# secded_word_sink

secded_word_sink, wiring by layer:
The bar under the picture is 20 um long.
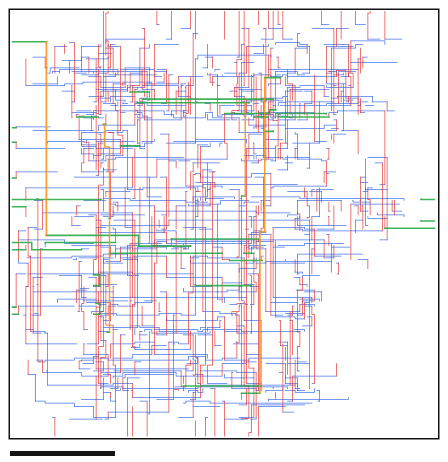

$ cat src/rtl/secded_pkg.sv
// Shared definitions for the SECDED word sink: codeword geometry, data bit
// positions inside the corrected codeword, sink FSM states and the extractor.
package secded_pkg;

    localparam int CODE_W = 13;
    localparam int DATA_W = 8;

    // Codeword bit that carries data bit i (bit 0 and powers of two are parity).
    localparam int DATA_POS [DATA_W] = '{3, 5, 6, 7, 9, 10, 11, 12};

    typedef enum logic [0:0] {
        OK    = 1'b0,
        FAULT = 1'b1
    } sink_state_t;

    // Gather the data bits out of a corrected codeword, LSB first.
    function automatic logic [DATA_W-1:0] extract_data(input logic [CODE_W-1:0] code);
        logic [DATA_W-1:0] d;
        d = '0;
        for (int i = 0; i < DATA_W; i++) begin
            d[i] = code[DATA_POS[i]];
        end
        return d;
    endfunction

endpackage

$ cat src/rtl/secded_word_sink_fifo.sv
// Synchronous FIFO with a registered head: rdata_o only changes when the head
// entry changes, and holds its last value once the FIFO drains.
module sync_fifo #(
    parameter int W     = 8,
    parameter int DEPTH = 4
) (
    input  logic         clk,
    input  logic         rst,
    input  logic         push_i,
    input  logic [W-1:0] wdata_i,
    input  logic         pop_i,
    output logic         full_o,
    output logic         empty_o,
    output logic [W-1:0] rdata_o
);

    localparam int PTR_W = (DEPTH > 1) ? $clog2(DEPTH) : 1;
    localparam int CNT_W = $clog2(DEPTH) + 1;

    logic [W-1:0]     mem_q [DEPTH];
    logic [PTR_W-1:0] wr_ptr_q, wr_ptr_d, rd_ptr_q, rd_ptr_d;
    logic [CNT_W-1:0] count_q, count_d, remain;
    logic [W-1:0]     head_q, head_d;
    logic             push_ok, pop_ok;

    assign full_o  = (count_q == CNT_W'(DEPTH));
    assign empty_o = (count_q == '0);
    assign rdata_o = head_q;

    // Full/empty come from the registered count, so a same-cycle pop never
    // makes room for a push.
    assign push_ok = push_i & ~full_o;
    assign pop_ok  = pop_i & ~empty_o;
    assign remain  = count_q - CNT_W'(pop_ok);

    // Next pointers, count and head; a push into an (effectively) empty FIFO
    // bypasses the array so the byte is at the head one clock after accept.
    always_comb begin
        wr_ptr_d = wr_ptr_q + PTR_W'(push_ok);
        rd_ptr_d = rd_ptr_q + PTR_W'(pop_ok);
        count_d  = remain + CNT_W'(push_ok);
        head_d   = head_q;
        if (remain == '0) begin
            if (push_ok) head_d = wdata_i;
        end else begin
            head_d = mem_q[rd_ptr_d];
        end
    end

    // Control state and head register.
    always_ff @(posedge clk) begin
        if (rst) begin
            wr_ptr_q <= '0;
            rd_ptr_q <= '0;
            count_q  <= '0;
            head_q   <= '0;
        end else begin
            wr_ptr_q <= wr_ptr_d;
            rd_ptr_q <= rd_ptr_d;
            count_q  <= count_d;
            head_q   <= head_d;
        end
    end

    // Storage array; contents are meaningless once count is reset.
    always_ff @(posedge clk) begin
        if (push_ok) mem_q[wr_ptr_q] <= wdata_i;
    end

endmodule

$ cat src/rtl/secded_word_sink.sv
// SECDED word sink: strips parity from corrected codewords, drops double-error
// words, buffers good bytes and keeps saturating error counters plus a sticky
// fault flag. Optional macro SECDED_SINK_TAG_EN adds out_corrected per byte.
module secded_word_sink
    import secded_pkg::*;
#(
    parameter int DEPTH = 4,
    parameter int CNT_W = 8
) (
    input  logic              clock,
    input  logic              reset,
    input  logic              in_valid,
    input  logic [CODE_W-1:0] in_code,
    input  logic              in_is1BitErr,
    input  logic              in_is2BitErr,
    output logic              in_ready,
    output logic              out_valid,
    output logic [DATA_W-1:0] out_data,
    input  logic              out_ready,
    output logic [CNT_W-1:0]  corr_count,
    output logic [CNT_W-1:0]  uncorr_count,
    output logic              fault,
    input  logic              clear_fault
`ifdef SECDED_SINK_TAG_EN
    ,
    output logic              out_corrected
`endif
);

`ifdef SECDED_SINK_TAG_EN
    localparam int TAG_W = 1;
`else
    localparam int TAG_W = 0;
`endif
    localparam int FIFO_W = DATA_W + TAG_W;
    localparam logic [CNT_W-1:0] CNT_MAX = '1;

    logic              full, empty, accept, push, corr_inc, uncorr_inc;
    logic [FIFO_W-1:0] wdata, rdata;
    logic [CNT_W-1:0]  corr_q, corr_d, uncorr_q, uncorr_d;
    sink_state_t       state_q, state_d;

    // A double-error flag overrides the single-error flag on the same word.
    assign accept     = in_valid & in_ready;
    assign push       = accept & ~in_is2BitErr;
    assign corr_inc   = push & in_is1BitErr;
    assign uncorr_inc = accept & in_is2BitErr;

`ifdef SECDED_SINK_TAG_EN
    assign wdata         = {in_is1BitErr, extract_data(in_code)};
    assign out_data      = rdata[DATA_W-1:0];
    assign out_corrected = rdata[DATA_W];
`else
    assign wdata    = extract_data(in_code);
    assign out_data = rdata;
`endif

    sync_fifo #(.W(FIFO_W), .DEPTH(DEPTH)) u_fifo (
        .clk     (clock),
        .rst     (reset),
        .push_i  (push),
        .wdata_i (wdata),
        .pop_i   (out_ready),
        .full_o  (full),
        .empty_o (empty),
        .rdata_o (rdata)
    );

    assign in_ready     = ~full;
    assign out_valid    = ~empty;
    assign corr_count   = corr_q;
    assign uncorr_count = uncorr_q;
    assign fault        = (state_q == FAULT);

    // Saturating counters; clear_fault wins over a same-cycle increment.
    always_comb begin
        corr_d   = corr_q;
        uncorr_d = uncorr_q;
        if (corr_inc && corr_q != CNT_MAX)     corr_d   = corr_q + CNT_W'(1);
        if (uncorr_inc && uncorr_q != CNT_MAX) uncorr_d = uncorr_q + CNT_W'(1);
        if (clear_fault) begin
            corr_d   = '0;
            uncorr_d = '0;
        end
    end

    // Counter registers.
    always_ff @(posedge clock) begin
        if (reset) begin
            corr_q   <= '0;
            uncorr_q <= '0;
        end else begin
            corr_q   <= corr_d;
            uncorr_q <= uncorr_d;
        end
    end

    // Fault FSM next state; a new double error beats a same-cycle clear.
    always_comb begin
        state_d = state_q;
        if (uncorr_inc)       state_d = FAULT;
        else if (clear_fault) state_d = OK;
    end

    // Fault FSM state register.
    always_ff @(posedge clock) begin
        if (reset) state_q <= OK;
        else       state_q <= state_d;
    end

endmodule

$ cat config.mk
export PLATFORM = sky130hd
export DESIGN_NAME = secded_word_sink
export DESIGN_NICKNAME = d
export VERILOG_FILES = /design/src/rtl/secded_pkg.sv /design/src/rtl/secded_word_sink_fifo.sv /design/src/rtl/secded_word_sink.sv
export SDC_FILE = /design/constraint.sdc
export NUM_CORES = 1
export LEC_CHECK = 0
export CELL_PAD_IN_SITES_DETAIL_PLACEMENT = 0
export CELL_PAD_IN_SITES_GLOBAL_PLACEMENT = 1
export CORE_UTILIZATION = 44
export CTS_CLUSTER_DIAMETER = 100
export CTS_CLUSTER_SIZE = 40
export DETAILED_ROUTE_END_ITERATION = 8
export PLACE_DENSITY = 0.88
export SLEW_MARGIN = 15
export SYNTH_ARGS = -nofsm -noshare
export SYNTH_HDL_FRONTEND = slang
export SYNTH_SLANG_ARGS = --single-unit
$ cat constraint.sdc
create_clock -name clock -period 4.2 [get_ports clock]
set_input_delay 0.63 -clock clock [delete_from_list [all_inputs] [get_ports clock]]
set_output_delay 0.63 -clock clock [all_outputs]
set_load 0.02 [all_outputs]
# uart_ctrl_rx

`config.mk`:
```
export PLATFORM = sky130hd
export DESIGN_NAME = uart_ctrl_rx
export DESIGN_NICKNAME = d
export VERILOG_FILES = /design/src/rtl/uart_pkg.sv /design/src/rtl/sync_fifo.sv /design/src/rtl/uart_ctrl_rx.sv
export SDC_FILE = /design/constraint.sdc
export NUM_CORES = 1
export LEC_CHECK = 0
export ABC_AREA = 1
export CAP_MARGIN = 20
export CELL_PAD_IN_SITES_DETAIL_PLACEMENT = 1
export CELL_PAD_IN_SITES_GLOBAL_PLACEMENT = 2
export CORE_UTILIZATION = 40
export CTS_BUF_LIST = sky130_fd_sc_hd__clkbuf_4 sky130_fd_sc_hd__clkbuf_8
export CTS_CLUSTER_DIAMETER = 50
export CTS_CLUSTER_SIZE = 40
export DETAILED_ROUTE_END_ITERATION = 7
export PLACE_DENSITY = 0.92
export SYNTH_ARGS = -nofsm -noshare
export SYNTH_HDL_FRONTEND = slang
export SYNTH_HIERARCHICAL = 1
export SYNTH_SLANG_ARGS = --single-unit
```
`constraint.sdc`:
```
create_clock -name i_clk -period 3.36 [get_ports i_clk]
set_clock_uncertainty 0.1 [all_clocks]
set_input_delay 0.504 -clock i_clk [delete_from_list [all_inputs] [get_ports i_clk]]
set_output_delay 0.504 -clock i_clk [all_outputs]
set_load 0.01 [all_outputs]
```
`src/rtl/uart_pkg.sv`:
```
// Shared types and constants for the UART receiver / controller-command decoder.
package uart_pkg;

  typedef enum logic [2:0] {
    S_IDLE      = 3'd0,
    S_START     = 3'd1,
    S_DATA      = 3'd2,
    S_PARITY    = 3'd3,
    S_STOP      = 3'd4,
    S_WAIT_HIGH = 3'd5
  } uart_state_e;

  localparam int PAR_NONE = 0;
  localparam int PAR_ODD  = 1;
  localparam int PAR_EVEN = 2;

  localparam int BTN_RIGHT  = 0;
  localparam int BTN_LEFT   = 1;
  localparam int BTN_JUMP   = 2;
  localparam int BTN_SQUAT  = 3;
  localparam int BTN_ATTACK = 4;
  localparam int BTN_DEFEND = 5;
  localparam int BTN_SELECT = 6;

endpackage

```
`src/rtl/sync_fifo.sv`:
```
// Show-ahead synchronous FIFO: head entry is visible on o_data while !o_empty.
// Pointers carry one wrap bit so full and empty are distinguishable.
module sync_fifo #(
  parameter int WIDTH = 8,
  parameter int DEPTH = 4
) (
  input  logic             i_clk,
  input  logic             i_rst,
  input  logic             i_push,
  input  logic             i_pop,
  input  logic [WIDTH-1:0] i_data,
  output logic [WIDTH-1:0] o_data,
  output logic             o_full,
  output logic             o_empty
);

  localparam int AW = $clog2(DEPTH);

  logic [AW:0]      wr_q;
  logic [AW:0]      rd_q;
  logic [WIDTH-1:0] mem_q [DEPTH];
  logic             do_push;
  logic             do_pop;

  assign o_empty = (wr_q == rd_q);
  assign o_full  = ((wr_q ^ rd_q) == {1'b1, {AW{1'b0}}});

  // A push into a full FIFO only lands when the head leaves in the same cycle.
  assign do_pop  = i_pop & ~o_empty;
  assign do_push = i_push & (~o_full | do_pop);

  always_ff @(posedge i_clk or posedge i_rst) begin
    if (i_rst) begin
      wr_q <= '0;
      rd_q <= '0;
      for (int i = 0; i < DEPTH; i++) mem_q[i] <= '0;
    end else begin
      if (do_push) begin
        mem_q[wr_q[AW-1:0]] <= i_data;
        wr_q                <= wr_q + 1'b1;
      end
      if (do_pop) rd_q <= rd_q + 1'b1;
    end
  end

  assign o_data = mem_q[rd_q[AW-1:0]];

endmodule

```
`src/rtl/uart_ctrl_rx.sv`:
```
// Oversampling UART receiver with optional parity, byte FIFO, line-error pulses
// and auto-releasing button outputs decoded from the received bytes.
module uart_ctrl_rx
  import uart_pkg::*;
#(
  parameter int CLKS_PER_BIT = 938,
  parameter int DATA_BITS    = 8,
  parameter int PARITY       = 0,
  parameter int FIFO_DEPTH   = 4,
  parameter int HOLD_CYCLES  = 2_700_000
) (
  input  logic                 i_clk,
  input  logic                 i_rst,
  input  logic                 i_rx,
  input  logic                 i_rd,
  output logic [DATA_BITS-1:0] o_data,
  output logic                 o_empty,
  output logic                 o_full,
  output logic                 o_frame_err,
  output logic                 o_parity_err,
  output logic                 o_overrun,
  output logic                 o_right,
  output logic                 o_left,
  output logic                 o_jump,
  output logic                 o_squat,
  output logic                 o_attack,
  output logic                 o_defend,
  output logic                 o_select,
  output uart_state_e          o_state
);

  localparam int CW = $clog2(CLKS_PER_BIT);
  localparam int HW = (HOLD_CYCLES > 1) ? $clog2(HOLD_CYCLES) : 1;
  localparam logic [CW-1:0] CNT_HALF = CW'(CLKS_PER_BIT / 2);
  localparam logic [CW-1:0] CNT_LAST = CW'(CLKS_PER_BIT - 1);
  localparam logic [2:0]    BIT_LAST = 3'(DATA_BITS - 1);
  localparam logic [HW-1:0] HOLD_LAST = HW'(HOLD_CYCLES - 1);

  logic                 rx_meta_q;
  logic                 rxs;
  uart_state_e          state_q;
  uart_state_e          state_d;
  logic [CW-1:0]        cnt_q;
  logic [2:0]           bit_q;
  logic [DATA_BITS-1:0] shift_q;
  logic                 par_q;
  logic                 good_stb_q;
  logic                 ferr_q;
  logic                 perr_q;
  logic [6:0]           btn_q;
  logic [HW-1:0]        hold_q;
  logic                 hold_act_q;

  logic                 cnt_clr;
  logic                 cnt_inc;
  logic                 take_data;
  logic                 take_par;
  logic                 stop_good;
  logic                 stop_ferr;
  logic                 stop_perr;
  logic                 bit_tick;
  logic                 par_ok;
  logic [7:0]           byte_w;
  logic                 fifo_full;

  // Two-flop synchroniser; resets to the idle (high) line level.
  always_ff @(posedge i_clk or posedge i_rst) begin
    if (i_rst) begin
      rx_meta_q <= 1'b1;
      rxs       <= 1'b1;
    end else begin
      rx_meta_q <= i_rx;
      rxs       <= rx_meta_q;
    end
  end

  always_ff @(posedge i_clk or posedge i_rst) begin
    if (i_rst) state_q <= S_IDLE;
    else       state_q <= state_d;
  end

  assign bit_tick = (cnt_q == CNT_LAST);

  always_comb begin
    par_ok = 1'b1;
    case (PARITY)
      PAR_ODD:  par_ok = ^{shift_q, par_q};
      PAR_EVEN: par_ok = ~^{shift_q, par_q};
      default:  par_ok = 1'b1;
    endcase
  end

  always_comb begin
    state_d   = state_q;
    cnt_clr   = 1'b0;
    cnt_inc   = 1'b0;
    take_data = 1'b0;
    take_par  = 1'b0;
    stop_good = 1'b0;
    stop_ferr = 1'b0;
    stop_perr = 1'b0;
    case (state_q)
      S_IDLE: begin
        cnt_clr = 1'b1;
        if (!rxs) state_d = S_START;
      end
      S_START: begin
        // Mid-bit recheck rejects short glitches on the idle line.
        if (cnt_q == CNT_HALF) begin
          cnt_clr = 1'b1;
          state_d = rxs ? S_IDLE : S_DATA;
        end else begin
          cnt_inc = 1'b1;
        end
      end
      S_DATA: begin
        if (bit_tick) begin
          cnt_clr   = 1'b1;
          take_data = 1'b1;
          if (bit_q == BIT_LAST) state_d = (PARITY != PAR_NONE) ? S_PARITY : S_STOP;
        end else begin
          cnt_inc = 1'b1;
        end
      end
      S_PARITY: begin
        if (bit_tick) begin
          cnt_clr  = 1'b1;
          take_par = 1'b1;
          state_d  = S_STOP;
        end else begin
          cnt_inc = 1'b1;
        end
      end
      S_STOP: begin
        if (bit_tick) begin
          cnt_clr = 1'b1;
          if (!rxs) begin
            stop_ferr = 1'b1;
            state_d   = S_WAIT_HIGH;
          end else if (!par_ok) begin
            stop_perr = 1'b1;
            state_d   = S_IDLE;
          end else begin
            stop_good = 1'b1;
            state_d   = S_IDLE;
          end
        end else begin
          cnt_inc = 1'b1;
        end
      end
      S_WAIT_HIGH: begin
        cnt_clr = 1'b1;
        if (rxs) state_d = S_IDLE;
      end
      default: state_d = S_IDLE;
    endcase
  end

  always_ff @(posedge i_clk or posedge i_rst) begin
    if (i_rst) begin
      cnt_q      <= '0;
      bit_q      <= '0;
      shift_q    <= '0;
      par_q      <= 1'b0;
      good_stb_q <= 1'b0;
      ferr_q     <= 1'b0;
      perr_q     <= 1'b0;
    end else begin
      if (cnt_clr)      cnt_q <= '0;
      else if (cnt_inc) cnt_q <= cnt_q + 1'b1;
      if (state_q != S_DATA) bit_q <= '0;
      else if (take_data)    bit_q <= bit_q + 1'b1;
      if (take_data) shift_q <= {rxs, shift_q[DATA_BITS-1:1]};
      if (take_par)  par_q   <= rxs;
      good_stb_q <= stop_good;
      ferr_q     <= stop_ferr;
      perr_q     <= stop_perr;
    end
  end

  // Zero-extend narrow frames so unused button bits read as 0.
  always_comb begin
    byte_w                = '0;
    byte_w[DATA_BITS-1:0] = shift_q;
  end

  // Every good byte reloads the buttons, even one the full FIFO drops.
  always_ff @(posedge i_clk or posedge i_rst) begin
    if (i_rst) begin
      btn_q      <= '0;
      hold_q     <= '0;
      hold_act_q <= 1'b0;
    end else if (good_stb_q) begin
      btn_q      <= byte_w[6:0];
      hold_q     <= '0;
      hold_act_q <= (byte_w != 8'h00);
    end else if (hold_act_q) begin
      if (hold_q == HOLD_LAST) begin
        btn_q      <= '0;
        hold_act_q <= 1'b0;
      end else begin
        hold_q <= hold_q + 1'b1;
      end
    end
  end

  sync_fifo #(
    .WIDTH (DATA_BITS),
    .DEPTH (FIFO_DEPTH)
  ) u_fifo (
    .i_clk   (i_clk),
    .i_rst   (i_rst),
    .i_push  (good_stb_q),
    .i_pop   (i_rd),
    .i_data  (shift_q),
    .o_data  (o_data),
    .o_full  (fifo_full),
    .o_empty (o_empty)
  );

  assign o_full       = fifo_full;
  assign o_overrun    = good_stb_q & fifo_full & ~i_rd;
  assign o_frame_err  = ferr_q;
  assign o_parity_err = perr_q;
  assign o_state      = state_q;

  assign o_right  = btn_q[BTN_RIGHT];
  assign o_left   = btn_q[BTN_LEFT];
  assign o_jump   = btn_q[BTN_JUMP];
  assign o_squat  = btn_q[BTN_SQUAT];
  assign o_attack = btn_q[BTN_ATTACK];
  assign o_defend = btn_q[BTN_DEFEND];
  assign o_select = btn_q[BTN_SELECT];

endmodule

```
# scam_blk_ctrl

--- src/rtl/scam_blk_ctrl.sv ---
// SCA block controller: free-running block-phase counter, per-phase SCA write-select
// decodes, and per-block LCT occupancy history with a saturating LCT count.
module scam_blk_ctrl #(
   parameter int STATE_W = 4,
   parameter int NHIST   = 2,
   parameter int TMR     = 0
) (
   input  logic               CLK,
   input  logic               RST,
   input  logic               SYNC,
   input  logic               LCTDLY,
   input  logic               DONE,
   input  logic               NOGTRG,
   input  logic               NODATA,
   input  logic               FB_NODATA,
   input  logic               SCND_BLK,
   input  logic               SCND_SHARED,
   input  logic               DLSCAFULL,
   input  logic               DSCAFULL,
   output logic [STATE_W-1:0] STATE,
   output logic               SELA,
   output logic               SELB,
   output logic               SELC,
   output logic               SELD,
   output logic               NOLCT,
   output logic               WRENA,
   output logic               LCTYENA,
   output logic               PREBLKEND,
   output logic               NBSEL,
   output logic               ENAREG,
   output logic [STATE_W-1:0] LCT_CNT,
   output logic               LCT_OVF
);

   localparam logic [STATE_W-1:0] PH_E   = '1;
   localparam logic [STATE_W-1:0] PH_NB  = PH_E - 1'b1;
   localparam logic [STATE_W-1:0] PH_P   = PH_E - 2'd2;
   localparam logic [STATE_W-1:0] CNT_MX = '1;

   // Out-of-range parameters leave an empty marker scope; TMR has no functional effect.
   if (STATE_W < 4 || STATE_W > 6 || NHIST < 1 || NHIST > 8 || TMR < 0) begin : g_illegal_params
   end

   logic [STATE_W-1:0] state_q, state_d;
   logic [STATE_W-1:0] cnt_q, cnt_d;
   logic [NHIST-1:0]   hist_q, hist_d;
   logic [STATE_W-1:0] lct_cnt_q, lct_cnt_d;
   logic               ovf_q, ovf_d;

   logic               cnt_sat;
   logic [STATE_W-1:0] cnt_inc;
   logic [NHIST:0]     hist_sh;
   logic               llct;

   always_ff @(posedge CLK or posedge RST) begin
      if (RST) begin
         state_q   <= '0;
         cnt_q     <= '0;
         hist_q    <= '0;
         lct_cnt_q <= '0;
         ovf_q     <= 1'b0;
      end else begin
         state_q   <= state_d;
         cnt_q     <= cnt_d;
         hist_q    <= hist_d;
         lct_cnt_q <= lct_cnt_d;
         ovf_q     <= ovf_d;
      end
   end

   always_comb begin
      state_d   = SYNC ? '0 : state_q + 1'b1;
      cnt_sat   = (cnt_q == CNT_MX);
      cnt_inc   = cnt_sat ? cnt_q : cnt_q + 1'b1;
      hist_sh   = {hist_q, (cnt_q != '0) | LCTDLY};
      cnt_d     = cnt_q;
      hist_d    = hist_q;
      lct_cnt_d = lct_cnt_q;
      ovf_d     = ovf_q;
      // An LCT on the closing cycle belongs to the ending block.
      if (PREBLKEND) begin
         lct_cnt_d = LCTDLY ? cnt_inc : cnt_q;
         hist_d    = hist_sh[NHIST-1:0];
         cnt_d     = '0;
      end else if (LCTDLY) begin
         cnt_d = cnt_inc;
      end
      if (LCTDLY && cnt_sat) ovf_d = 1'b1;
      if (SYNC) begin
         cnt_d = '0;
         ovf_d = 1'b0;
      end
   end

   assign llct      = |hist_q;
   assign STATE     = state_q;
   assign PREBLKEND = (state_q == PH_P);
   assign NBSEL     = (state_q == PH_NB);
   assign ENAREG    = (state_q == PH_E);
   assign SELA      = (state_q == STATE_W'(5));
   assign SELB      = NOGTRG & ~DLSCAFULL & (state_q == STATE_W'(3));
   assign SELC      = DONE & SCND_BLK & ~SCND_SHARED & ~NODATA & (state_q == STATE_W'(2));
   assign SELD      = DONE & SCND_BLK & ~FB_NODATA & (state_q == STATE_W'(4));
   assign LCTYENA   = llct & NBSEL;
   assign NOLCT     = ~llct & ~DSCAFULL & NBSEL;
   assign WRENA     = SELA | SELB | SELC | SELD | NOLCT;
   assign LCT_CNT   = lct_cnt_q;
   assign LCT_OVF   = ovf_q;

endmodule

--- config.mk ---
export PLATFORM = sky130hd
export DESIGN_NAME = scam_blk_ctrl
export DESIGN_NICKNAME = d
export VERILOG_FILES = /design/src/rtl/scam_blk_ctrl.sv
export SDC_FILE = /design/constraint.sdc
export NUM_CORES = 1
export LEC_CHECK = 0
export ABC_AREA = 1
export ABC_CLOCK_PERIOD_IN_PS = 1200
export CAP_MARGIN = 10
export CORE_ASPECT_RATIO = 1.2
export CORE_MARGIN = 5
export CORE_UTILIZATION = 39
export CTS_CLUSTER_DIAMETER = 80
export DETAILED_ROUTE_END_ITERATION = 8
export PLACE_DENSITY = 0.79
export SYNTH_ARGS = -nofsm -noshare
export SYNTH_HDL_FRONTEND = slang
export SYNTH_SLANG_ARGS = --single-unit
--- constraint.sdc ---
create_clock -name CLK -period 1.2 [get_ports CLK]
set_input_delay 0.24 -clock CLK [delete_from_list [all_inputs] [get_ports CLK]]
set_output_delay 0.24 -clock CLK [all_outputs]
set_load 0.02 [all_outputs]

## Gallery

I/O nets highlighted.
panel A
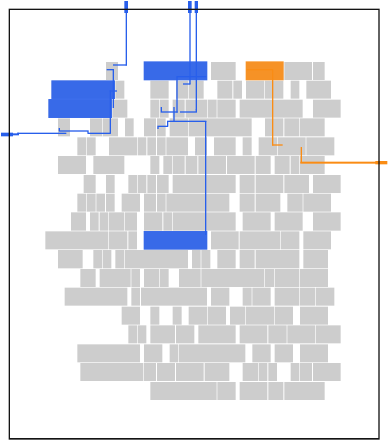
panel B
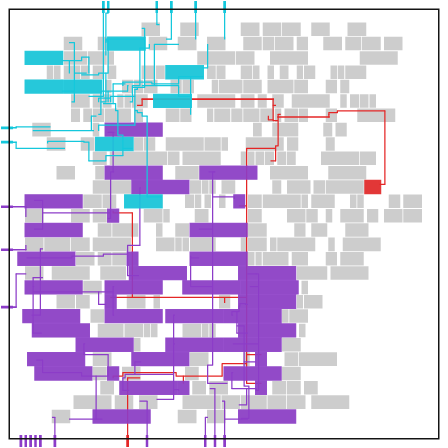
panel C
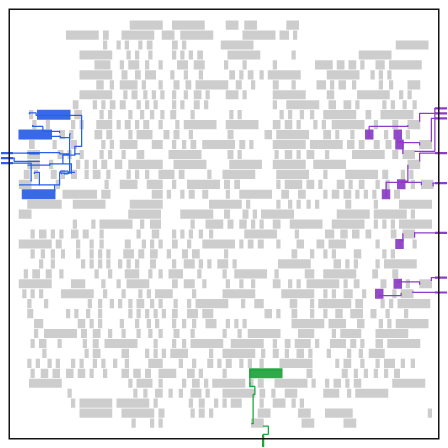
Panel A is scam_blk_ctrl.
Panel B is secded_word_sink.
Panel C is uart_ctrl_rx.

Key to panel A:
`LCT_CNT`: marked blue, bits 4, direction output, end cells 4, buffers 4, wire 105 um. `LCTYENA`: marked orange, bits 1, direction output, end cells 1, buffers 1, wire 29.0 um.

scam_blk_ctrl, routed clock nets over the placement:
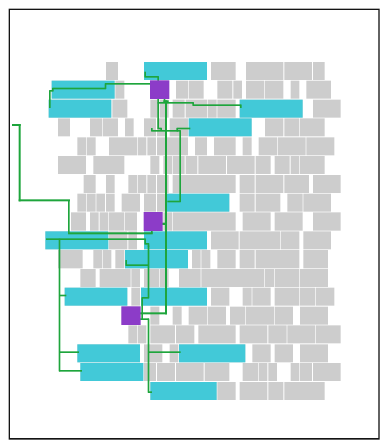
flip-flops: marked cyan, count 15. clock-net drivers: marked purple, count 3. clock wires: marked green, length 219 um.
There are 4 routed clock nets.
Clock Power Share: 25.1%
latest clock arrival within the worst-skew pair: 0.30 ns
Clock net power: 0.301 mW
final clock skew: 0.00180 ns

==> flow_summary.json, scam_blk_ctrl <==
{
  "final_critical_path_setup_slack_ns": -0.557,
  "failing_checks": "negative setup slack",
  "run_status": "complete, but fails checks",
  "cts_tree": "done",
  "synthTopLogicFamily": "simple AND/OR/NAND/NOR gates",
  "aoi_share_pct": 3.72,
  "setup-violations-final": 26,
  "synth_dominant_cell_count": "nand2_1",
  "worstMarginPinSlew_ns": 0.257,
  "route.detailed.vias_per_inst": 4.80,
  "totalWireLength_um": 2980,
  "ff_latch_area_um2": 379,
  "fillers": 141,
  "die-width_um": 53.2,
  "synthTopCellsByCount": "29 x nand2_1, 21 x inv_1, 18 x nor2_1",
  "pins_over_slew_limit": 0,
  "p_int_mw": 0.822,
  "synth_top_cell_by_area": "dfrtp_1",
  "syn-instance-count": 116,
  "fp.dieArea_mm2": 0.00329,
  "routed-wl-met3_um": 180,
  "drcViolationCount": 0,
  "power.total_mw": 1.20,
  "logic_gate_count": 78
}
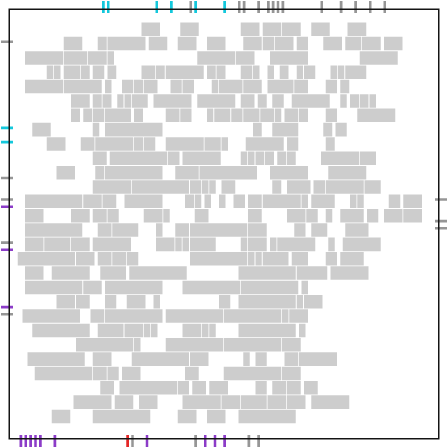
secded_word_sink: pin placement
Pins as bars across the die edge, other pins in gray.
`in_ready`: marked red, pins 1, direction output, edge bottom. `in_code`: marked purple, pins 13, direction input, edge 10 bottom, 3 left. `corr_count`: marked cyan, pins 8, direction output, edge 6 top, 2 left.
All pins by edge: 19 top, 15 bottom, 10 left, 3 right.
Die Ht: 81.2 um
tally of buffers added on design ports: 41
Horiz. Die Dim: 81.2 um

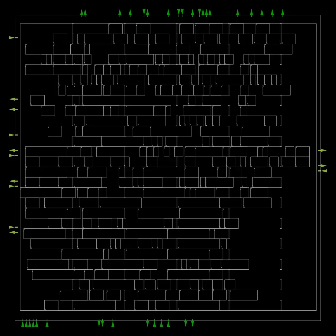
secded_word_sink: cell placement
flop count: 64
flop share of the area: 46.7%
core utilization of the finished layout: 57.2%

About 'wiring by layer' of secded_word_sink:
M2: marked red, wire length 2690 um. M1: marked blue, wire length 2690 um. M3: marked green, wire length 282 um. M4: marked orange, wire length 156 um.
drt wl/cell: 15.7 um
Total Routed Length: 5810 um
number of vias after detailed routing: 2057
overall routing resource usage: 19.6%

==> flow_summary.json, secded_word_sink <==
{
  "run_status": "complete, no violations",
  "critical_path_fanout_max": 17,
  "syn_to_layout_area_delta_pct": 24.3,
  "met1_wl_um": 2690,
  "ys_chip_area_mm2": 0.00276,
  "cap_violations": 0,
  "timing.hold.worst_endpoint": "fault",
  "p_int_mw": 1.30,
  "power.share.sequential_pct": 38.2,
  "dr.pass1.iters": 4,
  "ff_latch_area_mm2": 0.00160,
  "mostFrequentLayoutCell": "clkdlybuf4s50_1",
  "crit-reg2reg-launch": "u_fifo.count_q[0]",
  "dominant_cells": "registers",
  "synth_top_cell_by_area": "edfxtp_1",
  "route.met2.wl_um": 2690,
  "pins_over_slew_limit": 0,
  "p_comb_share_pct": 36.4,
  "buf_share_pct": 13.1,
  "finClkSkew_ns": 0.00817,
  "grt_use_met1_pct": 26.0,
  "synthTopCellsByCount": "32 x dfxtp_1, 32 x edfxtp_1, 26 x nand2_1",
  "syn-instance-count": 243,
  "synthTopLogicFamily": "simple AND/OR/NAND/NOR gates",
  "route.antenna.remaining_nets": 0,
  "cts-buffers-inserted": 9,
  "crit_arrival_ns": 2.03,
  "mappedNetlistNets": 271
}
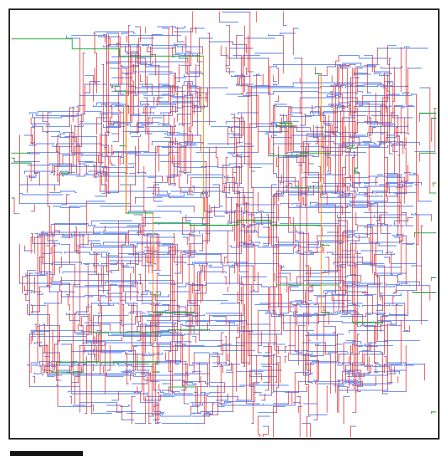
uart_ctrl_rx: wiring by layer
The bar under the picture is 20 um long.
M2: marked red, wire length 6750 um. M4: marked orange, wire length 186 um. M3: marked green, wire length 326 um. M1: marked blue, wire length 6680 um.
Total Routed Length: 13900 um
overall routing resource usage: 22.3%

==> flow_summary.json, uart_ctrl_rx <==
{
  "run_status": "complete, no violations",
  "reg.largest.list": "u_fifo/mem_q (32), hold_q (22), cnt_q (10)",
  "ff_latch_area_mm2": 0.00241,
  "wire_per_inst_um": 15.6,
  "pins_over_slew_limit": 0,
  "post-route-period-util_pct": 88.0,
  "dominant_cells": "logic gates",
  "fin_setup_tns_ns": 0,
  "synth.yosys.warnings": 6,
  "timing.hold.worst_endpoint": "rxs",
  "tally_of_buffers_added_on_design_ports": 25,
  "final_cell_mix": "235 x nand2_1, 93 x dfrtp_1, 73 x nor2_1",
  "worst_reg2reg_path_depth": 7,
  "rows": 41,
  "ctsRootBufferMaster": "clkbuf_8",
  "route.met2.wl_um": 6750,
  "synth.top_cell.area_share_pct": 44.5,
  "post_cts_resize_count": 0,
  "synth_dominant_cell_count": "nand2_1",
  "route.antenna.remaining_nets": 0,
  "power_combinational_mw": 0.0323,
  "maxUsedRoutingLayer": "met4",
  "met1_wl_um": 6680,
  "ys_sh_adder_pct": 2.36,
  "routed-wl-met3_um": 326
}

# dma_desc_seq

dma_desc_seq, wiring by layer:
The bar under the picture is 20 um long.
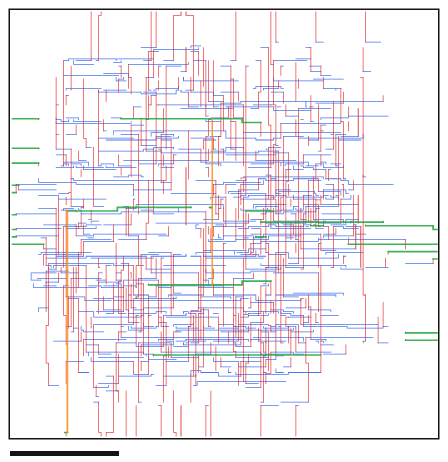

<file path="src/rtl/dma_desc_seq.sv">
// dma_desc_seq: walks the latched descriptor-enable mask, issuing one slice request per
// enabled descriptor, then drains outstanding AXI traffic before signalling completion.
module dma_desc_seq #(
  parameter int DMA_NUM_DESC   = 8,
  parameter int DESC_IDX_WIDTH = $clog2(DMA_NUM_DESC),
  parameter int CNT_WIDTH      = 16
) (
  input  logic                      clk,
  input  logic                      rst_n,
  input  logic                      csr_dma_start,
  input  logic                      csr_dma_abort,
  input  logic                      csr_dma_loop,
  input  logic [DMA_NUM_DESC-1:0]   csr_desc_en,
  output logic [DESC_IDX_WIDTH-1:0] dma_slice_idx,
  output logic                      dma_slice_valid,
  input  logic                      dma_slice_done,
  input  logic                      dma_axi_idle,
  output logic                      dma_busy,
  output logic                      dma_done,
  output logic                      dma_aborted,
  output logic [CNT_WIDTH-1:0]      dma_slice_cnt
);
  typedef enum logic [2:0] {IDLE, SCAN, ISSUE, WAIT, DRAIN} state_t;
  localparam logic [DESC_IDX_WIDTH-1:0] LAST = DESC_IDX_WIDTH'(DMA_NUM_DESC - 1);
  state_t                    state;
  logic [DESC_IDX_WIDTH-1:0] scan_idx;
  logic [DMA_NUM_DESC-1:0]   en_q;
  logic                      loop_q;
  logic                      abort_pend;
  logic                      pass_issued;
  logic                      abort_any;
  logic                      is_last;
  assign abort_any = csr_dma_abort | abort_pend;
  assign is_last   = scan_idx == LAST;
  always_ff @(posedge clk or negedge rst_n) begin
    if (!rst_n) begin
      state           <= IDLE;
      scan_idx        <= '0;
      en_q            <= '0;
      loop_q          <= 1'b0;
      abort_pend      <= 1'b0;
      pass_issued     <= 1'b0;
      dma_slice_idx   <= '0;
      dma_slice_valid <= 1'b0;
      dma_busy        <= 1'b0;
      dma_done        <= 1'b0;
      dma_aborted     <= 1'b0;
      dma_slice_cnt   <= '0;
    end else begin
      dma_slice_valid <= 1'b0;
      dma_done        <= 1'b0;
      case (state)
        IDLE: if (csr_dma_start) begin
          en_q          <= csr_desc_en;
          loop_q        <= csr_dma_loop;
          scan_idx      <= '0;
          dma_slice_cnt <= '0;
          dma_aborted   <= 1'b0;
          pass_issued   <= 1'b0;
          dma_busy      <= 1'b1;
          state         <= SCAN;
        end
        SCAN: if (abort_any) begin
          dma_aborted <= 1'b1;
          state       <= DRAIN;
        end else if (en_q[scan_idx]) begin
          dma_slice_valid <= 1'b1;
          dma_slice_idx   <= scan_idx;
          state           <= ISSUE;
        end else if (!is_last) begin
          scan_idx <= scan_idx + 1'b1;
        end else if (loop_q && pass_issued) begin
          // only rewalk when the pass issued something, so an empty mask cannot spin
          scan_idx    <= '0;
          pass_issued <= 1'b0;
        end else begin
          state <= DRAIN;
        end
        ISSUE: begin
          pass_issued <= 1'b1;
          if (csr_dma_abort) abort_pend <= 1'b1;
          state <= WAIT;
        end
        WAIT: if (!dma_slice_done) begin
          if (csr_dma_abort) abort_pend <= 1'b1;
        end else begin
          if (~&dma_slice_cnt) dma_slice_cnt <= dma_slice_cnt + 1'b1;
          if (abort_any) begin
            dma_aborted <= 1'b1;
            state       <= DRAIN;
          end else if (is_last) begin
            scan_idx    <= '0;
            pass_issued <= 1'b0;
            state       <= loop_q ? SCAN : DRAIN;
          end else begin
            scan_idx <= scan_idx + 1'b1;
            state    <= SCAN;
          end
        end
        DRAIN: if (dma_axi_idle) begin
          dma_busy   <= 1'b0;
          dma_done   <= 1'b1;
          abort_pend <= 1'b0;
          state      <= IDLE;
        end
        default: state <= IDLE;
      endcase
    end
  end
endmodule

</file>
<file path="config.mk">
export PLATFORM = sky130hd
export DESIGN_NAME = dma_desc_seq
export DESIGN_NICKNAME = d
export VERILOG_FILES = /design/src/rtl/dma_desc_seq.sv
export SDC_FILE = /design/constraint.sdc
export NUM_CORES = 1
export LEC_CHECK = 0
export CORE_MARGIN = 4
export CORE_UTILIZATION = 44
export DETAILED_ROUTE_END_ITERATION = 6
export GPL_TIMING_DRIVEN = 0
export PLACE_DENSITY = 0.68
export SETUP_SLACK_MARGIN = 0.2
export SYNTH_ARGS = -nofsm -noshare
export SYNTH_HDL_FRONTEND = slang
export SYNTH_SLANG_ARGS = --single-unit
</file>
<file path="constraint.sdc">
create_clock -name clk -period 3.6 [get_ports clk]
set_input_delay 0.54 -clock clk [delete_from_list [all_inputs] [get_ports clk]]
set_output_delay 0.54 -clock clk [all_outputs]
set_load 0.02 [all_outputs]
</file>
# write_buffer

### config.mk
export PLATFORM = sky130hd
export DESIGN_NAME = write_buffer
export DESIGN_NICKNAME = d
export VERILOG_FILES = /design/src/rtl/write_buffer.sv
export SDC_FILE = /design/constraint.sdc
export NUM_CORES = 1
export LEC_CHECK = 0
export CAP_MARGIN = 20
export CORE_UTILIZATION = 48
export CTS_CLUSTER_SIZE = 10
export DETAILED_ROUTE_END_ITERATION = 7
export PLACE_DENSITY = 0.75
export SLEW_MARGIN = 10
export SYNTH_ARGS = -nofsm -noshare
export SYNTH_HDL_FRONTEND = slang
export SYNTH_SLANG_ARGS = --single-unit
### constraint.sdc
create_clock -name CLK_48MHZ -period 2.05 [get_ports CLK_48MHZ]
set_clock_uncertainty 0.05 [all_clocks]
set_input_delay 0.5125 -clock CLK_48MHZ [delete_from_list [all_inputs] [get_ports CLK_48MHZ]]
set_output_delay 0.5125 -clock CLK_48MHZ [all_outputs]
set_load 0.05 [all_outputs]
### src/rtl/write_buffer.sv
// Byte-to-word write path: packs a byte stream little-endian into 16-bit words,
// queues up to two of them and hands each to the SDRAM controller with a CMD/DONE handshake.
module write_buffer #(
    parameter int unsigned WORDS_PER_ROW = 512,
    parameter logic [7:0]  PAD_BYTE      = 8'h00
) (
    input  logic        CLK_48MHZ,
    input  logic        RESET,
    input  logic [7:0]  BYTE_IN,
    input  logic        BYTE_VALID,
    input  logic        FLUSH,
    input  logic        WRITE_DONE,
    output logic        WRITE_CMD,
    output logic [15:0] DATA_WRITE,
    output logic [8:0]  COL_WRITE,
    output logic [12:0] ROW_WRITE,
    output logic        FULL,
    output logic        OVERFLOW,
    output logic        BUSY
);

    localparam logic [8:0]  COL_LAST = 9'(WORDS_PER_ROW - 1);
    localparam logic [12:0] ROW_LAST = 13'd8191;

    typedef enum logic {IDLE, WRITE} state_t;

    state_t      state_q, state_d;
    logic        write_cmd_q, write_cmd_d;
    logic [15:0] data_write_q, data_write_d;
    logic [8:0]  col_q, col_d;
    logic [12:0] row_q, row_d;
    logic        full_q, full_d;
    logic        overflow_q, overflow_d;
    logic [7:0]  low_q, low_d;
    logic        pending_q, pending_d;
    logic [15:0] mem_q [2];
    logic [15:0] mem_d [2];
    logic        wr_ptr_q, wr_ptr_d;
    logic        rd_ptr_q, rd_ptr_d;
    logic [1:0]  count_q, count_d;

    logic        pop;
    logic        push;
    logic        space;
    logic [15:0] push_word;

    always_comb begin
        // NOTE: every signal gets a default first so no path can infer a latch.
        state_d      = state_q;
        write_cmd_d  = write_cmd_q;
        data_write_d = data_write_q;
        col_d        = col_q;
        row_d        = row_q;
        full_d       = full_q;
        overflow_d   = overflow_q;
        low_d        = low_q;
        pending_d    = pending_q;
        mem_d        = mem_q;
        wr_ptr_d     = wr_ptr_q;
        rd_ptr_d     = rd_ptr_q;
        pop          = 1'b0;
        push         = 1'b0;
        push_word    = '0;

        // The in-flight word stays at the queue head until the controller acknowledges it.
        case (state_q)
            IDLE: begin
                if (count_q != 2'd0 && !full_q) begin
                    state_d      = WRITE;
                    write_cmd_d  = 1'b1;
                    data_write_d = mem_q[rd_ptr_q];
                end
            end
            WRITE: begin
                if (WRITE_DONE) begin
                    state_d     = IDLE;
                    write_cmd_d = 1'b0;
                    pop         = 1'b1;
                    if (col_q == COL_LAST) begin
                        col_d = '0;
                        if (row_q == ROW_LAST) full_d = 1'b1;
                        else                   row_d  = row_q + 13'd1;
                    end else begin
                        col_d = col_q + 9'd1;
                    end
                end
            end
            default: state_d = IDLE;
        endcase

        space = (count_q != 2'd2) || pop;

        if (BYTE_VALID) begin
            if (full_q) begin
                overflow_d = 1'b1;
            end else if (!pending_q) begin
                low_d     = BYTE_IN;
                pending_d = 1'b1;
            end else if (space) begin
                push      = 1'b1;
                push_word = {BYTE_IN, low_q};
                pending_d = 1'b0;
            end else begin
                overflow_d = 1'b1;
            end
        end

        // FLUSH sees the pending state left by a same-cycle byte.
        if (FLUSH && pending_d) begin
            if (space) begin
                push      = 1'b1;
                push_word = {PAD_BYTE, low_d};
                pending_d = 1'b0;
            end else begin
                overflow_d = 1'b1;
            end
        end

        if (push) begin
            mem_d[wr_ptr_q] = push_word;
            wr_ptr_d        = ~wr_ptr_q;
        end
        if (pop) rd_ptr_d = ~rd_ptr_q;
        count_d = count_q + {1'b0, push} - {1'b0, pop};
    end

    // NOTE: sequential state uses non-blocking assignments only.
    always_ff @(posedge CLK_48MHZ) begin
        if (RESET) begin
            state_q      <= IDLE;
            write_cmd_q  <= 1'b0;
            data_write_q <= '0;
            col_q        <= '0;
            row_q        <= '0;
            full_q       <= 1'b0;
            overflow_q   <= 1'b0;
            low_q        <= '0;
            pending_q    <= 1'b0;
            wr_ptr_q     <= 1'b0;
            rd_ptr_q     <= 1'b0;
            count_q      <= '0;
        end else begin
            state_q      <= state_d;
            write_cmd_q  <= write_cmd_d;
            data_write_q <= data_write_d;
            col_q        <= col_d;
            row_q        <= row_d;
            full_q       <= full_d;
            overflow_q   <= overflow_d;
            low_q        <= low_d;
            pending_q    <= pending_d;
            wr_ptr_q     <= wr_ptr_d;
            rd_ptr_q     <= rd_ptr_d;
            count_q      <= count_d;
        end
    end

    // NOTE: queue storage is not reset; count_q alone decides which entries are valid.
    always_ff @(posedge CLK_48MHZ) begin
        mem_q <= mem_d;
    end

    assign WRITE_CMD  = write_cmd_q;
    assign DATA_WRITE = data_write_q;
    assign COL_WRITE  = col_q;
    assign ROW_WRITE  = row_q;
    assign FULL       = full_q;
    assign OVERFLOW   = overflow_q;
    assign BUSY       = (count_q != 2'd0) || pending_q || write_cmd_q;

endmodule

# memory_stage_flat

[config.mk]
export PLATFORM = sky130hd
export DESIGN_NAME = memory_stage_flat
export DESIGN_NICKNAME = d
export VERILOG_FILES = /design/src/rtl/memory_stage_pkg.sv /design/src/rtl/memory_stage_if.sv /design/src/rtl/memory_stage_load_align.sv /design/src/rtl/memory_stage.sv /design/src/flat_wrapper.sv
export SDC_FILE = /design/constraint.sdc
export NUM_CORES = 1
export LEC_CHECK = 0
export CAP_MARGIN = 10
export CORE_AREA = 2 2 337 339
export CTS_CLUSTER_SIZE = 8
export DETAILED_ROUTE_END_ITERATION = 10
export DIE_AREA = 0 0 339 341
export PLACE_DENSITY_LB_ADDON = 0.3
export RECOVER_POWER = 100
export SLEW_MARGIN = 20
export SYNTH_ARGS = -nofsm -noshare
export SYNTH_HDL_FRONTEND = slang
export SYNTH_SLANG_ARGS = --single-unit
[constraint.sdc]
create_clock -name i_clk -period 2.4 [get_ports i_clk]
set_clock_uncertainty 0.1 [all_clocks]
set_input_delay 0.24 -clock i_clk [delete_from_list [all_inputs] [get_ports i_clk]]
set_output_delay 0.24 -clock i_clk [all_outputs]
set_load 0.03 [all_outputs]
[src/rtl/memory_stage_pkg.sv]
// Shared definitions for the memory stage.
// Contents:
//   - funct3 encodings for loads and stores
//   - FSM state type
//   - data-memory byte-lane count
//   - helpers that derive byte-lane masks and alignment from an access size
package mem_pkg;

  localparam int LANES = 8;

  // Load encodings. funct3[1:0] is the size and funct3[2] selects zero-extension.
  localparam logic [2:0] F3_LB  = 3'b000;
  localparam logic [2:0] F3_LH  = 3'b001;
  localparam logic [2:0] F3_LW  = 3'b010;
  localparam logic [2:0] F3_LD  = 3'b011;
  localparam logic [2:0] F3_LBU = 3'b100;
  localparam logic [2:0] F3_LHU = 3'b101;
  localparam logic [2:0] F3_LWU = 3'b110;

  // Store encodings. These share their size field with the loads.
  localparam logic [2:0] F3_SB = 3'b000;
  localparam logic [2:0] F3_SH = 3'b001;
  localparam logic [2:0] F3_SW = 3'b010;
  localparam logic [2:0] F3_SD = 3'b011;

  typedef enum logic {
    IDLE     = 1'b0,
    WAIT_ACK = 1'b1
  } state_t;

  // Byte-lane mask for an access of 2**size bytes, before the lane shift.
  function automatic logic [LANES-1:0] size_mask(input logic [1:0] size);
    case (size)
      2'd0:    return 8'h01;
      2'd1:    return 8'h03;
      2'd2:    return 8'h0F;
      default: return 8'hFF;
    endcase
  endfunction

  // An access is misaligned when the offset is not a multiple of its size.
  function automatic logic misaligned_for(input logic [1:0] size, input logic [2:0] off);
    case (size)
      2'd0:    return 1'b0;
      2'd1:    return off[0];
      2'd2:    return |off[1:0];
      default: return |off;
    endcase
  endfunction

endpackage

[src/rtl/memory_stage_if.sv]
// Data-memory bus between the memory stage (master) and the data memory (slave).
// Request signals:
//   - req   : access request
//   - we    : store when high
//   - addr  : 8-byte-aligned address
//   - wdata : lane-shifted store data
//   - be    : byte enables
// Response signals:
//   - ack   : access done
//   - rdata : 8-byte-aligned read data, valid together with ack
interface memory_stage_if #(
  parameter int ADDR_WIDTH = 64,
  parameter int DATA_WIDTH = 64
);

  logic                       req;
  logic                       we;
  logic [ADDR_WIDTH-1:0]      addr;
  logic [DATA_WIDTH-1:0]      wdata;
  logic [mem_pkg::LANES-1:0]  be;
  logic                       ack;
  logic [DATA_WIDTH-1:0]      rdata;

  modport master (output req, we, addr, wdata, be, input ack, rdata);
  modport slave  (input req, we, addr, wdata, be, output ack, rdata);

endinterface

[src/rtl/memory_stage_load_align.sv]
// Load formatting. The module is purely combinational.
// Ports:
//   - rdata  : 8-byte-aligned word from data memory
//   - offset : byte offset of the access within that word
//   - funct3 : load size and signedness
//   - data   : the loaded value, right-justified and extended
module load_align
  import mem_pkg::*;
#(
  parameter int DATA_WIDTH = 64
) (
  input  logic [DATA_WIDTH-1:0] rdata,
  input  logic [2:0]            offset,
  input  logic [2:0]            funct3,
  output logic [DATA_WIDTH-1:0] data
);

  logic [DATA_WIDTH-1:0] shifted;

  always_comb begin
    shifted = rdata >> {offset, 3'b000};
    data    = shifted;
    case (funct3)
      F3_LB:   data = {{(DATA_WIDTH-8){shifted[7]}}, shifted[7:0]};
      F3_LH:   data = {{(DATA_WIDTH-16){shifted[15]}}, shifted[15:0]};
      F3_LW:   data = {{(DATA_WIDTH-32){shifted[31]}}, shifted[31:0]};
      F3_LBU:  data = {{(DATA_WIDTH-8){1'b0}}, shifted[7:0]};
      F3_LHU:  data = {{(DATA_WIDTH-16){1'b0}}, shifted[15:0]};
      F3_LWU:  data = {{(DATA_WIDTH-32){1'b0}}, shifted[31:0]};
      default: data = shifted;
    endcase
  end

endmodule

[src/rtl/memory_stage.sv]
// Pipeline memory stage. Issues loads and stores to data memory and stalls
// upstream until the memory acknowledges. It then registers the results into
// the memory/writeback register.
// Ports:
//   - i_clk, i_arst     : clock and asynchronous active-low reset
//   - i_*               : execute-register fields, plus i_flush to squash the
//                         next writeback entry
//   - dmem              : data-memory bus (master side)
//   - o_stall           : freeze upstream
//   - o_misaligned      : misaligned access detected
//   - o_*               : memory/writeback register
module memory_stage
  import mem_pkg::*;
#(
  parameter int DATA_WIDTH = 64,
  parameter int ADDR_WIDTH = 64,
  parameter int REG_ADDR_W = 5
) (
  input  logic                  i_clk,
  input  logic                  i_arst,
  input  logic                  i_valid,
  input  logic [2:0]            i_result_src,
  input  logic                  i_mem_we,
  input  logic                  i_reg_we,
  input  logic [ADDR_WIDTH-1:0] i_pc_plus4,
  input  logic [ADDR_WIDTH-1:0] i_pc_target,
  input  logic [DATA_WIDTH-1:0] i_imm_ext,
  input  logic [DATA_WIDTH-1:0] i_alu_result,
  input  logic [DATA_WIDTH-1:0] i_write_data,
  input  logic [REG_ADDR_W-1:0] i_rd_addr,
  input  logic                  i_mem_re,
  input  logic [2:0]            i_funct3,
  input  logic                  i_flush,
  memory_stage_if.master        dmem,
  output logic                  o_stall,
  output logic                  o_misaligned,
  output logic                  o_valid,
  output logic [2:0]            o_result_src,
  output logic                  o_reg_we,
  output logic [ADDR_WIDTH-1:0] o_pc_plus4,
  output logic [ADDR_WIDTH-1:0] o_pc_target,
  output logic [DATA_WIDTH-1:0] o_imm_ext,
  output logic [DATA_WIDTH-1:0] o_alu_result,
  output logic [DATA_WIDTH-1:0] o_read_data,
  output logic [REG_ADDR_W-1:0] o_rd_addr
);

  state_t                state, state_next;
  logic                  access, is_load, misaligned, aligned_access, pending;
  logic                  flush_hold, bubble;
  logic [1:0]            size;
  logic [2:0]            offset;
  logic [DATA_WIDTH-1:0] wmask, load_data;

  assign size   = i_funct3[1:0];
  assign offset = i_alu_result[2:0];

  // When both we and re are set, the access is treated as a store.
  assign access         = i_valid & (i_mem_we | i_mem_re);
  assign is_load        = i_mem_re & ~i_mem_we;
  assign misaligned     = access & misaligned_for(size, offset);
  assign aligned_access = access & ~misaligned;
  assign o_misaligned   = misaligned;

  // Request fields come straight from the execute register. Upstream is
  // frozen by o_stall while the access waits, so these fields stay stable
  // in WAIT_ACK. Gating req with the reset drops it at once when reset is
  // asserted mid-wait.
  assign dmem.req  = i_arst & ((state == WAIT_ACK) | aligned_access);
  assign dmem.we   = i_mem_we;
  assign dmem.addr = {i_alu_result[ADDR_WIDTH-1:3], 3'b000};
  assign dmem.be   = size_mask(size) << offset;

  // Keep only the low size bytes of the store data, then move them to their lane.
  always_comb begin
    case (size)
      2'd0:    wmask = DATA_WIDTH'(8'hFF);
      2'd1:    wmask = DATA_WIDTH'(16'hFFFF);
      2'd2:    wmask = DATA_WIDTH'(32'hFFFF_FFFF);
      default: wmask = '1;
    endcase
  end
  assign dmem.wdata = (i_write_data & wmask) << {offset, 3'b000};

  assign pending = dmem.req;
  assign o_stall = pending & ~dmem.ack;

  // FSM state register
  always_ff @(posedge i_clk or negedge i_arst) begin
    if (!i_arst) state <= IDLE;
    else         state <= state_next;
  end

  // FSM next-state logic. An ack arriving in the request cycle completes
  // the access without entering WAIT_ACK.
  always_comb begin
    state_next = state;
    case (state)
      IDLE:     if (pending && !dmem.ack) state_next = WAIT_ACK;
      WAIT_ACK: if (dmem.ack)             state_next = IDLE;
      default:  state_next = IDLE;
    endcase
  end

  load_align #(.DATA_WIDTH(DATA_WIDTH)) u_load_align (
    .rdata  (dmem.rdata),
    .offset (offset),
    .funct3 (i_funct3),
    .data   (load_data)
  );

  // A flush seen while stalled is remembered until the register can take
  // the bubble. The stalled access itself runs to completion.
  assign bubble = misaligned | i_flush | flush_hold;

  // Memory/writeback register. It holds its value while stalled.
  always_ff @(posedge i_clk or negedge i_arst) begin
    if (!i_arst) begin
      flush_hold   <= 1'b0;
      o_valid      <= 1'b0;
      o_result_src <= '0;
      o_reg_we     <= 1'b0;
      o_pc_plus4   <= '0;
      o_pc_target  <= '0;
      o_imm_ext    <= '0;
      o_alu_result <= '0;
      o_read_data  <= '0;
      o_rd_addr    <= '0;
    end else if (!o_stall) begin
      flush_hold   <= 1'b0;
      o_valid      <= i_valid & ~bubble;
      o_result_src <= i_result_src;
      o_reg_we     <= i_reg_we & ~bubble;
      o_pc_plus4   <= i_pc_plus4;
      o_pc_target  <= i_pc_target;
      o_imm_ext    <= i_imm_ext;
      o_alu_result <= i_alu_result;
      o_read_data  <= (aligned_access && is_load) ? load_data : '0;
      o_rd_addr    <= i_rd_addr;
    end else if (i_flush) begin
      flush_hold   <= 1'b1;
    end
  end

endmodule

[src/flat_wrapper.sv]
// flat-port wrapper written by rule: the top's interface ports become plain ports
module memory_stage_flat import mem_pkg::*;
#(
  parameter int DATA_WIDTH = 64,
  parameter int ADDR_WIDTH = 64,
  parameter int REG_ADDR_W = 5
)
  (i_clk, i_arst, i_valid, i_result_src, i_mem_we, i_reg_we, i_pc_plus4, i_pc_target, i_imm_ext, i_alu_result, i_write_data, i_rd_addr, i_mem_re, i_funct3, i_flush, o_stall, o_misaligned, o_valid, o_result_src, o_reg_we, o_pc_plus4, o_pc_target, o_imm_ext, o_alu_result, o_read_data, o_rd_addr, dmem_req, dmem_we, dmem_addr, dmem_wdata, dmem_be, dmem_ack, dmem_rdata);
  memory_stage_if #(.ADDR_WIDTH(ADDR_WIDTH), .DATA_WIDTH(DATA_WIDTH)) dmem_i ();
  input  logic i_clk;
  input  logic i_arst;
  input  logic i_valid;
  input  logic [2:0] i_result_src;
  input  logic i_mem_we;
  input  logic i_reg_we;
  input  logic [ADDR_WIDTH-1:0] i_pc_plus4;
  input  logic [ADDR_WIDTH-1:0] i_pc_target;
  input  logic [DATA_WIDTH-1:0] i_imm_ext;
  input  logic [DATA_WIDTH-1:0] i_alu_result;
  input  logic [DATA_WIDTH-1:0] i_write_data;
  input  logic [REG_ADDR_W-1:0] i_rd_addr;
  input  logic i_mem_re;
  input  logic [2:0] i_funct3;
  input  logic i_flush;
  output logic o_stall;
  output logic o_misaligned;
  output logic o_valid;
  output logic [2:0] o_result_src;
  output logic o_reg_we;
  output logic [ADDR_WIDTH-1:0] o_pc_plus4;
  output logic [ADDR_WIDTH-1:0] o_pc_target;
  output logic [DATA_WIDTH-1:0] o_imm_ext;
  output logic [DATA_WIDTH-1:0] o_alu_result;
  output logic [DATA_WIDTH-1:0] o_read_data;
  output logic [REG_ADDR_W-1:0] o_rd_addr;
  output wire logic [$bits(dmem_i.req)-1:0] dmem_req;
  output wire logic [$bits(dmem_i.we)-1:0] dmem_we;
  output wire logic [$bits(dmem_i.addr)-1:0] dmem_addr;
  output wire logic [$bits(dmem_i.wdata)-1:0] dmem_wdata;
  output wire logic [$bits(dmem_i.be)-1:0] dmem_be;
  input wire logic [$bits(dmem_i.ack)-1:0] dmem_ack;
  input wire logic [$bits(dmem_i.rdata)-1:0] dmem_rdata;
  assign dmem_req = dmem_i.req;
  assign dmem_we = dmem_i.we;
  assign dmem_addr = dmem_i.addr;
  assign dmem_wdata = dmem_i.wdata;
  assign dmem_be = dmem_i.be;
  assign dmem_i.ack = dmem_ack;
  assign dmem_i.rdata = dmem_rdata;
  memory_stage #(.DATA_WIDTH(DATA_WIDTH), .ADDR_WIDTH(ADDR_WIDTH), .REG_ADDR_W(REG_ADDR_W)) u_core (.i_clk(i_clk), .i_arst(i_arst), .i_valid(i_valid), .i_result_src(i_result_src), .i_mem_we(i_mem_we), .i_reg_we(i_reg_we), .i_pc_plus4(i_pc_plus4), .i_pc_target(i_pc_target), .i_imm_ext(i_imm_ext), .i_alu_result(i_alu_result), .i_write_data(i_write_data), .i_rd_addr(i_rd_addr), .i_mem_re(i_mem_re), .i_funct3(i_funct3), .i_flush(i_flush), .dmem(dmem_i), .o_stall(o_stall), .o_misaligned(o_misaligned), .o_valid(o_valid), .o_result_src(o_result_src), .o_reg_we(o_reg_we), .o_pc_plus4(o_pc_plus4), .o_pc_target(o_pc_target), .o_imm_ext(o_imm_ext), .o_alu_result(o_alu_result), .o_read_data(o_read_data), .o_rd_addr(o_rd_addr));
endmodule
memory_stage_flat, pin placement:
Pins as bars across the die edge, other pins in gray.
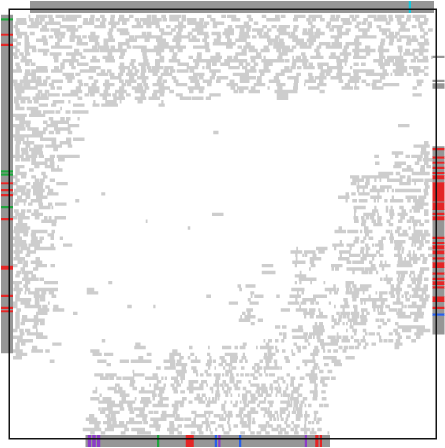
`o_read_data`: marked red, pins 64, direction output, edge 44 right, 11 left, 9 bottom. `i_clk`: marked cyan, pins 1, direction input, edge top. `o_rd_addr`: marked green, pins 5, direction output, edge 4 left, 1 bottom. `dmem_be`: marked purple, pins 8, direction output, edge bottom. `i_funct3`: marked blue, pins 3, direction input, edge 2 bottom, 1 right.
All pins by edge: 349 top, 211 bottom, 198 left, 115 right.
Die Ht: 341 um
tally of buffers added on design ports: 869
Horiz. Die Dim: 339 um

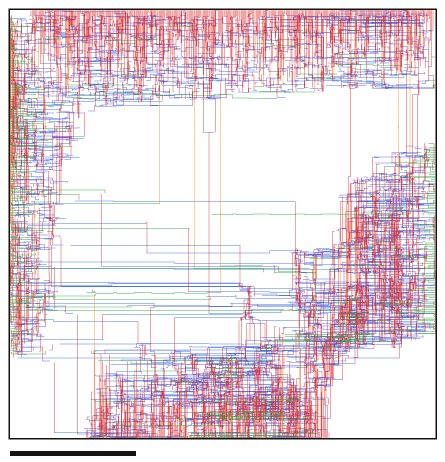
memory_stage_flat: wiring by layer
The bar under the picture is 100 um long.
M4: marked orange, wire length 2650 um. M5: marked purple, wire length 13.8 um. M3: marked green, wire length 6600 um. M1: marked blue, wire length 36.2 mm. M2: marked red, wire length 40.9 mm.
number of vias after detailed routing: 15371
Total Routed Length: 86300 um
drt wl/cell: 22.4 um
overall routing resource usage: 14.3%

==> flow_summary.json, memory_stage_flat <==
{
  "ys_chip_area_mm2": 0.0173,
  "grt_antenna_before_repair": 9,
  "post_dp_hpwl_um": 68300,
  "run_status": "complete, no violations",
  "start_kind": "input port",
  "route.antenna.remaining_nets": 0,
  "pins_over_slew_limit": 0,
  "power_frac_clock_pct": 37.8,
  "comb_area_share_pct": 26.4,
  "grt_pass1_vias": 15951,
  "grt_pass1_wl_um": 121000,
  "critPathMaxStageDelay_ns": 0.39,
  "gp_congestion": 0.923,
  "dominant_cells": "non-clock buffers",
  "post_cts_resize_count": 27,
  "dr.pass1.iters": 5,
  "grt_start_max_net_pins": 120,
  "synth_top_cell_by_area": "dfrtp_1"
}
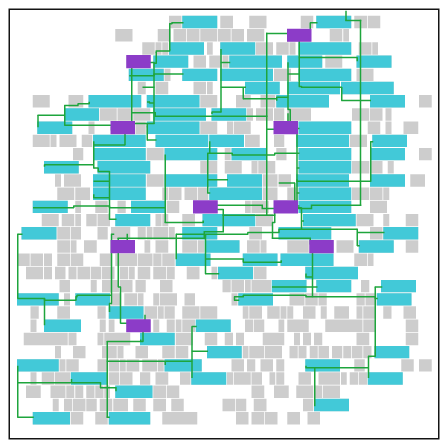
write_buffer: routed clock nets over the placement
clock wires: marked green, length 964 um. clock-net drivers: marked purple, count 9. flip-flops: marked cyan, count 87.
Position of the flops: spread over the die.
Clock Power Share: 24.4%
latest clock arrival within the worst-skew pair: 0.35 ns
Clock net power: 1.10 mW

==> flow_summary.json, write_buffer <==
{
  "run_status": "complete, but fails checks",
  "worst_slew_margin_rel_pct": 68.0,
  "route.met2.wl_um": 3340,
  "power.total_mw": 4.50,
  "top_power_group": "registers",
  "routed-wl-met3_um": 253,
  "grt_pass1_vias": 2358,
  "cp_cell_sequence": "ha_4 > nand3_1 > nor2_1 > ha_2 > nand3_2 > or4_4 > or3_1 > a21oi_1",
  "fin_setup_tns_ns": -0.00324,
  "tally_of_buffers_added_on_design_ports": 54,
  "maxUsedRoutingLayer": "met4",
  "worst-endpoint-required_ns": 2.29,
  "top_cells_by_area": "dfxtp_1 31%, edfxtp_1 27%, mux2i_1 7.3%, nor2_1 5.3%, a211oi_1 3.8%",
  "worstMarginPinSlew_ns": 0.482,
  "syn_to_layout_area_delta_pct": 28.5,
  "final_critical_path_setup_slack_ns": -0.00324,
  "setup-violations-final": 1,
  "failing_checks": "negative setup slack",
  "rsz0062_at_grt": "yes",
  "final-comb-area_mm2": 0.00147,
  "grt.met3_usage_pct": 5.00,
  "totalWireLength_um": 6910,
  "p_int_mw": 2.93
}
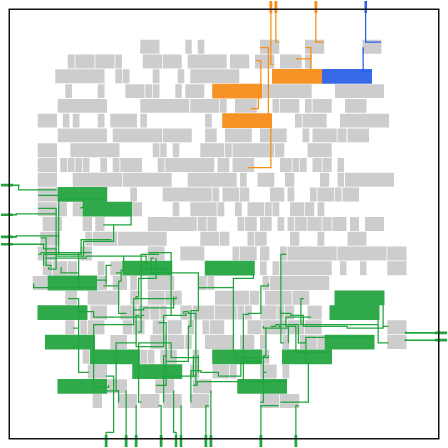
dma_desc_seq: I/O nets highlighted
`dma_slice_cnt`: marked green, bits 16, direction output, end cells 16, buffers 16, wire 818 um. `dma_slice_valid`: marked blue, bits 1, direction output, end cells 1, buffers 1, wire 14.2 um. `dma_slice_idx`: marked orange, bits 3, direction output, end cells 3, buffers 3, wire 72.8 um.
tally of buffers added on design ports: 37
I/O pins: 38

About 'wiring by layer' of dma_desc_seq:
M2: marked red, wire length 2150 um. M3: marked green, wire length 212 um. M1: marked blue, wire length 2490 um. M4: marked orange, wire length 71.4 um.
Total Routed Length: 4930 um
overall routing resource usage: 17.4%
number of vias after detailed routing: 1803
drt wl/cell: 14.4 um

==> flow_summary.json, dma_desc_seq <==
{
  "p_int_mw": 1.10,
  "drcViolationCount": 0,
  "synth_cell_type_count": 52,
  "worst_r2r_endpoint": "scan_idx[0]",
  "grt_start_max_net_pins": 41,
  "swShare_pct": 37.1,
  "rsz0062_at_grt": "no",
  "ys_seq_share_pct": 45.3,
  "yosysCellCount": 231,
  "mostFrequentLayoutCell": "nand2_1",
  "start_kind": "input port",
  "max_freq_mhz": 452,
  "final_critical_path_setup_slack_ns": 1.39,
  "crit_arrival_ns": 2.40,
  "flop_share_of_the_area_pct": 36.0,
  "detailedPlace.worstSlack_ns": 1.10,
  "run_status": "complete, no violations",
  "layout.non_clock_buffers": 46,
  "finClkSkew_ns": 0.00827,
  "met1_wl_um": 2490,
  "pins_over_slew_limit": 0,
  "die-width_um": 78.9,
  "worst-endpoint-required_ns": 3.79,
  "grt.met3_usage_pct": 3.63,
  "finalHoldWorstSlack_ns": 0.344
}

# d_mem_arbiter

d_mem_arbiter, cell placement:
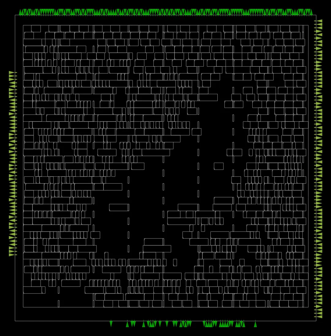

[src/rtl/d_mem_arbiter.sv]
// d_mem_arbiter: two-port round-robin arbiter in front of the
// single-ported data memory, with range checks and completion pulses.
module d_mem_arbiter #(
    parameter int unsigned MEM_SIZE = 64
) (
    input  logic        clk,
    input  logic        rst,
    input  logic        req0,
    input  logic        req1,
    input  logic        we0,
    input  logic        we1,
    input  logic [31:0] addr0,
    input  logic [31:0] addr1,
    input  logic [31:0] wdata0,
    input  logic [31:0] wdata1,
    output logic        gnt0,
    output logic        gnt1,
    output logic        done0,
    output logic        done1,
    output logic        err0,
    output logic        err1,
    output logic [31:0] rdata0,
    output logic [31:0] rdata1,
    output logic [31:0] mem_address,
    output logic [31:0] mem_writeData,
    output logic        mem_memWrite,
    output logic        mem_memRead,
    input  logic [31:0] mem_readData
);

    localparam logic [31:0] LIMIT = MEM_SIZE;

    logic        last;
    logic        elig0;
    logic        elig1;
    logic        nxt_gnt0;
    logic        nxt_gnt1;
    logic        nxt_last;
    logic        busy;
    logic        sel_we;
    logic        inrange;
    logic [31:0] sel_addr;
    logic [31:0] sel_wdata;

    // grant, completion and read-data registers
    always_ff @(posedge clk) begin
        if (rst) begin
            gnt0   <= 1'b0;
            gnt1   <= 1'b0;
            last   <= 1'b1;
            done0  <= 1'b0;
            done1  <= 1'b0;
            err0   <= 1'b0;
            err1   <= 1'b0;
            rdata0 <= '0;
            rdata1 <= '0;
        end else begin
            gnt0  <= nxt_gnt0;
            gnt1  <= nxt_gnt1;
            last  <= nxt_last;
            done0 <= gnt0;
            done1 <= gnt1;
            err0  <= gnt0 & ~inrange;
            err1  <= gnt1 & ~inrange;
            if (gnt0 & mem_memRead) begin
                rdata0 <= mem_readData;
            end
            if (gnt1 & mem_memRead) begin
                rdata1 <= mem_readData;
            end
        end
    end

    // round-robin pick among ports not already in service or acknowledge
    always_comb begin
        elig0    = req0 & ~gnt0 & ~done0;
        elig1    = req1 & ~gnt1 & ~done1;
        nxt_gnt0 = 1'b0;
        nxt_gnt1 = 1'b0;
        nxt_last = last;
        unique case (1'b1)
            elig0 & elig1: begin
                nxt_gnt0 = last;
                nxt_gnt1 = ~last;
                nxt_last = ~last;
            end
            elig0 & ~elig1: begin
                nxt_gnt0 = 1'b1;
                nxt_last = 1'b0;
            end
            ~elig0 & elig1: begin
                nxt_gnt1 = 1'b1;
                nxt_last = 1'b1;
            end
            default: begin
                nxt_gnt0 = 1'b0;
                nxt_gnt1 = 1'b0;
            end
        endcase
    end

    // route the owner's request to the memory, gated by the range check
    always_comb begin
        sel_addr  = '0;
        sel_wdata = '0;
        sel_we    = 1'b0;
        if (gnt0) begin
            sel_addr  = addr0;
            sel_wdata = wdata0;
            sel_we    = we0;
        end else if (gnt1) begin
            sel_addr  = addr1;
            sel_wdata = wdata1;
            sel_we    = we1;
        end
        busy          = gnt0 | gnt1;
        inrange       = busy & (sel_addr < LIMIT);
        mem_address   = sel_addr;
        mem_writeData = sel_wdata;
        mem_memWrite  = sel_we & inrange & ~rst;
        mem_memRead   = ~sel_we & inrange;
    end

endmodule
[config.mk]
export PLATFORM = sky130hd
export DESIGN_NAME = d_mem_arbiter
export DESIGN_NICKNAME = d
export VERILOG_FILES = /design/src/rtl/d_mem_arbiter.sv
export SDC_FILE = /design/constraint.sdc
export NUM_CORES = 1
export LEC_CHECK = 0
export ABC_AREA = 1
export CORE_AREA = 3 3 116 118
export CTS_BUF_LIST = sky130_fd_sc_hd__clkbuf_8
export CTS_CLUSTER_SIZE = 10
export DETAILED_ROUTE_END_ITERATION = 6
export DIE_AREA = 0 0 119 121
export PLACE_DENSITY = 0.76
export SYNTH_ARGS = -nofsm -noshare
export SYNTH_HDL_FRONTEND = slang
export SYNTH_SLANG_ARGS = --single-unit
[constraint.sdc]
create_clock -name clk -period 3.61 [get_ports clk]
set_input_delay 0.361 -clock clk [delete_from_list [all_inputs] [get_ports clk]]
set_output_delay 0.361 -clock clk [all_outputs]
set_load 0.03 [all_outputs]
# z_window_accumulator

File: config.mk
export PLATFORM = sky130hd
export DESIGN_NAME = z_window_accumulator
export DESIGN_NICKNAME = d
export VERILOG_FILES = /design/src/rtl/z_window_accumulator.sv
export SDC_FILE = /design/constraint.sdc
export NUM_CORES = 1
export LEC_CHECK = 0
export CAP_MARGIN = 20
export CORE_MARGIN = 4
export CORE_UTILIZATION = 40
export DETAILED_ROUTE_END_ITERATION = 8
export SYNTH_ARGS = -nofsm -noshare
export SYNTH_HDL_FRONTEND = slang
export SYNTH_SLANG_ARGS = --single-unit
File: constraint.sdc
create_clock -name clock -period 4.71 [get_ports clock]
set_input_delay 0.942 -clock clock [delete_from_list [all_inputs] [get_ports clock]]
set_output_delay 0.942 -clock clock [all_outputs]
set_load 0.005 [all_outputs]
File: src/rtl/z_window_accumulator.sv
`default_nettype none
// ============================================================================
//  Module      : z_window_accumulator
//  Description : Drains 8-bit z samples over a dav_/rfd handshake and, for
//                every window of N samples, presents the window sum and
//                maximum downstream over a second dav_/rfd handshake.
//  Revision    : 1.0  initial release
// ============================================================================
module z_window_accumulator #(
    parameter int N = 4                 // samples per window, 1..16
) (
    input  logic        clock,
    input  logic        reset,
    input  logic        dav_z_,
    input  logic [7:0]  z,
    output logic        rfd_z,
    output logic        dav_,
    input  logic        rfd,
    output logic [11:0] s,
    output logic [7:0]  m
);

    typedef enum logic [1:0] {
        W_DAV   = 2'd0,
        W_END   = 2'd1,
        OUT     = 2'd2,
        OUT_END = 2'd3
    } state_t;

    // Count value at which the current window is complete.
    localparam logic [4:0] CNT_LAST = 5'(N);

    state_t      state_q;
    logic [11:0] acc_q;
    logic [7:0]  mx_q;
    logic [4:0]  cnt_q;
    logic        rfd_z_q;
    logic        dav_q;
    logic [11:0] s_q;
    logic [7:0]  m_q;

    logic [11:0] acc_d;
    logic [7:0]  mx_d;
    logic [4:0]  cnt_d;

    // Running sum/max/count as they would be after folding in the current z.
    always_comb begin
        acc_d = acc_q + {4'b0000, z};
        mx_d  = (z > mx_q) ? z : mx_q;
        cnt_d = cnt_q + 5'd1;
    end

    // Window FSM; every output is a register updated on the state transitions.
    always_ff @(posedge clock) begin
        if (reset) begin
            state_q <= W_DAV;
            acc_q   <= '0;
            mx_q    <= '0;
            cnt_q   <= '0;
            rfd_z_q <= 1'b1;
            dav_q   <= 1'b1;
            s_q     <= '0;
            m_q     <= '0;
        end else begin
            case (state_q)
                W_DAV: begin
                    if (!dav_z_) begin
                        acc_q   <= acc_d;
                        mx_q    <= mx_d;
                        cnt_q   <= cnt_d;
                        rfd_z_q <= 1'b0;
                        state_q <= W_END;
                    end
                end
                W_END: begin
                    // Upstream must release dav_z_ before the next sample;
                    // a completed window keeps rfd_z low until downstream acks.
                    if (dav_z_) begin
                        if (cnt_q == CNT_LAST) begin
                            s_q     <= acc_q;
                            m_q     <= mx_q;
                            dav_q   <= 1'b0;
                            state_q <= OUT;
                        end else begin
                            rfd_z_q <= 1'b1;
                            state_q <= W_DAV;
                        end
                    end
                end
                OUT: begin
                    // dav_ is low for at least this one cycle even if rfd is
                    // already low on entry.
                    if (!rfd) begin
                        dav_q   <= 1'b1;
                        state_q <= OUT_END;
                    end
                end
                OUT_END: begin
                    if (rfd) begin
                        acc_q   <= '0;
                        mx_q    <= '0;
                        cnt_q   <= '0;
                        rfd_z_q <= 1'b1;
                        state_q <= W_DAV;
                    end
                end
                default: begin
                    state_q <= W_DAV;
                end
            endcase
        end
    end

    assign rfd_z = rfd_z_q;
    assign dav_  = dav_q;
    assign s     = s_q;
    assign m     = m_q;

endmodule
`default_nettype wire

# deserializer_flat

==> config.mk <==
export PLATFORM = sky130hd
export DESIGN_NAME = deserializer_flat
export DESIGN_NICKNAME = d
export VERILOG_FILES = /design/src/rtl/deserializer_if.sv /design/src/rtl/deserializer.sv /design/src/flat_wrapper.sv
export SDC_FILE = /design/constraint.sdc
export NUM_CORES = 1
export LEC_CHECK = 0
export ABC_AREA = 1
export CELL_PAD_IN_SITES_DETAIL_PLACEMENT = 1
export CELL_PAD_IN_SITES_GLOBAL_PLACEMENT = 2
export CORE_MARGIN = 2
export CORE_UTILIZATION = 31
export DETAILED_ROUTE_END_ITERATION = 10
export GPL_TIMING_DRIVEN = 0
export PLACE_DENSITY_LB_ADDON = 0.15
export SLEW_MARGIN = 20
export SYNTH_ARGS = -nofsm -noshare
export SYNTH_HDL_FRONTEND = slang
export SYNTH_SLANG_ARGS = --single-unit
==> constraint.sdc <==
create_clock -name clk -period 3.35 [get_ports clk]
set_clock_uncertainty 0.05 [all_clocks]
set_input_delay 0.8375 -clock clk [delete_from_list [all_inputs] [get_ports clk]]
set_output_delay 0.8375 -clock clk [all_outputs]
set_load 0.02 [all_outputs]
==> src/rtl/deserializer_if.sv <==
// Purpose : serial-in / parallel-out bundle for the ADC deserializer.
// Latency : n/a (signal bundle only).
// Backpressure: none; the serial stream and the word strobe are free-running.
//
// Signals:
//   D        serial data bit, one per clock
//   bit_slip slip request level; a rising edge moves the word boundary one bit later
//   Q        last completed parallel word
//   valid    one-cycle strobe on the cycle Q updates
// Modports: master drives D/bit_slip (data source); slave produces Q/valid (deserializer).
interface deserializer_if #(
  parameter int WIDTH = 8
);
  logic             D;
  logic             bit_slip;
  logic [WIDTH-1:0] Q;
  logic             valid;

  modport master (
    output D,
    output bit_slip,
    input  Q,
    input  valid
  );

  modport slave (
    input  D,
    input  bit_slip,
    output Q,
    output valid
  );
endinterface

==> src/rtl/deserializer.sv <==
// Purpose : 1:WIDTH serial-to-parallel converter with bit-slip word alignment.
// Latency : Q/valid update on the same edge that samples the last bit of a word.
// Backpressure: none; one bit accepted every clock, words are strobed and held.
//
// Ports:
//   clk  rising-edge clock for all state
//   rst  synchronous active-high reset (clears shift register, counter, slip history, Q, valid)
//   bus  deserializer_if.slave: D, bit_slip in; Q, valid out
//
// Build option: DESERIALIZER_LSB_FIRST_EN -- when defined the first received bit
// lands in Q[0]; otherwise the first received bit lands in Q[WIDTH-1].
module deserializer #(
  parameter int WIDTH = 8
) (
  input  logic          clk,
  input  logic          rst,
  deserializer_if.slave bus
);

  localparam int            CW   = (WIDTH > 1) ? $clog2(WIDTH) : 1;
  localparam logic [CW-1:0] LAST = CW'(WIDTH - 1);

  logic [WIDTH-1:0] sr;
  logic [CW-1:0]    cnt;
  logic             slip_q;
  logic [WIDTH-1:0] q_r;
  logic             valid_r;

  logic [WIDTH-1:0] sr_next;
  logic             slip_ev;
  logic             word_done;

  // The word presented on completion is the shift register after this edge's
  // bit is folded in, so the last bit is visible with no extra cycle.
`ifdef DESERIALIZER_LSB_FIRST_EN
  assign sr_next = {bus.D, sr[WIDTH-1:1]};
`else
  assign sr_next = {sr[WIDTH-2:0], bus.D};
`endif

  // Only the rising edge of the request counts, so a held level is one slip.
  assign slip_ev   = bus.bit_slip & ~slip_q;
  // A slip landing on the final bit position wins: the word is deferred one bit.
  assign word_done = (cnt == LAST) && !slip_ev;

  always_ff @(posedge clk) begin
    if (rst) begin
      sr      <= '0;
      cnt     <= '0;
      slip_q  <= 1'b0;
      q_r     <= '0;
      valid_r <= 1'b0;
    end else begin
      sr     <= sr_next;
      slip_q <= bus.bit_slip;
      if (word_done) begin
        q_r     <= sr_next;
        valid_r <= 1'b1;
        cnt     <= '0;
      end else begin
        valid_r <= 1'b0;
        // Holding the count for one edge stretches the current word by one bit,
        // which shifts every later boundary by one bit as well.
        if (!slip_ev) begin
          cnt <= cnt + CW'(1);
        end
      end
    end
  end

  assign bus.Q     = q_r;
  assign bus.valid = valid_r;

endmodule

==> src/flat_wrapper.sv <==
// flat-port wrapper written by rule: the top's interface ports become plain ports
module deserializer_flat 
#(
  parameter int WIDTH = 8
)
  (clk, rst, bus_D, bus_bit_slip, bus_Q, bus_valid);
  deserializer_if #(.WIDTH(WIDTH)) bus_i ();
  input  logic clk;
  input  logic rst;
  input wire logic [$bits(bus_i.D)-1:0] bus_D;
  input wire logic [$bits(bus_i.bit_slip)-1:0] bus_bit_slip;
  output wire logic [$bits(bus_i.Q)-1:0] bus_Q;
  output wire logic [$bits(bus_i.valid)-1:0] bus_valid;
  assign bus_i.D = bus_D;
  assign bus_i.bit_slip = bus_bit_slip;
  assign bus_Q = bus_i.Q;
  assign bus_valid = bus_i.valid;
  deserializer #(.WIDTH(WIDTH)) u_core (.clk(clk), .rst(rst), .bus(bus_i));
endmodule
# qam_cfg_sweeper

==> src/rtl/qam_cfg_sweeper.sv <==
// Steps a modulator through every mod/filter/baud/carrier combination, holding each
// accepted config for a programmable dwell time and pulsing done after the last one.
module qam_cfg_sweeper #(
  parameter logic [15:0] FREQ_MIN  = 16'd10000,
  parameter logic [15:0] FREQ_MAX  = 16'd60000,
  parameter logic [15:0] FREQ_STEP = 16'd1000,
  parameter int          DWELL_W   = 24
) (
  input  logic               clk,
  input  logic               rst,
  input  logic               start,
  input  logic               stop,
  input  logic [DWELL_W-1:0] dwell_cycles,
  input  logic               cfg_ack,
  output logic               mod_type,
  output logic [1:0]         baud_rate,
  output logic               filter_enable,
  output logic               use_sqrt_rcos,
  output logic [15:0]        carrier_freq_set,
  output logic               cfg_valid,
  output logic               busy,
  output logic               done,
  output logic [11:0]        step_idx
);

  typedef enum logic [1:0] {S_IDLE, S_APPLY, S_DWELL, S_ADVANCE} state_t;

  state_t             r_state, w_state_nxt;
  logic               r_mod, w_mod_nxt;
  logic [1:0]         r_baud, w_baud_nxt;
  logic [1:0]         r_fmode, w_fmode_nxt;
  logic [15:0]        r_freq, w_freq_nxt;
  logic [11:0]        r_step, w_step_nxt;
  logic [DWELL_W-1:0] r_dwell, w_dwell_nxt;
  logic               w_done;
  logic [16:0]        w_sum;
  logic               w_wrap;
  logic               w_last;

  // 17-bit sum so a step past 16'hFFFF is seen as a wrap rather than aliasing low
  assign w_sum  = {1'b0, r_freq} + {1'b0, FREQ_STEP};
  assign w_wrap = w_sum[16] || (w_sum > {1'b0, FREQ_MAX});
  assign w_last = r_mod && (r_fmode == 2'd2) && (r_baud == 2'd3) && w_wrap;

  always_comb begin
    w_state_nxt = r_state;
    w_mod_nxt   = r_mod;
    w_baud_nxt  = r_baud;
    w_fmode_nxt = r_fmode;
    w_freq_nxt  = r_freq;
    w_step_nxt  = r_step;
    w_dwell_nxt = r_dwell;
    w_done      = 1'b0;
    case (r_state)
      S_IDLE: begin
        if (start && !stop) begin
          w_mod_nxt   = 1'b0;
          w_baud_nxt  = 2'd0;
          w_fmode_nxt = 2'd0;
          w_freq_nxt  = FREQ_MIN;
          w_step_nxt  = 12'd0;
          w_state_nxt = S_APPLY;
        end
      end
      S_APPLY: begin
        if (stop) begin
          w_state_nxt = S_IDLE;
        end else if (cfg_ack) begin
          w_dwell_nxt = (dwell_cycles == '0) ? DWELL_W'(1) : dwell_cycles;
          w_state_nxt = S_DWELL;
        end
      end
      S_DWELL: begin
        if (stop) begin
          w_state_nxt = S_IDLE;
        end else if (r_dwell <= DWELL_W'(1)) begin
          w_state_nxt = S_ADVANCE;
        end else begin
          w_dwell_nxt = r_dwell - DWELL_W'(1);
        end
      end
      S_ADVANCE: begin
        if (stop) begin
          w_state_nxt = S_IDLE;
        end else if (w_last) begin
          w_done      = 1'b1;
          w_state_nxt = S_IDLE;
        end else begin
          w_state_nxt = S_APPLY;
          if (r_step != 12'hFFF) w_step_nxt = r_step + 12'd1;
          // carry ripples carrier -> baud -> filter mode -> mod type
          if (!w_wrap) begin
            w_freq_nxt = w_sum[15:0];
          end else begin
            w_freq_nxt = FREQ_MIN;
            if (r_baud != 2'd3) begin
              w_baud_nxt = r_baud + 2'd1;
            end else begin
              w_baud_nxt = 2'd0;
              if (r_fmode != 2'd2) begin
                w_fmode_nxt = r_fmode + 2'd1;
              end else begin
                w_fmode_nxt = 2'd0;
                w_mod_nxt   = ~r_mod;
              end
            end
          end
        end
      end
      default: w_state_nxt = S_IDLE;
    endcase
  end

  always_ff @(posedge clk or posedge rst) begin
    if (rst) begin
      r_state <= S_IDLE;
      r_mod   <= 1'b0;
      r_baud  <= 2'd0;
      r_fmode <= 2'd0;
      r_freq  <= FREQ_MIN;
      r_step  <= 12'd0;
      r_dwell <= '0;
    end else begin
      r_state <= w_state_nxt;
      r_mod   <= w_mod_nxt;
      r_baud  <= w_baud_nxt;
      r_fmode <= w_fmode_nxt;
      r_freq  <= w_freq_nxt;
      r_step  <= w_step_nxt;
      r_dwell <= w_dwell_nxt;
    end
  end

  assign mod_type         = r_mod;
  assign baud_rate        = r_baud;
  assign filter_enable    = (r_fmode != 2'd0);
  assign use_sqrt_rcos    = (r_fmode == 2'd2);
  assign carrier_freq_set = r_freq;
  assign step_idx         = r_step;
  assign cfg_valid        = (r_state == S_APPLY);
  assign done             = w_done;
  assign busy             = (r_state != S_IDLE) && !w_done;

endmodule

==> config.mk <==
export PLATFORM = sky130hd
export DESIGN_NAME = qam_cfg_sweeper
export DESIGN_NICKNAME = d
export VERILOG_FILES = /design/src/rtl/qam_cfg_sweeper.sv
export SDC_FILE = /design/constraint.sdc
export NUM_CORES = 1
export LEC_CHECK = 0
export CORE_ASPECT_RATIO = 0.75
export CORE_UTILIZATION = 51
export DETAILED_ROUTE_END_ITERATION = 8
export PLACE_DENSITY = 0.78
export SYNTH_ARGS = -nofsm -noshare
export SYNTH_HDL_FRONTEND = slang
export SYNTH_SLANG_ARGS = --single-unit
==> constraint.sdc <==
create_clock -name clk -period 6.9 [get_ports clk]
set_clock_uncertainty 0.15 [all_clocks]
set_input_delay 1.38 -clock clk [delete_from_list [all_inputs] [get_ports clk]]
set_output_delay 1.38 -clock clk [all_outputs]
set_load 0.1 [all_outputs]
# fetch_prefetch_unit

[src/rtl/fetch_prefetch_unit.sv]
// fetch_prefetch_unit: RV32 fetch stage with req/gnt/rvalid imem port, prefetch FIFO and redirect flush
module fetch_prefetch_unit #(
    parameter int              XLEN       = 32,
    parameter logic [XLEN-1:0] PC_RESET   = '0,
    parameter int              FIFO_DEPTH = 4,
    parameter int              MAX_OUTST  = 2
) (
    input  logic            clk,
    input  logic            rst_n,
    input  logic            redirect,
    input  logic [XLEN-1:0] redirect_pc,
    output logic            imem_req,
    output logic [XLEN-1:0] imem_addr,
    input  logic            imem_gnt,
    input  logic            imem_rvalid,
    input  logic [XLEN-1:0] imem_rdata,
    output logic            de_valid,
    input  logic            de_ready,
    output logic [XLEN-1:0] de_pc,
    output logic [XLEN-1:0] de_instr
);
    localparam int CW = $clog2(MAX_OUTST + 1);
    localparam int AW = $clog2(FIFO_DEPTH);
    localparam int NW = $clog2(FIFO_DEPTH + 1);

    logic [XLEN-1:0] fetch_pc, resp_pc, last_pc, last_instr, target;
    logic [XLEN-1:0] pc_mem    [FIFO_DEPTH];
    logic [XLEN-1:0] instr_mem [FIFO_DEPTH];
    logic [AW-1:0]   wr_ptr, rd_ptr;
    logic [NW-1:0]   count;
    logic [CW-1:0]   outst, drop;
    logic            empty, fire, rsp, push, pop;

    // Issue gating, response acceptance and decode handshake
    always_comb begin
        target    = redirect_pc & ~XLEN'(3);
        empty     = (count == '0);
        imem_req  = rst_n & !redirect & (int'(outst) < MAX_OUTST)
                  & (int'(count) + int'(outst) < FIFO_DEPTH);
        imem_addr = fetch_pc;
        fire      = imem_req & imem_gnt;
        rsp       = imem_rvalid & (outst != '0);
        push      = rsp & (drop == '0) & !redirect;
        de_valid  = rst_n & !empty & !redirect;
        pop       = de_valid & de_ready;
        de_pc     = !rst_n ? '0 : empty ? last_pc    : pc_mem[rd_ptr];
        de_instr  = !rst_n ? '0 : empty ? last_instr : instr_mem[rd_ptr];
    end

    // Prefetch storage; written only when an undropped response arrives
    always_ff @(posedge clk) begin
        if (push) begin
            pc_mem[wr_ptr]    <= resp_pc;
            instr_mem[wr_ptr] <= imem_rdata;
        end
    end

    // PCs, FIFO pointers, outstanding and drop counters; redirect overrides everything but outst
    always_ff @(posedge clk) begin
        if (!rst_n) begin
            fetch_pc   <= PC_RESET;
            resp_pc    <= PC_RESET;
            wr_ptr     <= '0;
            rd_ptr     <= '0;
            count      <= '0;
            outst      <= '0;
            drop       <= '0;
            last_pc    <= '0;
            last_instr <= '0;
        end else begin
            if (redirect) begin
                fetch_pc <= target;
                resp_pc  <= target;
                wr_ptr   <= '0;
                rd_ptr   <= '0;
                count    <= '0;
                drop     <= outst + CW'(fire) - CW'(rsp);
            end else begin
                if (fire)
                    fetch_pc <= fetch_pc + XLEN'(4);
                if (push) begin
                    wr_ptr  <= wr_ptr + AW'(1);
                    resp_pc <= resp_pc + XLEN'(4);
                end
                if (rsp && drop != '0)
                    drop <= drop - CW'(1);
                if (pop) begin
                    rd_ptr     <= rd_ptr + AW'(1);
                    last_pc    <= pc_mem[rd_ptr];
                    last_instr <= instr_mem[rd_ptr];
                end
                count <= count + NW'(push) - NW'(pop);
            end
            outst <= outst + CW'(fire) - CW'(rsp);
        end
    end
endmodule
[config.mk]
export PLATFORM = sky130hd
export DESIGN_NAME = fetch_prefetch_unit
export DESIGN_NICKNAME = d
export VERILOG_FILES = /design/src/rtl/fetch_prefetch_unit.sv
export SDC_FILE = /design/constraint.sdc
export NUM_CORES = 1
export LEC_CHECK = 0
export CAP_MARGIN = 20
export CORE_ASPECT_RATIO = 0.6
export CORE_UTILIZATION = 61
export DETAILED_ROUTE_END_ITERATION = 8
export PLACE_DENSITY_LB_ADDON = 0.15
export SETUP_SLACK_MARGIN = 0.3
export SYNTH_ARGS = -nofsm -noshare
export SYNTH_HDL_FRONTEND = slang
export SYNTH_SLANG_ARGS = --single-unit
[constraint.sdc]
create_clock -name clk -period 7.6 [get_ports clk]
set_input_delay 1.52 -clock clk [delete_from_list [all_inputs] [get_ports clk]]
set_output_delay 1.52 -clock clk [all_outputs]
set_load 0.01 [all_outputs]
z_window_accumulator, wiring by layer:
The bar under the picture is 20 um long.
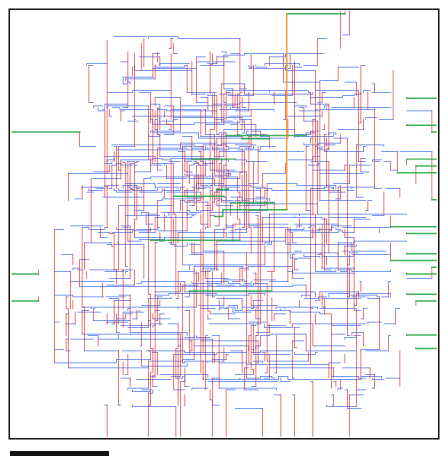
M1: marked blue, wire length 2880 um. M2: marked red, wire length 2420 um. M4: marked orange, wire length 39.4 um. M3: marked green, wire length 226 um.
overall routing resource usage: 16.4%
drt wl/cell: 14.0 um

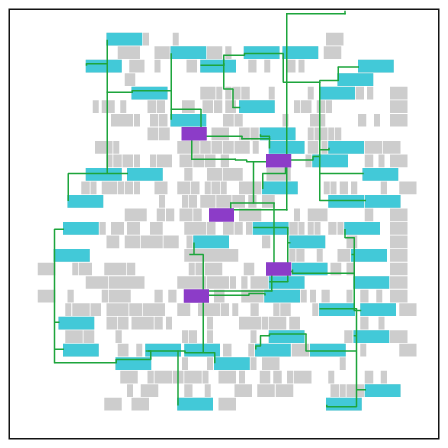
z_window_accumulator: routed clock nets over the placement
clock wires: marked green, length 606 um. clock-net drivers: marked purple, count 5. flip-flops: marked cyan, count 49.
Position of the flops: spread over the die.
final clock skew: 0.00258 ns
latest clock arrival within the worst-skew pair: 0.30 ns
Clock net power: 0.314 mW
Clock Power Share: 35.3%

==> flow_summary.json, z_window_accumulator <==
{
  "synthTopLogicFamily": "simple AND/OR/NAND/NOR gates",
  "grt_pass1_wl_um": 9820,
  "timing.critical_path.slowest_stage_cell": "clkdlybuf4s50_1",
  "rsz0062_at_grt": "no",
  "grt.met3_usage_pct": 2.79,
  "crit_arrival_ns": 3.07,
  "syn_to_layout_area_delta_pct": 19.9,
  "power.total_mw": 0.889,
  "grt_use_met1_pct": 23.2,
  "synth_dominant_cell_count": "nand2_1",
  "synth-xor-area-share_pct": 2.15,
  "worst_reg2reg_path_depth": 7,
  "logic_gate_count": 219,
  "post_dp_hpwl_um": 4120,
  "run_status": "complete, no violations",
  "async_reset_ff_share_pct": 0,
  "antenna_cells_inserted": 0,
  "cts-root-to-sink-buffers": 2,
  "ys_seq_share_pct": 40.2,
  "dominant_cells": "logic gates"
}
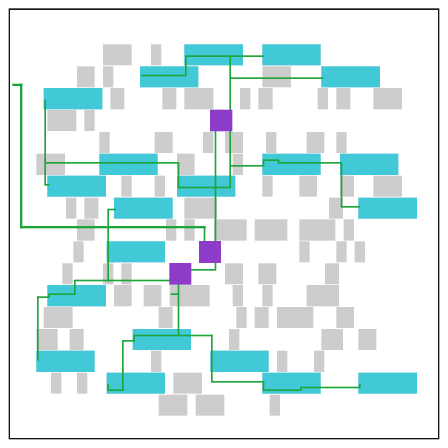
deserializer_flat: routed clock nets over the placement
clock-net drivers: marked purple, count 3. clock wires: marked green, length 265 um. flip-flops: marked cyan, count 20.
There are 4 routed clock nets.
Clock Power Share: 33.2%
latest clock arrival within the worst-skew pair: 0.29 ns
Clock net power: 0.138 mW

==> flow_summary.json, deserializer_flat <==
{
  "ys_sh_adder_pct": 3.34,
  "tally_of_buffers_added_on_design_ports": 11,
  "chipHeight_um": 53.2,
  "rrSetupSlack_ns": 1.94,
  "crit_arrival_ns": 1.25,
  "top_cells_by_area": "dfxtp_1 53%, nand3_1 6.7%, nand4_1 6.7%, nand2_1 6.0%, inv_1 5.5%",
  "nClkBuffers": 4,
  "dpl_cell_area_um2": 895,
  "dr.pass1.iters": 4,
  "taps": 28,
  "post_cts_resize_count": 0,
  "ys_seq_share_pct": 53.4,
  "dominant_cells": "registers",
  "synth_top_cell_by_area": "dfxtp_1",
  "cts-buffers-inserted": 3,
  "vdd_ir_drop_max_mv": 0.216,
  "floorplan.core_util_pct": 33.2,
  "run_status": "complete, no violations",
  "route.detailed.vias_per_inst": 4.65,
  "grt_pass1_wl_um": 2620,
  "async_reset_ff_share_pct": 0,
  "start_kind": "register",
  "synth.top_cell.area_share_pct": 53.4,
  "worstMarginPinSlew_ns": 0.217,
  "path_depth": 1
}
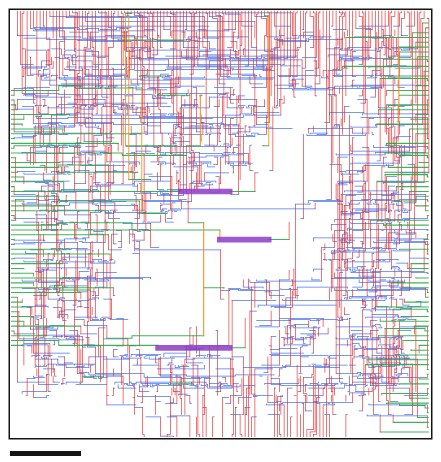
d_mem_arbiter: wiring by layer
The bar under the picture is 20 um long.
M5: marked purple, wire length 47.8 um. M3: marked green, wire length 1560 um. M1: marked blue, wire length 6440 um. M4: marked orange, wire length 226 um. M2: marked red, wire length 7570 um.
number of vias after detailed routing: 4792
overall routing resource usage: 20.7%
drt wl/cell: 14.4 um

Notes on 'cell placement' of d_mem_arbiter above:
standard-cell row count: 41
flop count: 71
well tap count: 172

==> flow_summary.json, d_mem_arbiter <==
{
  "critical_path.startpoint": "gnt0",
  "power_frac_clock_pct": 35.6,
  "top_cells_by_area": "dfxtp_1 36%, nand2_1 19%, nor2_1 15%, inv_1 9.0%, a22o_1 8.4%",
  "floorplan.core_util_pct": 31.7,
  "critical_path_class": "register to output pin",
  "ys_seq_share_pct": 35.7,
  "drive_above_1_share_pct": 3.34,
  "finalHoldWorstSlack_ns": 0.511,
  "buf_share_pct": 42.4,
  "postCtsSetupBuffers": 0,
  "aoi_share_pct": 9.55,
  "crit_path_frequent_cell": "nand2_1",
  "path_depth": 10,
  "antenna_cells_inserted": 0,
  "grt-ovfl-total": 0,
  "post-route-min-period_ns": 3.23,
  "p_clk_mw": 0.781,
  "grt_most_used_layer": "met2",
  "grt_antenna_before_repair": 3,
  "cap_violations": 0,
  "ys_sh_adder_pct": 1.26,
  "dominant_cells": "non-clock buffers",
  "dpl_cell_area_mm2": 0.00705,
  "run_status": "complete, no violations",
  "fin_setup_tns_ns": 0
}
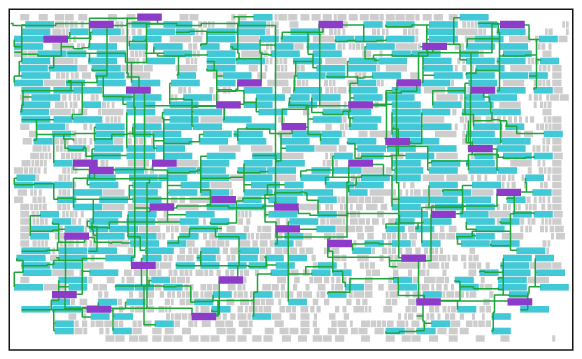
fetch_prefetch_unit: routed clock nets over the placement
clock-net drivers: marked purple, count 35. flip-flops: marked cyan, count 383. clock wires: marked green, length 4200 um.
There are 36 routed clock nets.
latest clock arrival within the worst-skew pair: 0.53 ns
Clock net power: 1.69 mW
Clock Power Share: 38.3%
final clock skew: 0.0105 ns

==> flow_summary.json, fetch_prefetch_unit <==
{
  "grt_most_used_layer": "met1",
  "path_depth": 4,
  "cts-root-to-sink-buffers": 3,
  "grt_start_max_net_pins": 84,
  "maxUsedRoutingLayer": "met4",
  "run_status": "complete, no violations",
  "worst_r2r_endpoint": "drop[1]",
  "grt_use_met1_pct": 45.6,
  "cap_violations": 0,
  "cts-buffers-inserted": 35,
  "timing.hold.worst_endpoint": "last_instr[17]",
  "final-comb-area_mm2": 0.00525,
  "yosysCellCount": 1279,
  "crit-reg2reg-launch": "outst[1]",
  "final-instance-count-excl-fill": 1772,
  "crit_arrival_ns": 4.05,
  "route.antenna.remaining_nets": 0,
  "chipHeight_um": 126,
  "route.met2.wl_um": 16800,
  "start_kind": "input port",
  "finalHoldWorstSlack_ns": 0.455,
  "total_number_of_warnings_across_the_stage_logs": 31
}
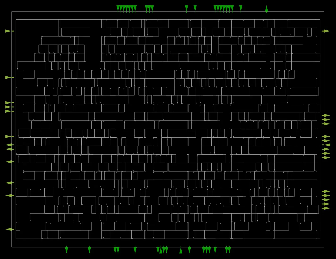
qam_cfg_sweeper: cell placement
standard-cell row count: 26
well tap count: 98
core region area: 0.00693 mm2

==> flow_summary.json, qam_cfg_sweeper <==
{
  "clock_sink_count": 56,
  "worst_reg2reg_path_depth": 9,
  "worst_hold_startpoint": "r_dwell[19]",
  "path_delay_family": "buffers and inverters",
  "power_combinational_mw": 0.316,
  "synth_dominant_cell_count": "nor2_1",
  "layout.core_utilization_pct": 64.5,
  "final_area_mm2": 0.00447,
  "layout.non_clock_buffers": 65,
  "run_status": "complete, no violations",
  "fp.dieArea_mm2": 0.00765,
  "worst-endpoint-required_ns": 5.37,
  "totalWireLength_um": 9500,
  "final_critical_path_setup_slack_ns": 1.50,
  "synthesis.area_mm2": 0.00372,
  "synth-xor-area-share_pct": 0.706,
  "dpl_cell_area_mm2": 0.00437,
  "post-route-min-period_ns": 5.40,
  "yosysCellCount": 466,
  "detail_route.iter0.violations": 229,
  "clock_latency_ns": 0.33
}

# comparador_serial

===== src/rtl/comparador_serial.sv =====
// Serial magnitude comparator: compares two WIDTH-bit operands MSB-first,
// CHUNK bits per clock, unsigned or two's complement, stopping at the first
// differing chunk and reporting through a start/busy/done handshake.
module comparador_serial #(
   parameter int WIDTH = 8,
   parameter int CHUNK = 1
) (
   input  logic             clk,
   input  logic             rst_n,
   input  logic             start,
   input  logic             signed_mode,
   input  logic [WIDTH-1:0] A,
   input  logic [WIDTH-1:0] B,
   output logic             busy,
   output logic             done,
   output logic             AmaiorB,
   output logic             AmenorB,
   output logic             AigualB
);

   localparam int N     = WIDTH / CHUNK;
   localparam int IDX_W = (N > 1) ? $clog2(N) : 1;

   generate
      if (WIDTH < 2 || CHUNK < 1 || (WIDTH % CHUNK) != 0) begin : g_bad_param
         $error("comparador_serial: WIDTH must be >= 2 and a multiple of CHUNK");
      end
   endgenerate

   typedef enum logic {IDLE = 1'b0, RUN = 1'b1} state_t;

   state_t           state;
   state_t           state_nxt;
   logic [WIDTH-1:0] sh_a;
   logic [WIDTH-1:0] sh_b;
   logic [WIDTH-1:0] msb_flip;
   logic [CHUNK-1:0] top_a;
   logic [CHUNK-1:0] top_b;
   logic [IDX_W-1:0] idx;
   logic             accept;
   logic             differ;
   logic             last;

   // In signed mode the MSB is inverted (offset binary) so that a plain
   // unsigned chunk compare yields the two's-complement order.
   assign msb_flip = {signed_mode, {(WIDTH-1){1'b0}}};
   assign top_a    = sh_a[WIDTH-1 -: CHUNK];
   assign top_b    = sh_b[WIDTH-1 -: CHUNK];
   assign accept   = (state == IDLE) && start;
   assign differ   = (top_a != top_b);
   assign last     = (idx == IDX_W'(N - 1));

   // State register
   always_ff @(posedge clk or negedge rst_n) begin
      if (!rst_n) state <= IDLE;
      else        state <= state_nxt;
   end

   // Next-state logic: leave RUN on the first differing chunk or after the last one
   always_comb begin
      state_nxt = state;
      case (state)
         IDLE:    if (start) state_nxt = RUN;
         RUN:     if (differ || last) state_nxt = IDLE;
         default: state_nxt = IDLE;
      endcase
   end

   // Output logic: busy is a pure decode of the state
   always_comb begin
      busy = (state == RUN);
   end

   // Operand shift registers: load on accept, shift one chunk per RUN cycle
   always_ff @(posedge clk) begin
      if (accept) begin
         sh_a <= A ^ msb_flip;
         sh_b <= B ^ msb_flip;
      end else if (state == RUN) begin
         sh_a <= sh_a << CHUNK;
         sh_b <= sh_b << CHUNK;
      end
   end

   // Chunk index, done pulse and result flags
   always_ff @(posedge clk or negedge rst_n) begin
      if (!rst_n) begin
         idx     <= '0;
         done    <= 1'b0;
         AmaiorB <= 1'b0;
         AmenorB <= 1'b0;
         AigualB <= 1'b0;
      end else begin
         done <= 1'b0;
         if (accept) begin
            idx     <= '0;
            AmaiorB <= 1'b0;
            AmenorB <= 1'b0;
            AigualB <= 1'b0;
         end else if (state == RUN) begin
            if (differ) begin
               AmaiorB <= (top_a > top_b);
               AmenorB <= (top_a < top_b);
               done    <= 1'b1;
            end else if (last) begin
               AigualB <= 1'b1;
               done    <= 1'b1;
            end else begin
               idx <= idx + 1'b1;
            end
         end
      end
   end

endmodule


===== config.mk =====
export PLATFORM = sky130hd
export DESIGN_NAME = comparador_serial
export DESIGN_NICKNAME = d
export VERILOG_FILES = /design/src/rtl/comparador_serial.sv
export SDC_FILE = /design/constraint.sdc
export NUM_CORES = 1
export LEC_CHECK = 0
export CAP_MARGIN = 30
export CORE_MARGIN = 5
export CORE_UTILIZATION = 26
export CTS_CLUSTER_SIZE = 12
export DETAILED_ROUTE_END_ITERATION = 8
export PLACE_DENSITY_LB_ADDON = 0.3
export SETUP_SLACK_MARGIN = 0.1
export SLEW_MARGIN = 20
export SYNTH_ARGS = -nofsm -noshare
export SYNTH_HDL_FRONTEND = slang
export SYNTH_SLANG_ARGS = --single-unit

===== constraint.sdc =====
create_clock -name clk -period 2.3 [get_ports clk]
set_input_delay 0.23 -clock clk [delete_from_list [all_inputs] [get_ports clk]]
set_output_delay 0.23 -clock clk [all_outputs]
set_load 0.1 [all_outputs]

# bsg_manycore_link_elastic_pipe

**src/rtl/bsg_manycore_pkg.sv**
```systemverilog
`default_nettype none
// ---------------------------------------------------------------------------
// bsg_manycore_pkg: shared manycore types, incl. link pipe configuration.
// Revision: 1.0
// ---------------------------------------------------------------------------
package bsg_manycore_pkg;

  typedef struct packed {
    logic [31:0] stages;
    logic        bypass;
  } bsg_manycore_link_pipe_cfg_s;

endpackage
`default_nettype wire

```
**src/rtl/bsg_manycore_link_two_fifo_stage.sv**
```systemverilog
`default_nettype none
// ---------------------------------------------------------------------------
// bsg_manycore_link_two_fifo_stage: two-entry valid/ready_and FIFO stage.
// Revision: 1.0
// ---------------------------------------------------------------------------
module bsg_manycore_link_two_fifo_stage #(
  parameter int width_p = 64
) (
  input  logic               clk_i,
  input  logic               reset_i,
  input  logic               v_i,
  input  logic [width_p-1:0] data_i,
  output logic               ready_and_o,
  output logic               v_o,
  output logic [width_p-1:0] data_o,
  input  logic               ready_and_i,
  output logic               empty_o
);

  logic [width_p-1:0] mem_q [2];
  logic               wptr_q, wptr_d;
  logic               rptr_q, rptr_d;
  logic [1:0]         count_q, count_d;
  logic               enq, deq;

  // Handshakes are masked during reset so nothing moves while flushing.
  assign ready_and_o = (count_q != 2'd2) & ~reset_i;
  assign v_o         = (count_q != 2'd0) & ~reset_i;
  assign data_o      = mem_q[rptr_q];
  assign empty_o     = (count_q == 2'd0);

  assign enq = v_i & ready_and_o;
  assign deq = v_o & ready_and_i;

  always_comb begin
    wptr_d  = wptr_q;
    rptr_d  = rptr_q;
    count_d = count_q + {1'b0, enq} - {1'b0, deq};
    if (enq) wptr_d = ~wptr_q;
    if (deq) rptr_d = ~rptr_q;
  end

  always_ff @(posedge clk_i) begin
    if (reset_i) begin
      wptr_q  <= 1'b0;
      rptr_q  <= 1'b0;
      count_q <= 2'd0;
    end else begin
      wptr_q  <= wptr_d;
      rptr_q  <= rptr_d;
      count_q <= count_d;
    end
  end

  always_ff @(posedge clk_i) begin
    if (enq) mem_q[wptr_q] <= data_i;
  end

endmodule
`default_nettype wire

```
**src/rtl/bsg_manycore_link_elastic_pipe.sv**
```systemverilog
`default_nettype none
// ---------------------------------------------------------------------------
// bsg_manycore_link_elastic_pipe: per-channel elastic buffering for tile links.
// Revision: 1.0
// ---------------------------------------------------------------------------
module bsg_manycore_link_elastic_pipe
  import bsg_manycore_pkg::*;
#(
  parameter int                        width_p        = 64,
  parameter int                        num_channels_p = 12,
  parameter int                        stages_p       = 2,
  parameter logic [num_channels_p-1:0] bypass_mask_p  = '0,
  parameter int                        reset_stages_p = 2
) (
  input  logic                              clk_i,
  input  logic                              reset_i,
  output logic                              reset_o,
  input  logic [num_channels_p-1:0]         v_i,
  input  logic [num_channels_p*width_p-1:0] data_i,
  output logic [num_channels_p-1:0]         ready_and_o,
  output logic [num_channels_p-1:0]         v_o,
  output logic [num_channels_p*width_p-1:0] data_o,
  input  logic [num_channels_p-1:0]         ready_and_i,
  output logic [num_channels_p-1:0]         empty_o
);

  // Reset delay chain is intentionally never reset itself.
  logic [reset_stages_p-1:0] reset_chain_q;

  always_ff @(posedge clk_i) begin
    reset_chain_q[0] <= reset_i;
    for (int i = 1; i < reset_stages_p; i++) begin
      reset_chain_q[i] <= reset_chain_q[i-1];
    end
  end

  assign reset_o = reset_chain_q[reset_stages_p-1];

  for (genvar c = 0; c < num_channels_p; c++) begin : g_ch
    localparam bsg_manycore_link_pipe_cfg_s cfg_lp = '{stages: stages_p, bypass: bypass_mask_p[c]};
    localparam int stages_lp = int'(cfg_lp.stages);

    if (cfg_lp.bypass) begin : g_bypass
      assign v_o[c]                       = v_i[c];
      assign data_o[c*width_p +: width_p] = data_i[c*width_p +: width_p];
      assign ready_and_o[c]               = ready_and_i[c];
      assign empty_o[c]                   = 1'b1;
    end else begin : g_buf
      logic [stages_lp:0]   v_link;
      logic [stages_lp:0]   rdy_link;
      logic [width_p-1:0]   data_link [stages_lp+1];
      logic [stages_lp-1:0] stage_empty;

      assign v_link[0]    = v_i[c];
      assign data_link[0] = data_i[c*width_p +: width_p];
      assign ready_and_o[c]      = rdy_link[0];
      assign rdy_link[stages_lp] = ready_and_i[c];

      for (genvar s = 0; s < stages_lp; s++) begin : g_stage
        bsg_manycore_link_two_fifo_stage #(
          .width_p(width_p)
        ) u_stage (
          .clk_i      (clk_i),
          .reset_i    (reset_i),
          .v_i        (v_link[s]),
          .data_i     (data_link[s]),
          .ready_and_o(rdy_link[s]),
          .v_o        (v_link[s+1]),
          .data_o     (data_link[s+1]),
          .ready_and_i(rdy_link[s+1]),
          .empty_o    (stage_empty[s])
        );
      end

      assign v_o[c]                       = v_link[stages_lp];
      assign data_o[c*width_p +: width_p] = data_link[stages_lp];
      assign empty_o[c]                   = (&stage_empty) | reset_i;
    end
  end

endmodule
`default_nettype wire
```
**config.mk**
```make
export PLATFORM = sky130hd
export DESIGN_NAME = bsg_manycore_link_elastic_pipe
export DESIGN_NICKNAME = d
export VERILOG_FILES = /design/src/rtl/bsg_manycore_pkg.sv /design/src/rtl/bsg_manycore_link_two_fifo_stage.sv /design/src/rtl/bsg_manycore_link_elastic_pipe.sv
export SDC_FILE = /design/constraint.sdc
export NUM_CORES = 2
export LEC_CHECK = 0
export ABC_CLOCK_PERIOD_IN_PS = 27800
export CORE_AREA = 2 2 621 623
export DETAILED_ROUTE_END_ITERATION = 10
export DIE_AREA = 0 0 623 625
export GPL_TIMING_DRIVEN = 0
export PLACE_DENSITY = 0.61
export SYNTH_ARGS = -nofsm -noshare
export SYNTH_HDL_FRONTEND = slang
export SYNTH_SLANG_ARGS = --single-unit
```
**constraint.sdc**
```tcl
create_clock -name clk_i -period 27.8 [get_ports clk_i]
set_input_delay 5.56 -clock clk_i [delete_from_list [all_inputs] [get_ports clk_i]]
set_output_delay 5.56 -clock clk_i [all_outputs]
set_load 0.01 [all_outputs]
```
# display_scan_ctrl

File: src/rtl/display_scan_ctrl.sv
// Digit scan controller for a 4-digit multiplexed display.
// Steps a 2-bit digit select at a prescaled rate and presents the matching
// nibble of the active display word. It blanks the decoder during a
// dead-time window at the start of each slot, and also blanks leading-zero
// digits when that is enabled. A new display word is parked in a pending
// register and becomes active only at a frame boundary, or at once when
// the scan is idle.
module display_scan_ctrl #(
  parameter int PRESCALE = 50000,
  parameter int DEADTIME = 8
) (
  input  logic        i_clk,
  input  logic        i_reset_n,
  input  logic        i_en,
  input  logic        i_load,
  input  logic [15:0] i_value,
  input  logic        i_blank_lz,
  output logic [1:0]  o_sel,
  output logic [3:0]  o_nibble,
  output logic        o_digit_off,
  output logic        o_load_ack,
  output logic        o_frame_done
);

  localparam int CW = (PRESCALE > 1) ? $clog2(PRESCALE) : 1;
  localparam logic [CW-1:0] LAST = CW'(PRESCALE - 1);
  localparam logic [CW-1:0] DT   = CW'(DEADTIME);

  typedef enum logic [1:0] {IDLE, DEAD, ON} state_t;

  state_t         r_state;
  logic [CW-1:0]  r_cnt;
  logic [1:0]     r_sel;
  logic [15:0]    r_active;
  logic [15:0]    r_pending;
  logic           r_pend_flag;
  logic [3:0]     r_nibble;
  logic           r_digit_off;
  logic           r_load_ack;
  logic           r_frame_done;

  state_t         w_state_nxt;
  logic [CW-1:0]  w_cnt_nxt;
  logic [1:0]     w_sel_nxt;
  logic           w_wrap;
  logic [15:0]    w_active_nxt;
  logic [15:0]    w_pending_nxt;
  logic           w_pend_flag_nxt;
  logic           w_ack_nxt;
  logic           w_off_nxt;
  logic [3:0]     w_nibble_nxt;

  // A digit is dark when it is not digit 0 and it, and every digit above it, is zero
  function automatic logic blank_digit(input logic lz, input logic [1:0] d,
                                       input logic [15:0] w);
    logic b;
    case (d)
      2'd1:    b = (w[15:4] == 12'd0);
      2'd2:    b = (w[15:8] == 8'd0);
      2'd3:    b = (w[15:12] == 4'd0);
      default: b = 1'b0;
    endcase
    return lz && b;
  endfunction

  // Scan FSM: slot counter, digit select and detection of the frame wrap
  always_comb begin
    w_state_nxt = r_state;
    w_cnt_nxt   = r_cnt;
    w_sel_nxt   = r_sel;
    w_wrap      = 1'b0;
    if (!i_en) begin
      w_state_nxt = IDLE;
      w_cnt_nxt   = '0;
    end else begin
      case (r_state)
        IDLE: begin
          w_cnt_nxt   = '0;
          w_state_nxt = (DEADTIME == 0) ? ON : DEAD;
        end
        DEAD: begin
          w_cnt_nxt = r_cnt + 1'b1;
          if (w_cnt_nxt == DT) w_state_nxt = ON;
        end
        ON: begin
          if (r_cnt == LAST) begin
            w_cnt_nxt   = '0;
            w_sel_nxt   = r_sel + 2'd1;
            w_state_nxt = (DEADTIME == 0) ? ON : DEAD;
            w_wrap      = (r_sel == 2'd3);
          end else begin
            w_cnt_nxt = r_cnt + 1'b1;
          end
        end
        default: begin
          w_state_nxt = IDLE;
          w_cnt_nxt   = '0;
        end
      endcase
    end
  end

  // Double buffer: a load that lands on the wrap edge bypasses the pending register
  always_comb begin
    w_active_nxt    = r_active;
    w_pending_nxt   = r_pending;
    w_pend_flag_nxt = r_pend_flag;
    w_ack_nxt       = 1'b0;
    if (w_wrap && i_load) begin
      w_active_nxt    = i_value;
      w_pend_flag_nxt = 1'b0;
      w_ack_nxt       = 1'b1;
    end else begin
      if (r_pend_flag && (w_wrap || r_state == IDLE)) begin
        w_active_nxt    = r_pending;
        w_pend_flag_nxt = 1'b0;
        w_ack_nxt       = 1'b1;
      end
      if (i_load) begin
        w_pending_nxt   = i_value;
        w_pend_flag_nxt = 1'b1;
      end
    end
  end

  // Output values come from the next-state view, so the registered outputs match the new slot
  always_comb begin
    w_nibble_nxt = w_active_nxt[{w_sel_nxt, 2'b00} +: 4];
    w_off_nxt    = (w_state_nxt != ON) || blank_digit(i_blank_lz, w_sel_nxt, w_active_nxt);
  end

  // State and registered outputs; everything clears as soon as reset is asserted
  always_ff @(posedge i_clk or negedge i_reset_n) begin
    if (!i_reset_n) begin
      r_state      <= IDLE;
      r_cnt        <= '0;
      r_sel        <= 2'd0;
      r_active     <= 16'd0;
      r_pending    <= 16'd0;
      r_pend_flag  <= 1'b0;
      r_nibble     <= 4'd0;
      r_digit_off  <= 1'b1;
      r_load_ack   <= 1'b0;
      r_frame_done <= 1'b0;
    end else begin
      r_state      <= w_state_nxt;
      r_cnt        <= w_cnt_nxt;
      r_sel        <= w_sel_nxt;
      r_active     <= w_active_nxt;
      r_pending    <= w_pending_nxt;
      r_pend_flag  <= w_pend_flag_nxt;
      r_nibble     <= w_nibble_nxt;
      r_digit_off  <= w_off_nxt;
      r_load_ack   <= w_ack_nxt;
      r_frame_done <= w_wrap;
    end
  end

  assign o_sel        = r_sel;
  assign o_nibble     = r_nibble;
  assign o_digit_off  = r_digit_off;
  assign o_load_ack   = r_load_ack;
  assign o_frame_done = r_frame_done;

endmodule
File: config.mk
export PLATFORM = sky130hd
export DESIGN_NAME = display_scan_ctrl
export DESIGN_NICKNAME = d
export VERILOG_FILES = /design/src/rtl/display_scan_ctrl.sv
export SDC_FILE = /design/constraint.sdc
export NUM_CORES = 1
export LEC_CHECK = 0
export CAP_MARGIN = 40
export CORE_MARGIN = 2
export CORE_UTILIZATION = 41
export CTS_CLUSTER_SIZE = 30
export DETAILED_ROUTE_END_ITERATION = 10
export DONT_BUFFER_PORTS = 1
export GPL_TIMING_DRIVEN = 0
export PLACE_DENSITY = 0.52
export SYNTH_ARGS = -nofsm -noshare
export SYNTH_HDL_FRONTEND = slang
export SYNTH_SLANG_ARGS = --single-unit
File: constraint.sdc
create_clock -name i_clk -period 3.6 [get_ports i_clk]
set_input_delay 0.54 -clock i_clk [delete_from_list [all_inputs] [get_ports i_clk]]
set_output_delay 0.54 -clock i_clk [all_outputs]
set_load 0.01 [all_outputs]
bsg_manycore_link_elastic_pipe, pin placement:
Pins as bars across the die edge, other pins in gray.
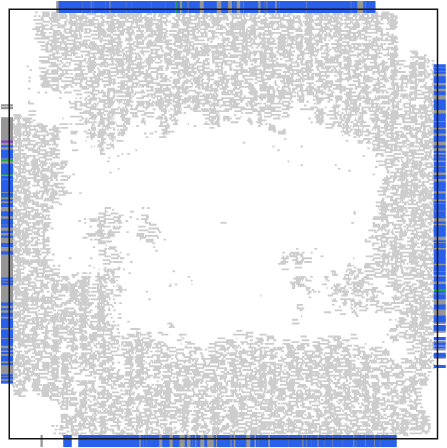
`ready_and_i`: marked green, pins 12, direction input, edge 6 top, 4 left, 2 right. `reset_i`: marked purple, pins 1, direction input, edge left. `data_o`: marked blue, pins 768, direction output, edge 289 bottom, 256 top, 140 right, 83 left.
Horiz. Die Dim: 623 um
Die Ht: 625 um

==> flow_summary.json, bsg_manycore_link_elastic_pipe <==
{
  "ys_seq_share_pct": 77.3,
  "worstSetupEndpointType": "output pin",
  "global_route.usage.total_pct": 18.2,
  "setup-violations-final": 0,
  "io_pins": 1599,
  "ys_sh_adder_pct": 0.398,
  "post-route-period-util_pct": 53.9,
  "top_cells_by_area": "edfxtp_1 75%, mux2_2 14%, buf_4 4.9%, dfxtp_1 2.0%, buf_2 0.74%",
  "power.share.sequential_pct": 43.5,
  "maxUsedRoutingLayer": "met5",
  "run_status": "complete, no violations",
  "ctsRootBufferMaster": "clkbuf_16",
  "synthesis.area_mm2": 0.122,
  "grt_antenna_before_repair": 198,
  "largest_register_ff_count": 3072,
  "power_frac_clock_pct": 32.3,
  "fin_setup_tns_ns": 0,
  "synth_cell_type_count": 41,
  "grt_most_used_layer": "met2",
  "cts_tree": "done",
  "vdd_ir_drop_max_mv": 0.0666,
  "rows": 228
}
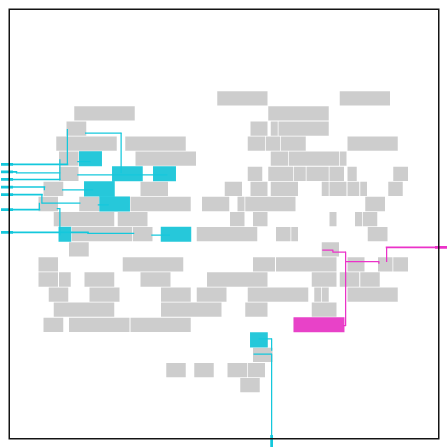
comparador_serial: I/O nets highlighted
`A`: marked cyan, bits 8, direction input, end cells 8, buffers 8, wire 155 um. `AmenorB`: marked magenta, bits 1, direction output, end cells 1, buffers 1, wire 36.0 um.
tally of buffers added on design ports: 24
I/O pins: 25

==> flow_summary.json, comparador_serial <==
{
  "route.antenna.remaining_nets": 0,
  "pwr_density_cell_mw_per_mm2": 1320,
  "aoi_share_pct": 5.02,
  "clock_sink_count": 24,
  "p_comb_share_pct": 41.6,
  "final_critical_path_setup_slack_ns": 0.633,
  "rows": 24,
  "synth-xor-area-share_pct": 1.50,
  "post-route-period-util_pct": 72.5,
  "run_status": "complete, no violations",
  "antenna_cells_inserted": 0,
  "numSynthFlops": 24,
  "crit_buf_inv": 0,
  "path_depth": 2,
  "final-comb-area_um2": 450,
  "worst_slew_margin_rel_pct": 73.1,
  "grt_pass1_wl_um": 3440
}
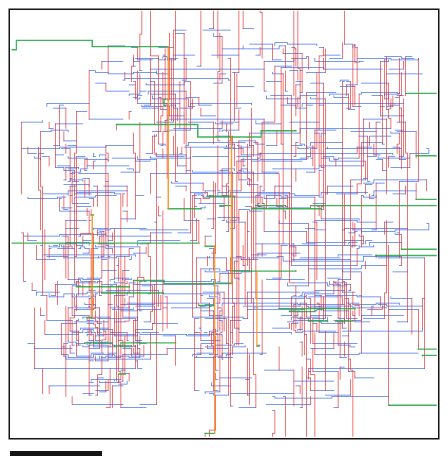
display_scan_ctrl: wiring by layer
The bar under the picture is 20 um long.
M1: marked blue, wire length 3220 um. M2: marked red, wire length 3720 um. M3: marked green, wire length 364 um. M4: marked orange, wire length 147 um.
overall routing resource usage: 18.6%
Total Routed Length: 7450 um

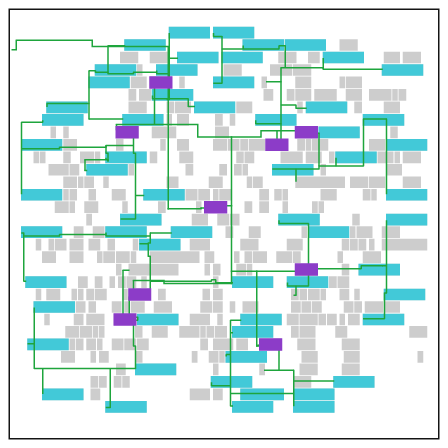
display_scan_ctrl: routed clock nets over the placement
clock wires: marked green, length 869 um. flip-flops: marked cyan, count 60. clock-net drivers: marked purple, count 9.
There are 10 routed clock nets. Position of the flops: spread over the die.
final clock skew: 0.00685 ns
Clock Power Share: 41.3%

==> flow_summary.json, display_scan_ctrl <==
{
  "dpl_cell_area_mm2": 0.00340,
  "run_status": "complete, no violations",
  "cts-root-to-sink-buffers": 2,
  "syn_area_per_cell_um2": 10.2,
  "post-route-period-util_pct": 84.7,
  "top_cells_by_area": "dfrtp_1 45%, mux2i_1 8.3%, mux2_2 6.9%, nor2_1 3.6%, a21oi_1 3.4%",
  "most_common_flop_cell_mapped_by_yosys": "dfrtp_1",
  "grt.met3_usage_pct": 5.16,
  "critical_path_class": "register to register",
  "worst-endpoint-required_ns": 3.85,
  "synth.top_cell.area_share_pct": 45.1,
  "grt-ovfl-total": 0,
  "wire_per_inst_um": 16.9,
  "setup-violations-final": 0,
  "flop_share_of_the_area_pct": 41.1,
  "dominant_cells": "logic gates",
  "nClkBuffers": 11,
  "rsz0062_at_grt": "no",
  "synthTopCellsByCount": "59 x dfrtp_1, 31 x nor2_1, 27 x mux2i_1",
  "met1_wl_um": 3220,
  "synthTopLogicFamily": "multiplexers",
  "routed-via-count": 2426,
  "timing.critical_path.slowest_stage_cell": "or4_4",
  "dr.pass1.iters": 4,
  "total_number_of_warnings_across_the_stage_logs": 29,
  "pwr_density_cell_mw_per_mm2": 477
}


==> screenshots <==
Cell placement.
Plate I
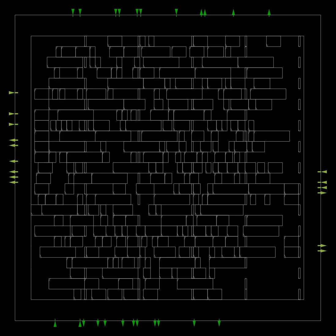
Plate II
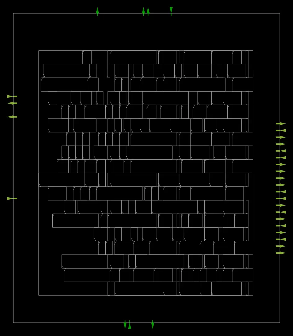
Plate III
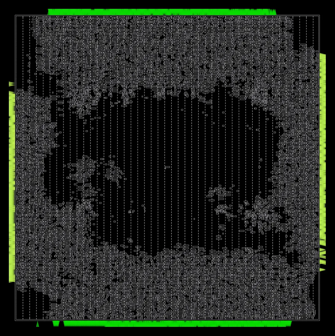
Plate IV
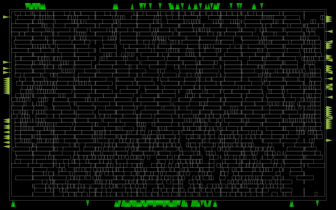
Plate V
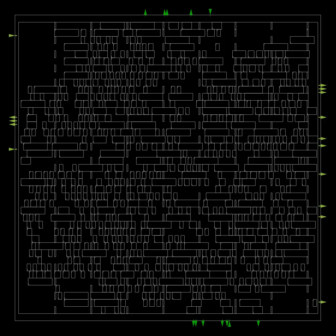
Plate VI
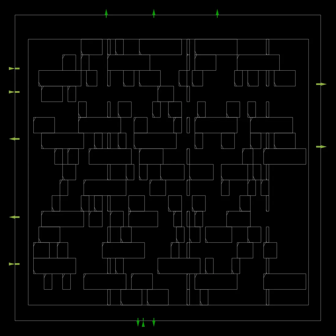
- fetch_prefetch_unit = Plate IV
- deserializer_flat = Plate VI
- bsg_manycore_link_elastic_pipe = Plate III
- scam_blk_ctrl = Plate II
- uart_ctrl_rx = Plate V
- dma_desc_seq = Plate I


## Gallery

Routed clock nets over the placement.
(a)
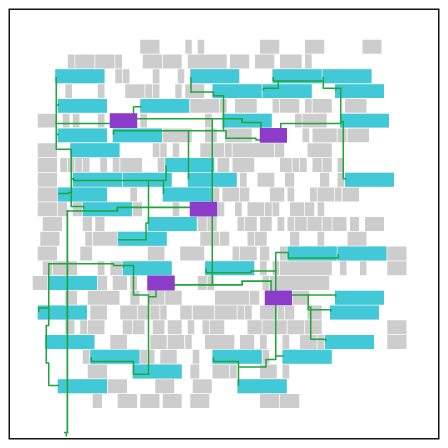
(b)
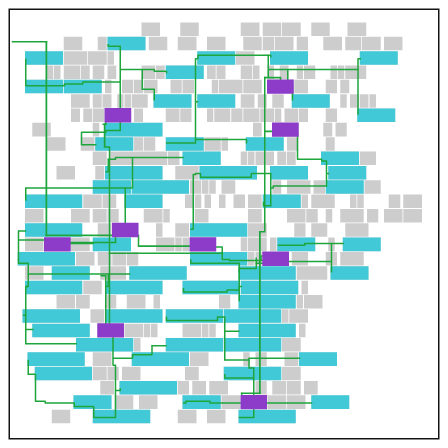
(c)
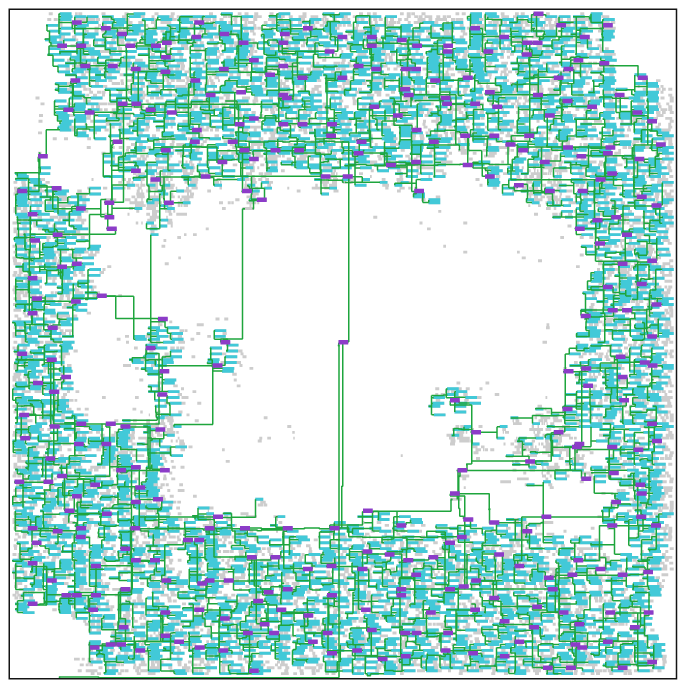
(d)
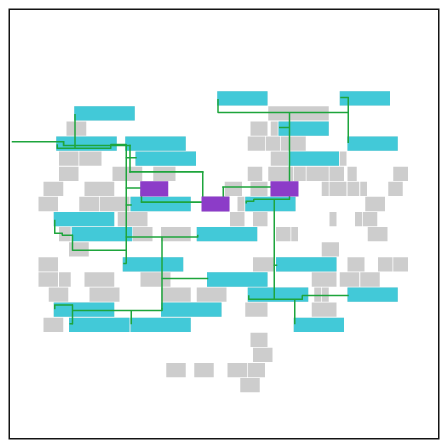
(e)
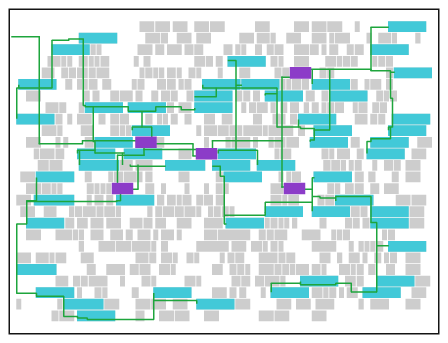
(f)
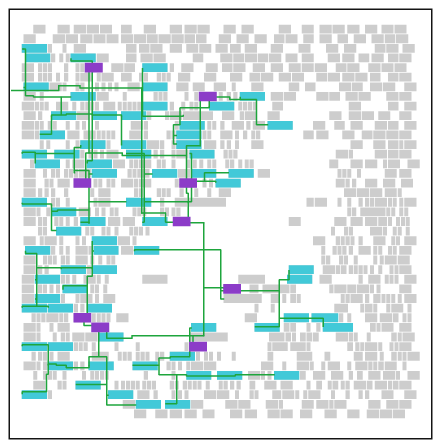
- fewest sequential cells: (d)
| picture | from |
|---|---|
| (d) | comparador_serial |
| (b) | secded_word_sink |
| (e) | qam_cfg_sweeper |
| (a) | dma_desc_seq |
| (c) | bsg_manycore_link_elastic_pipe |
| (f) | d_mem_arbiter |

Power figures rest on the tool's default switching activity, not on a simulated workload.
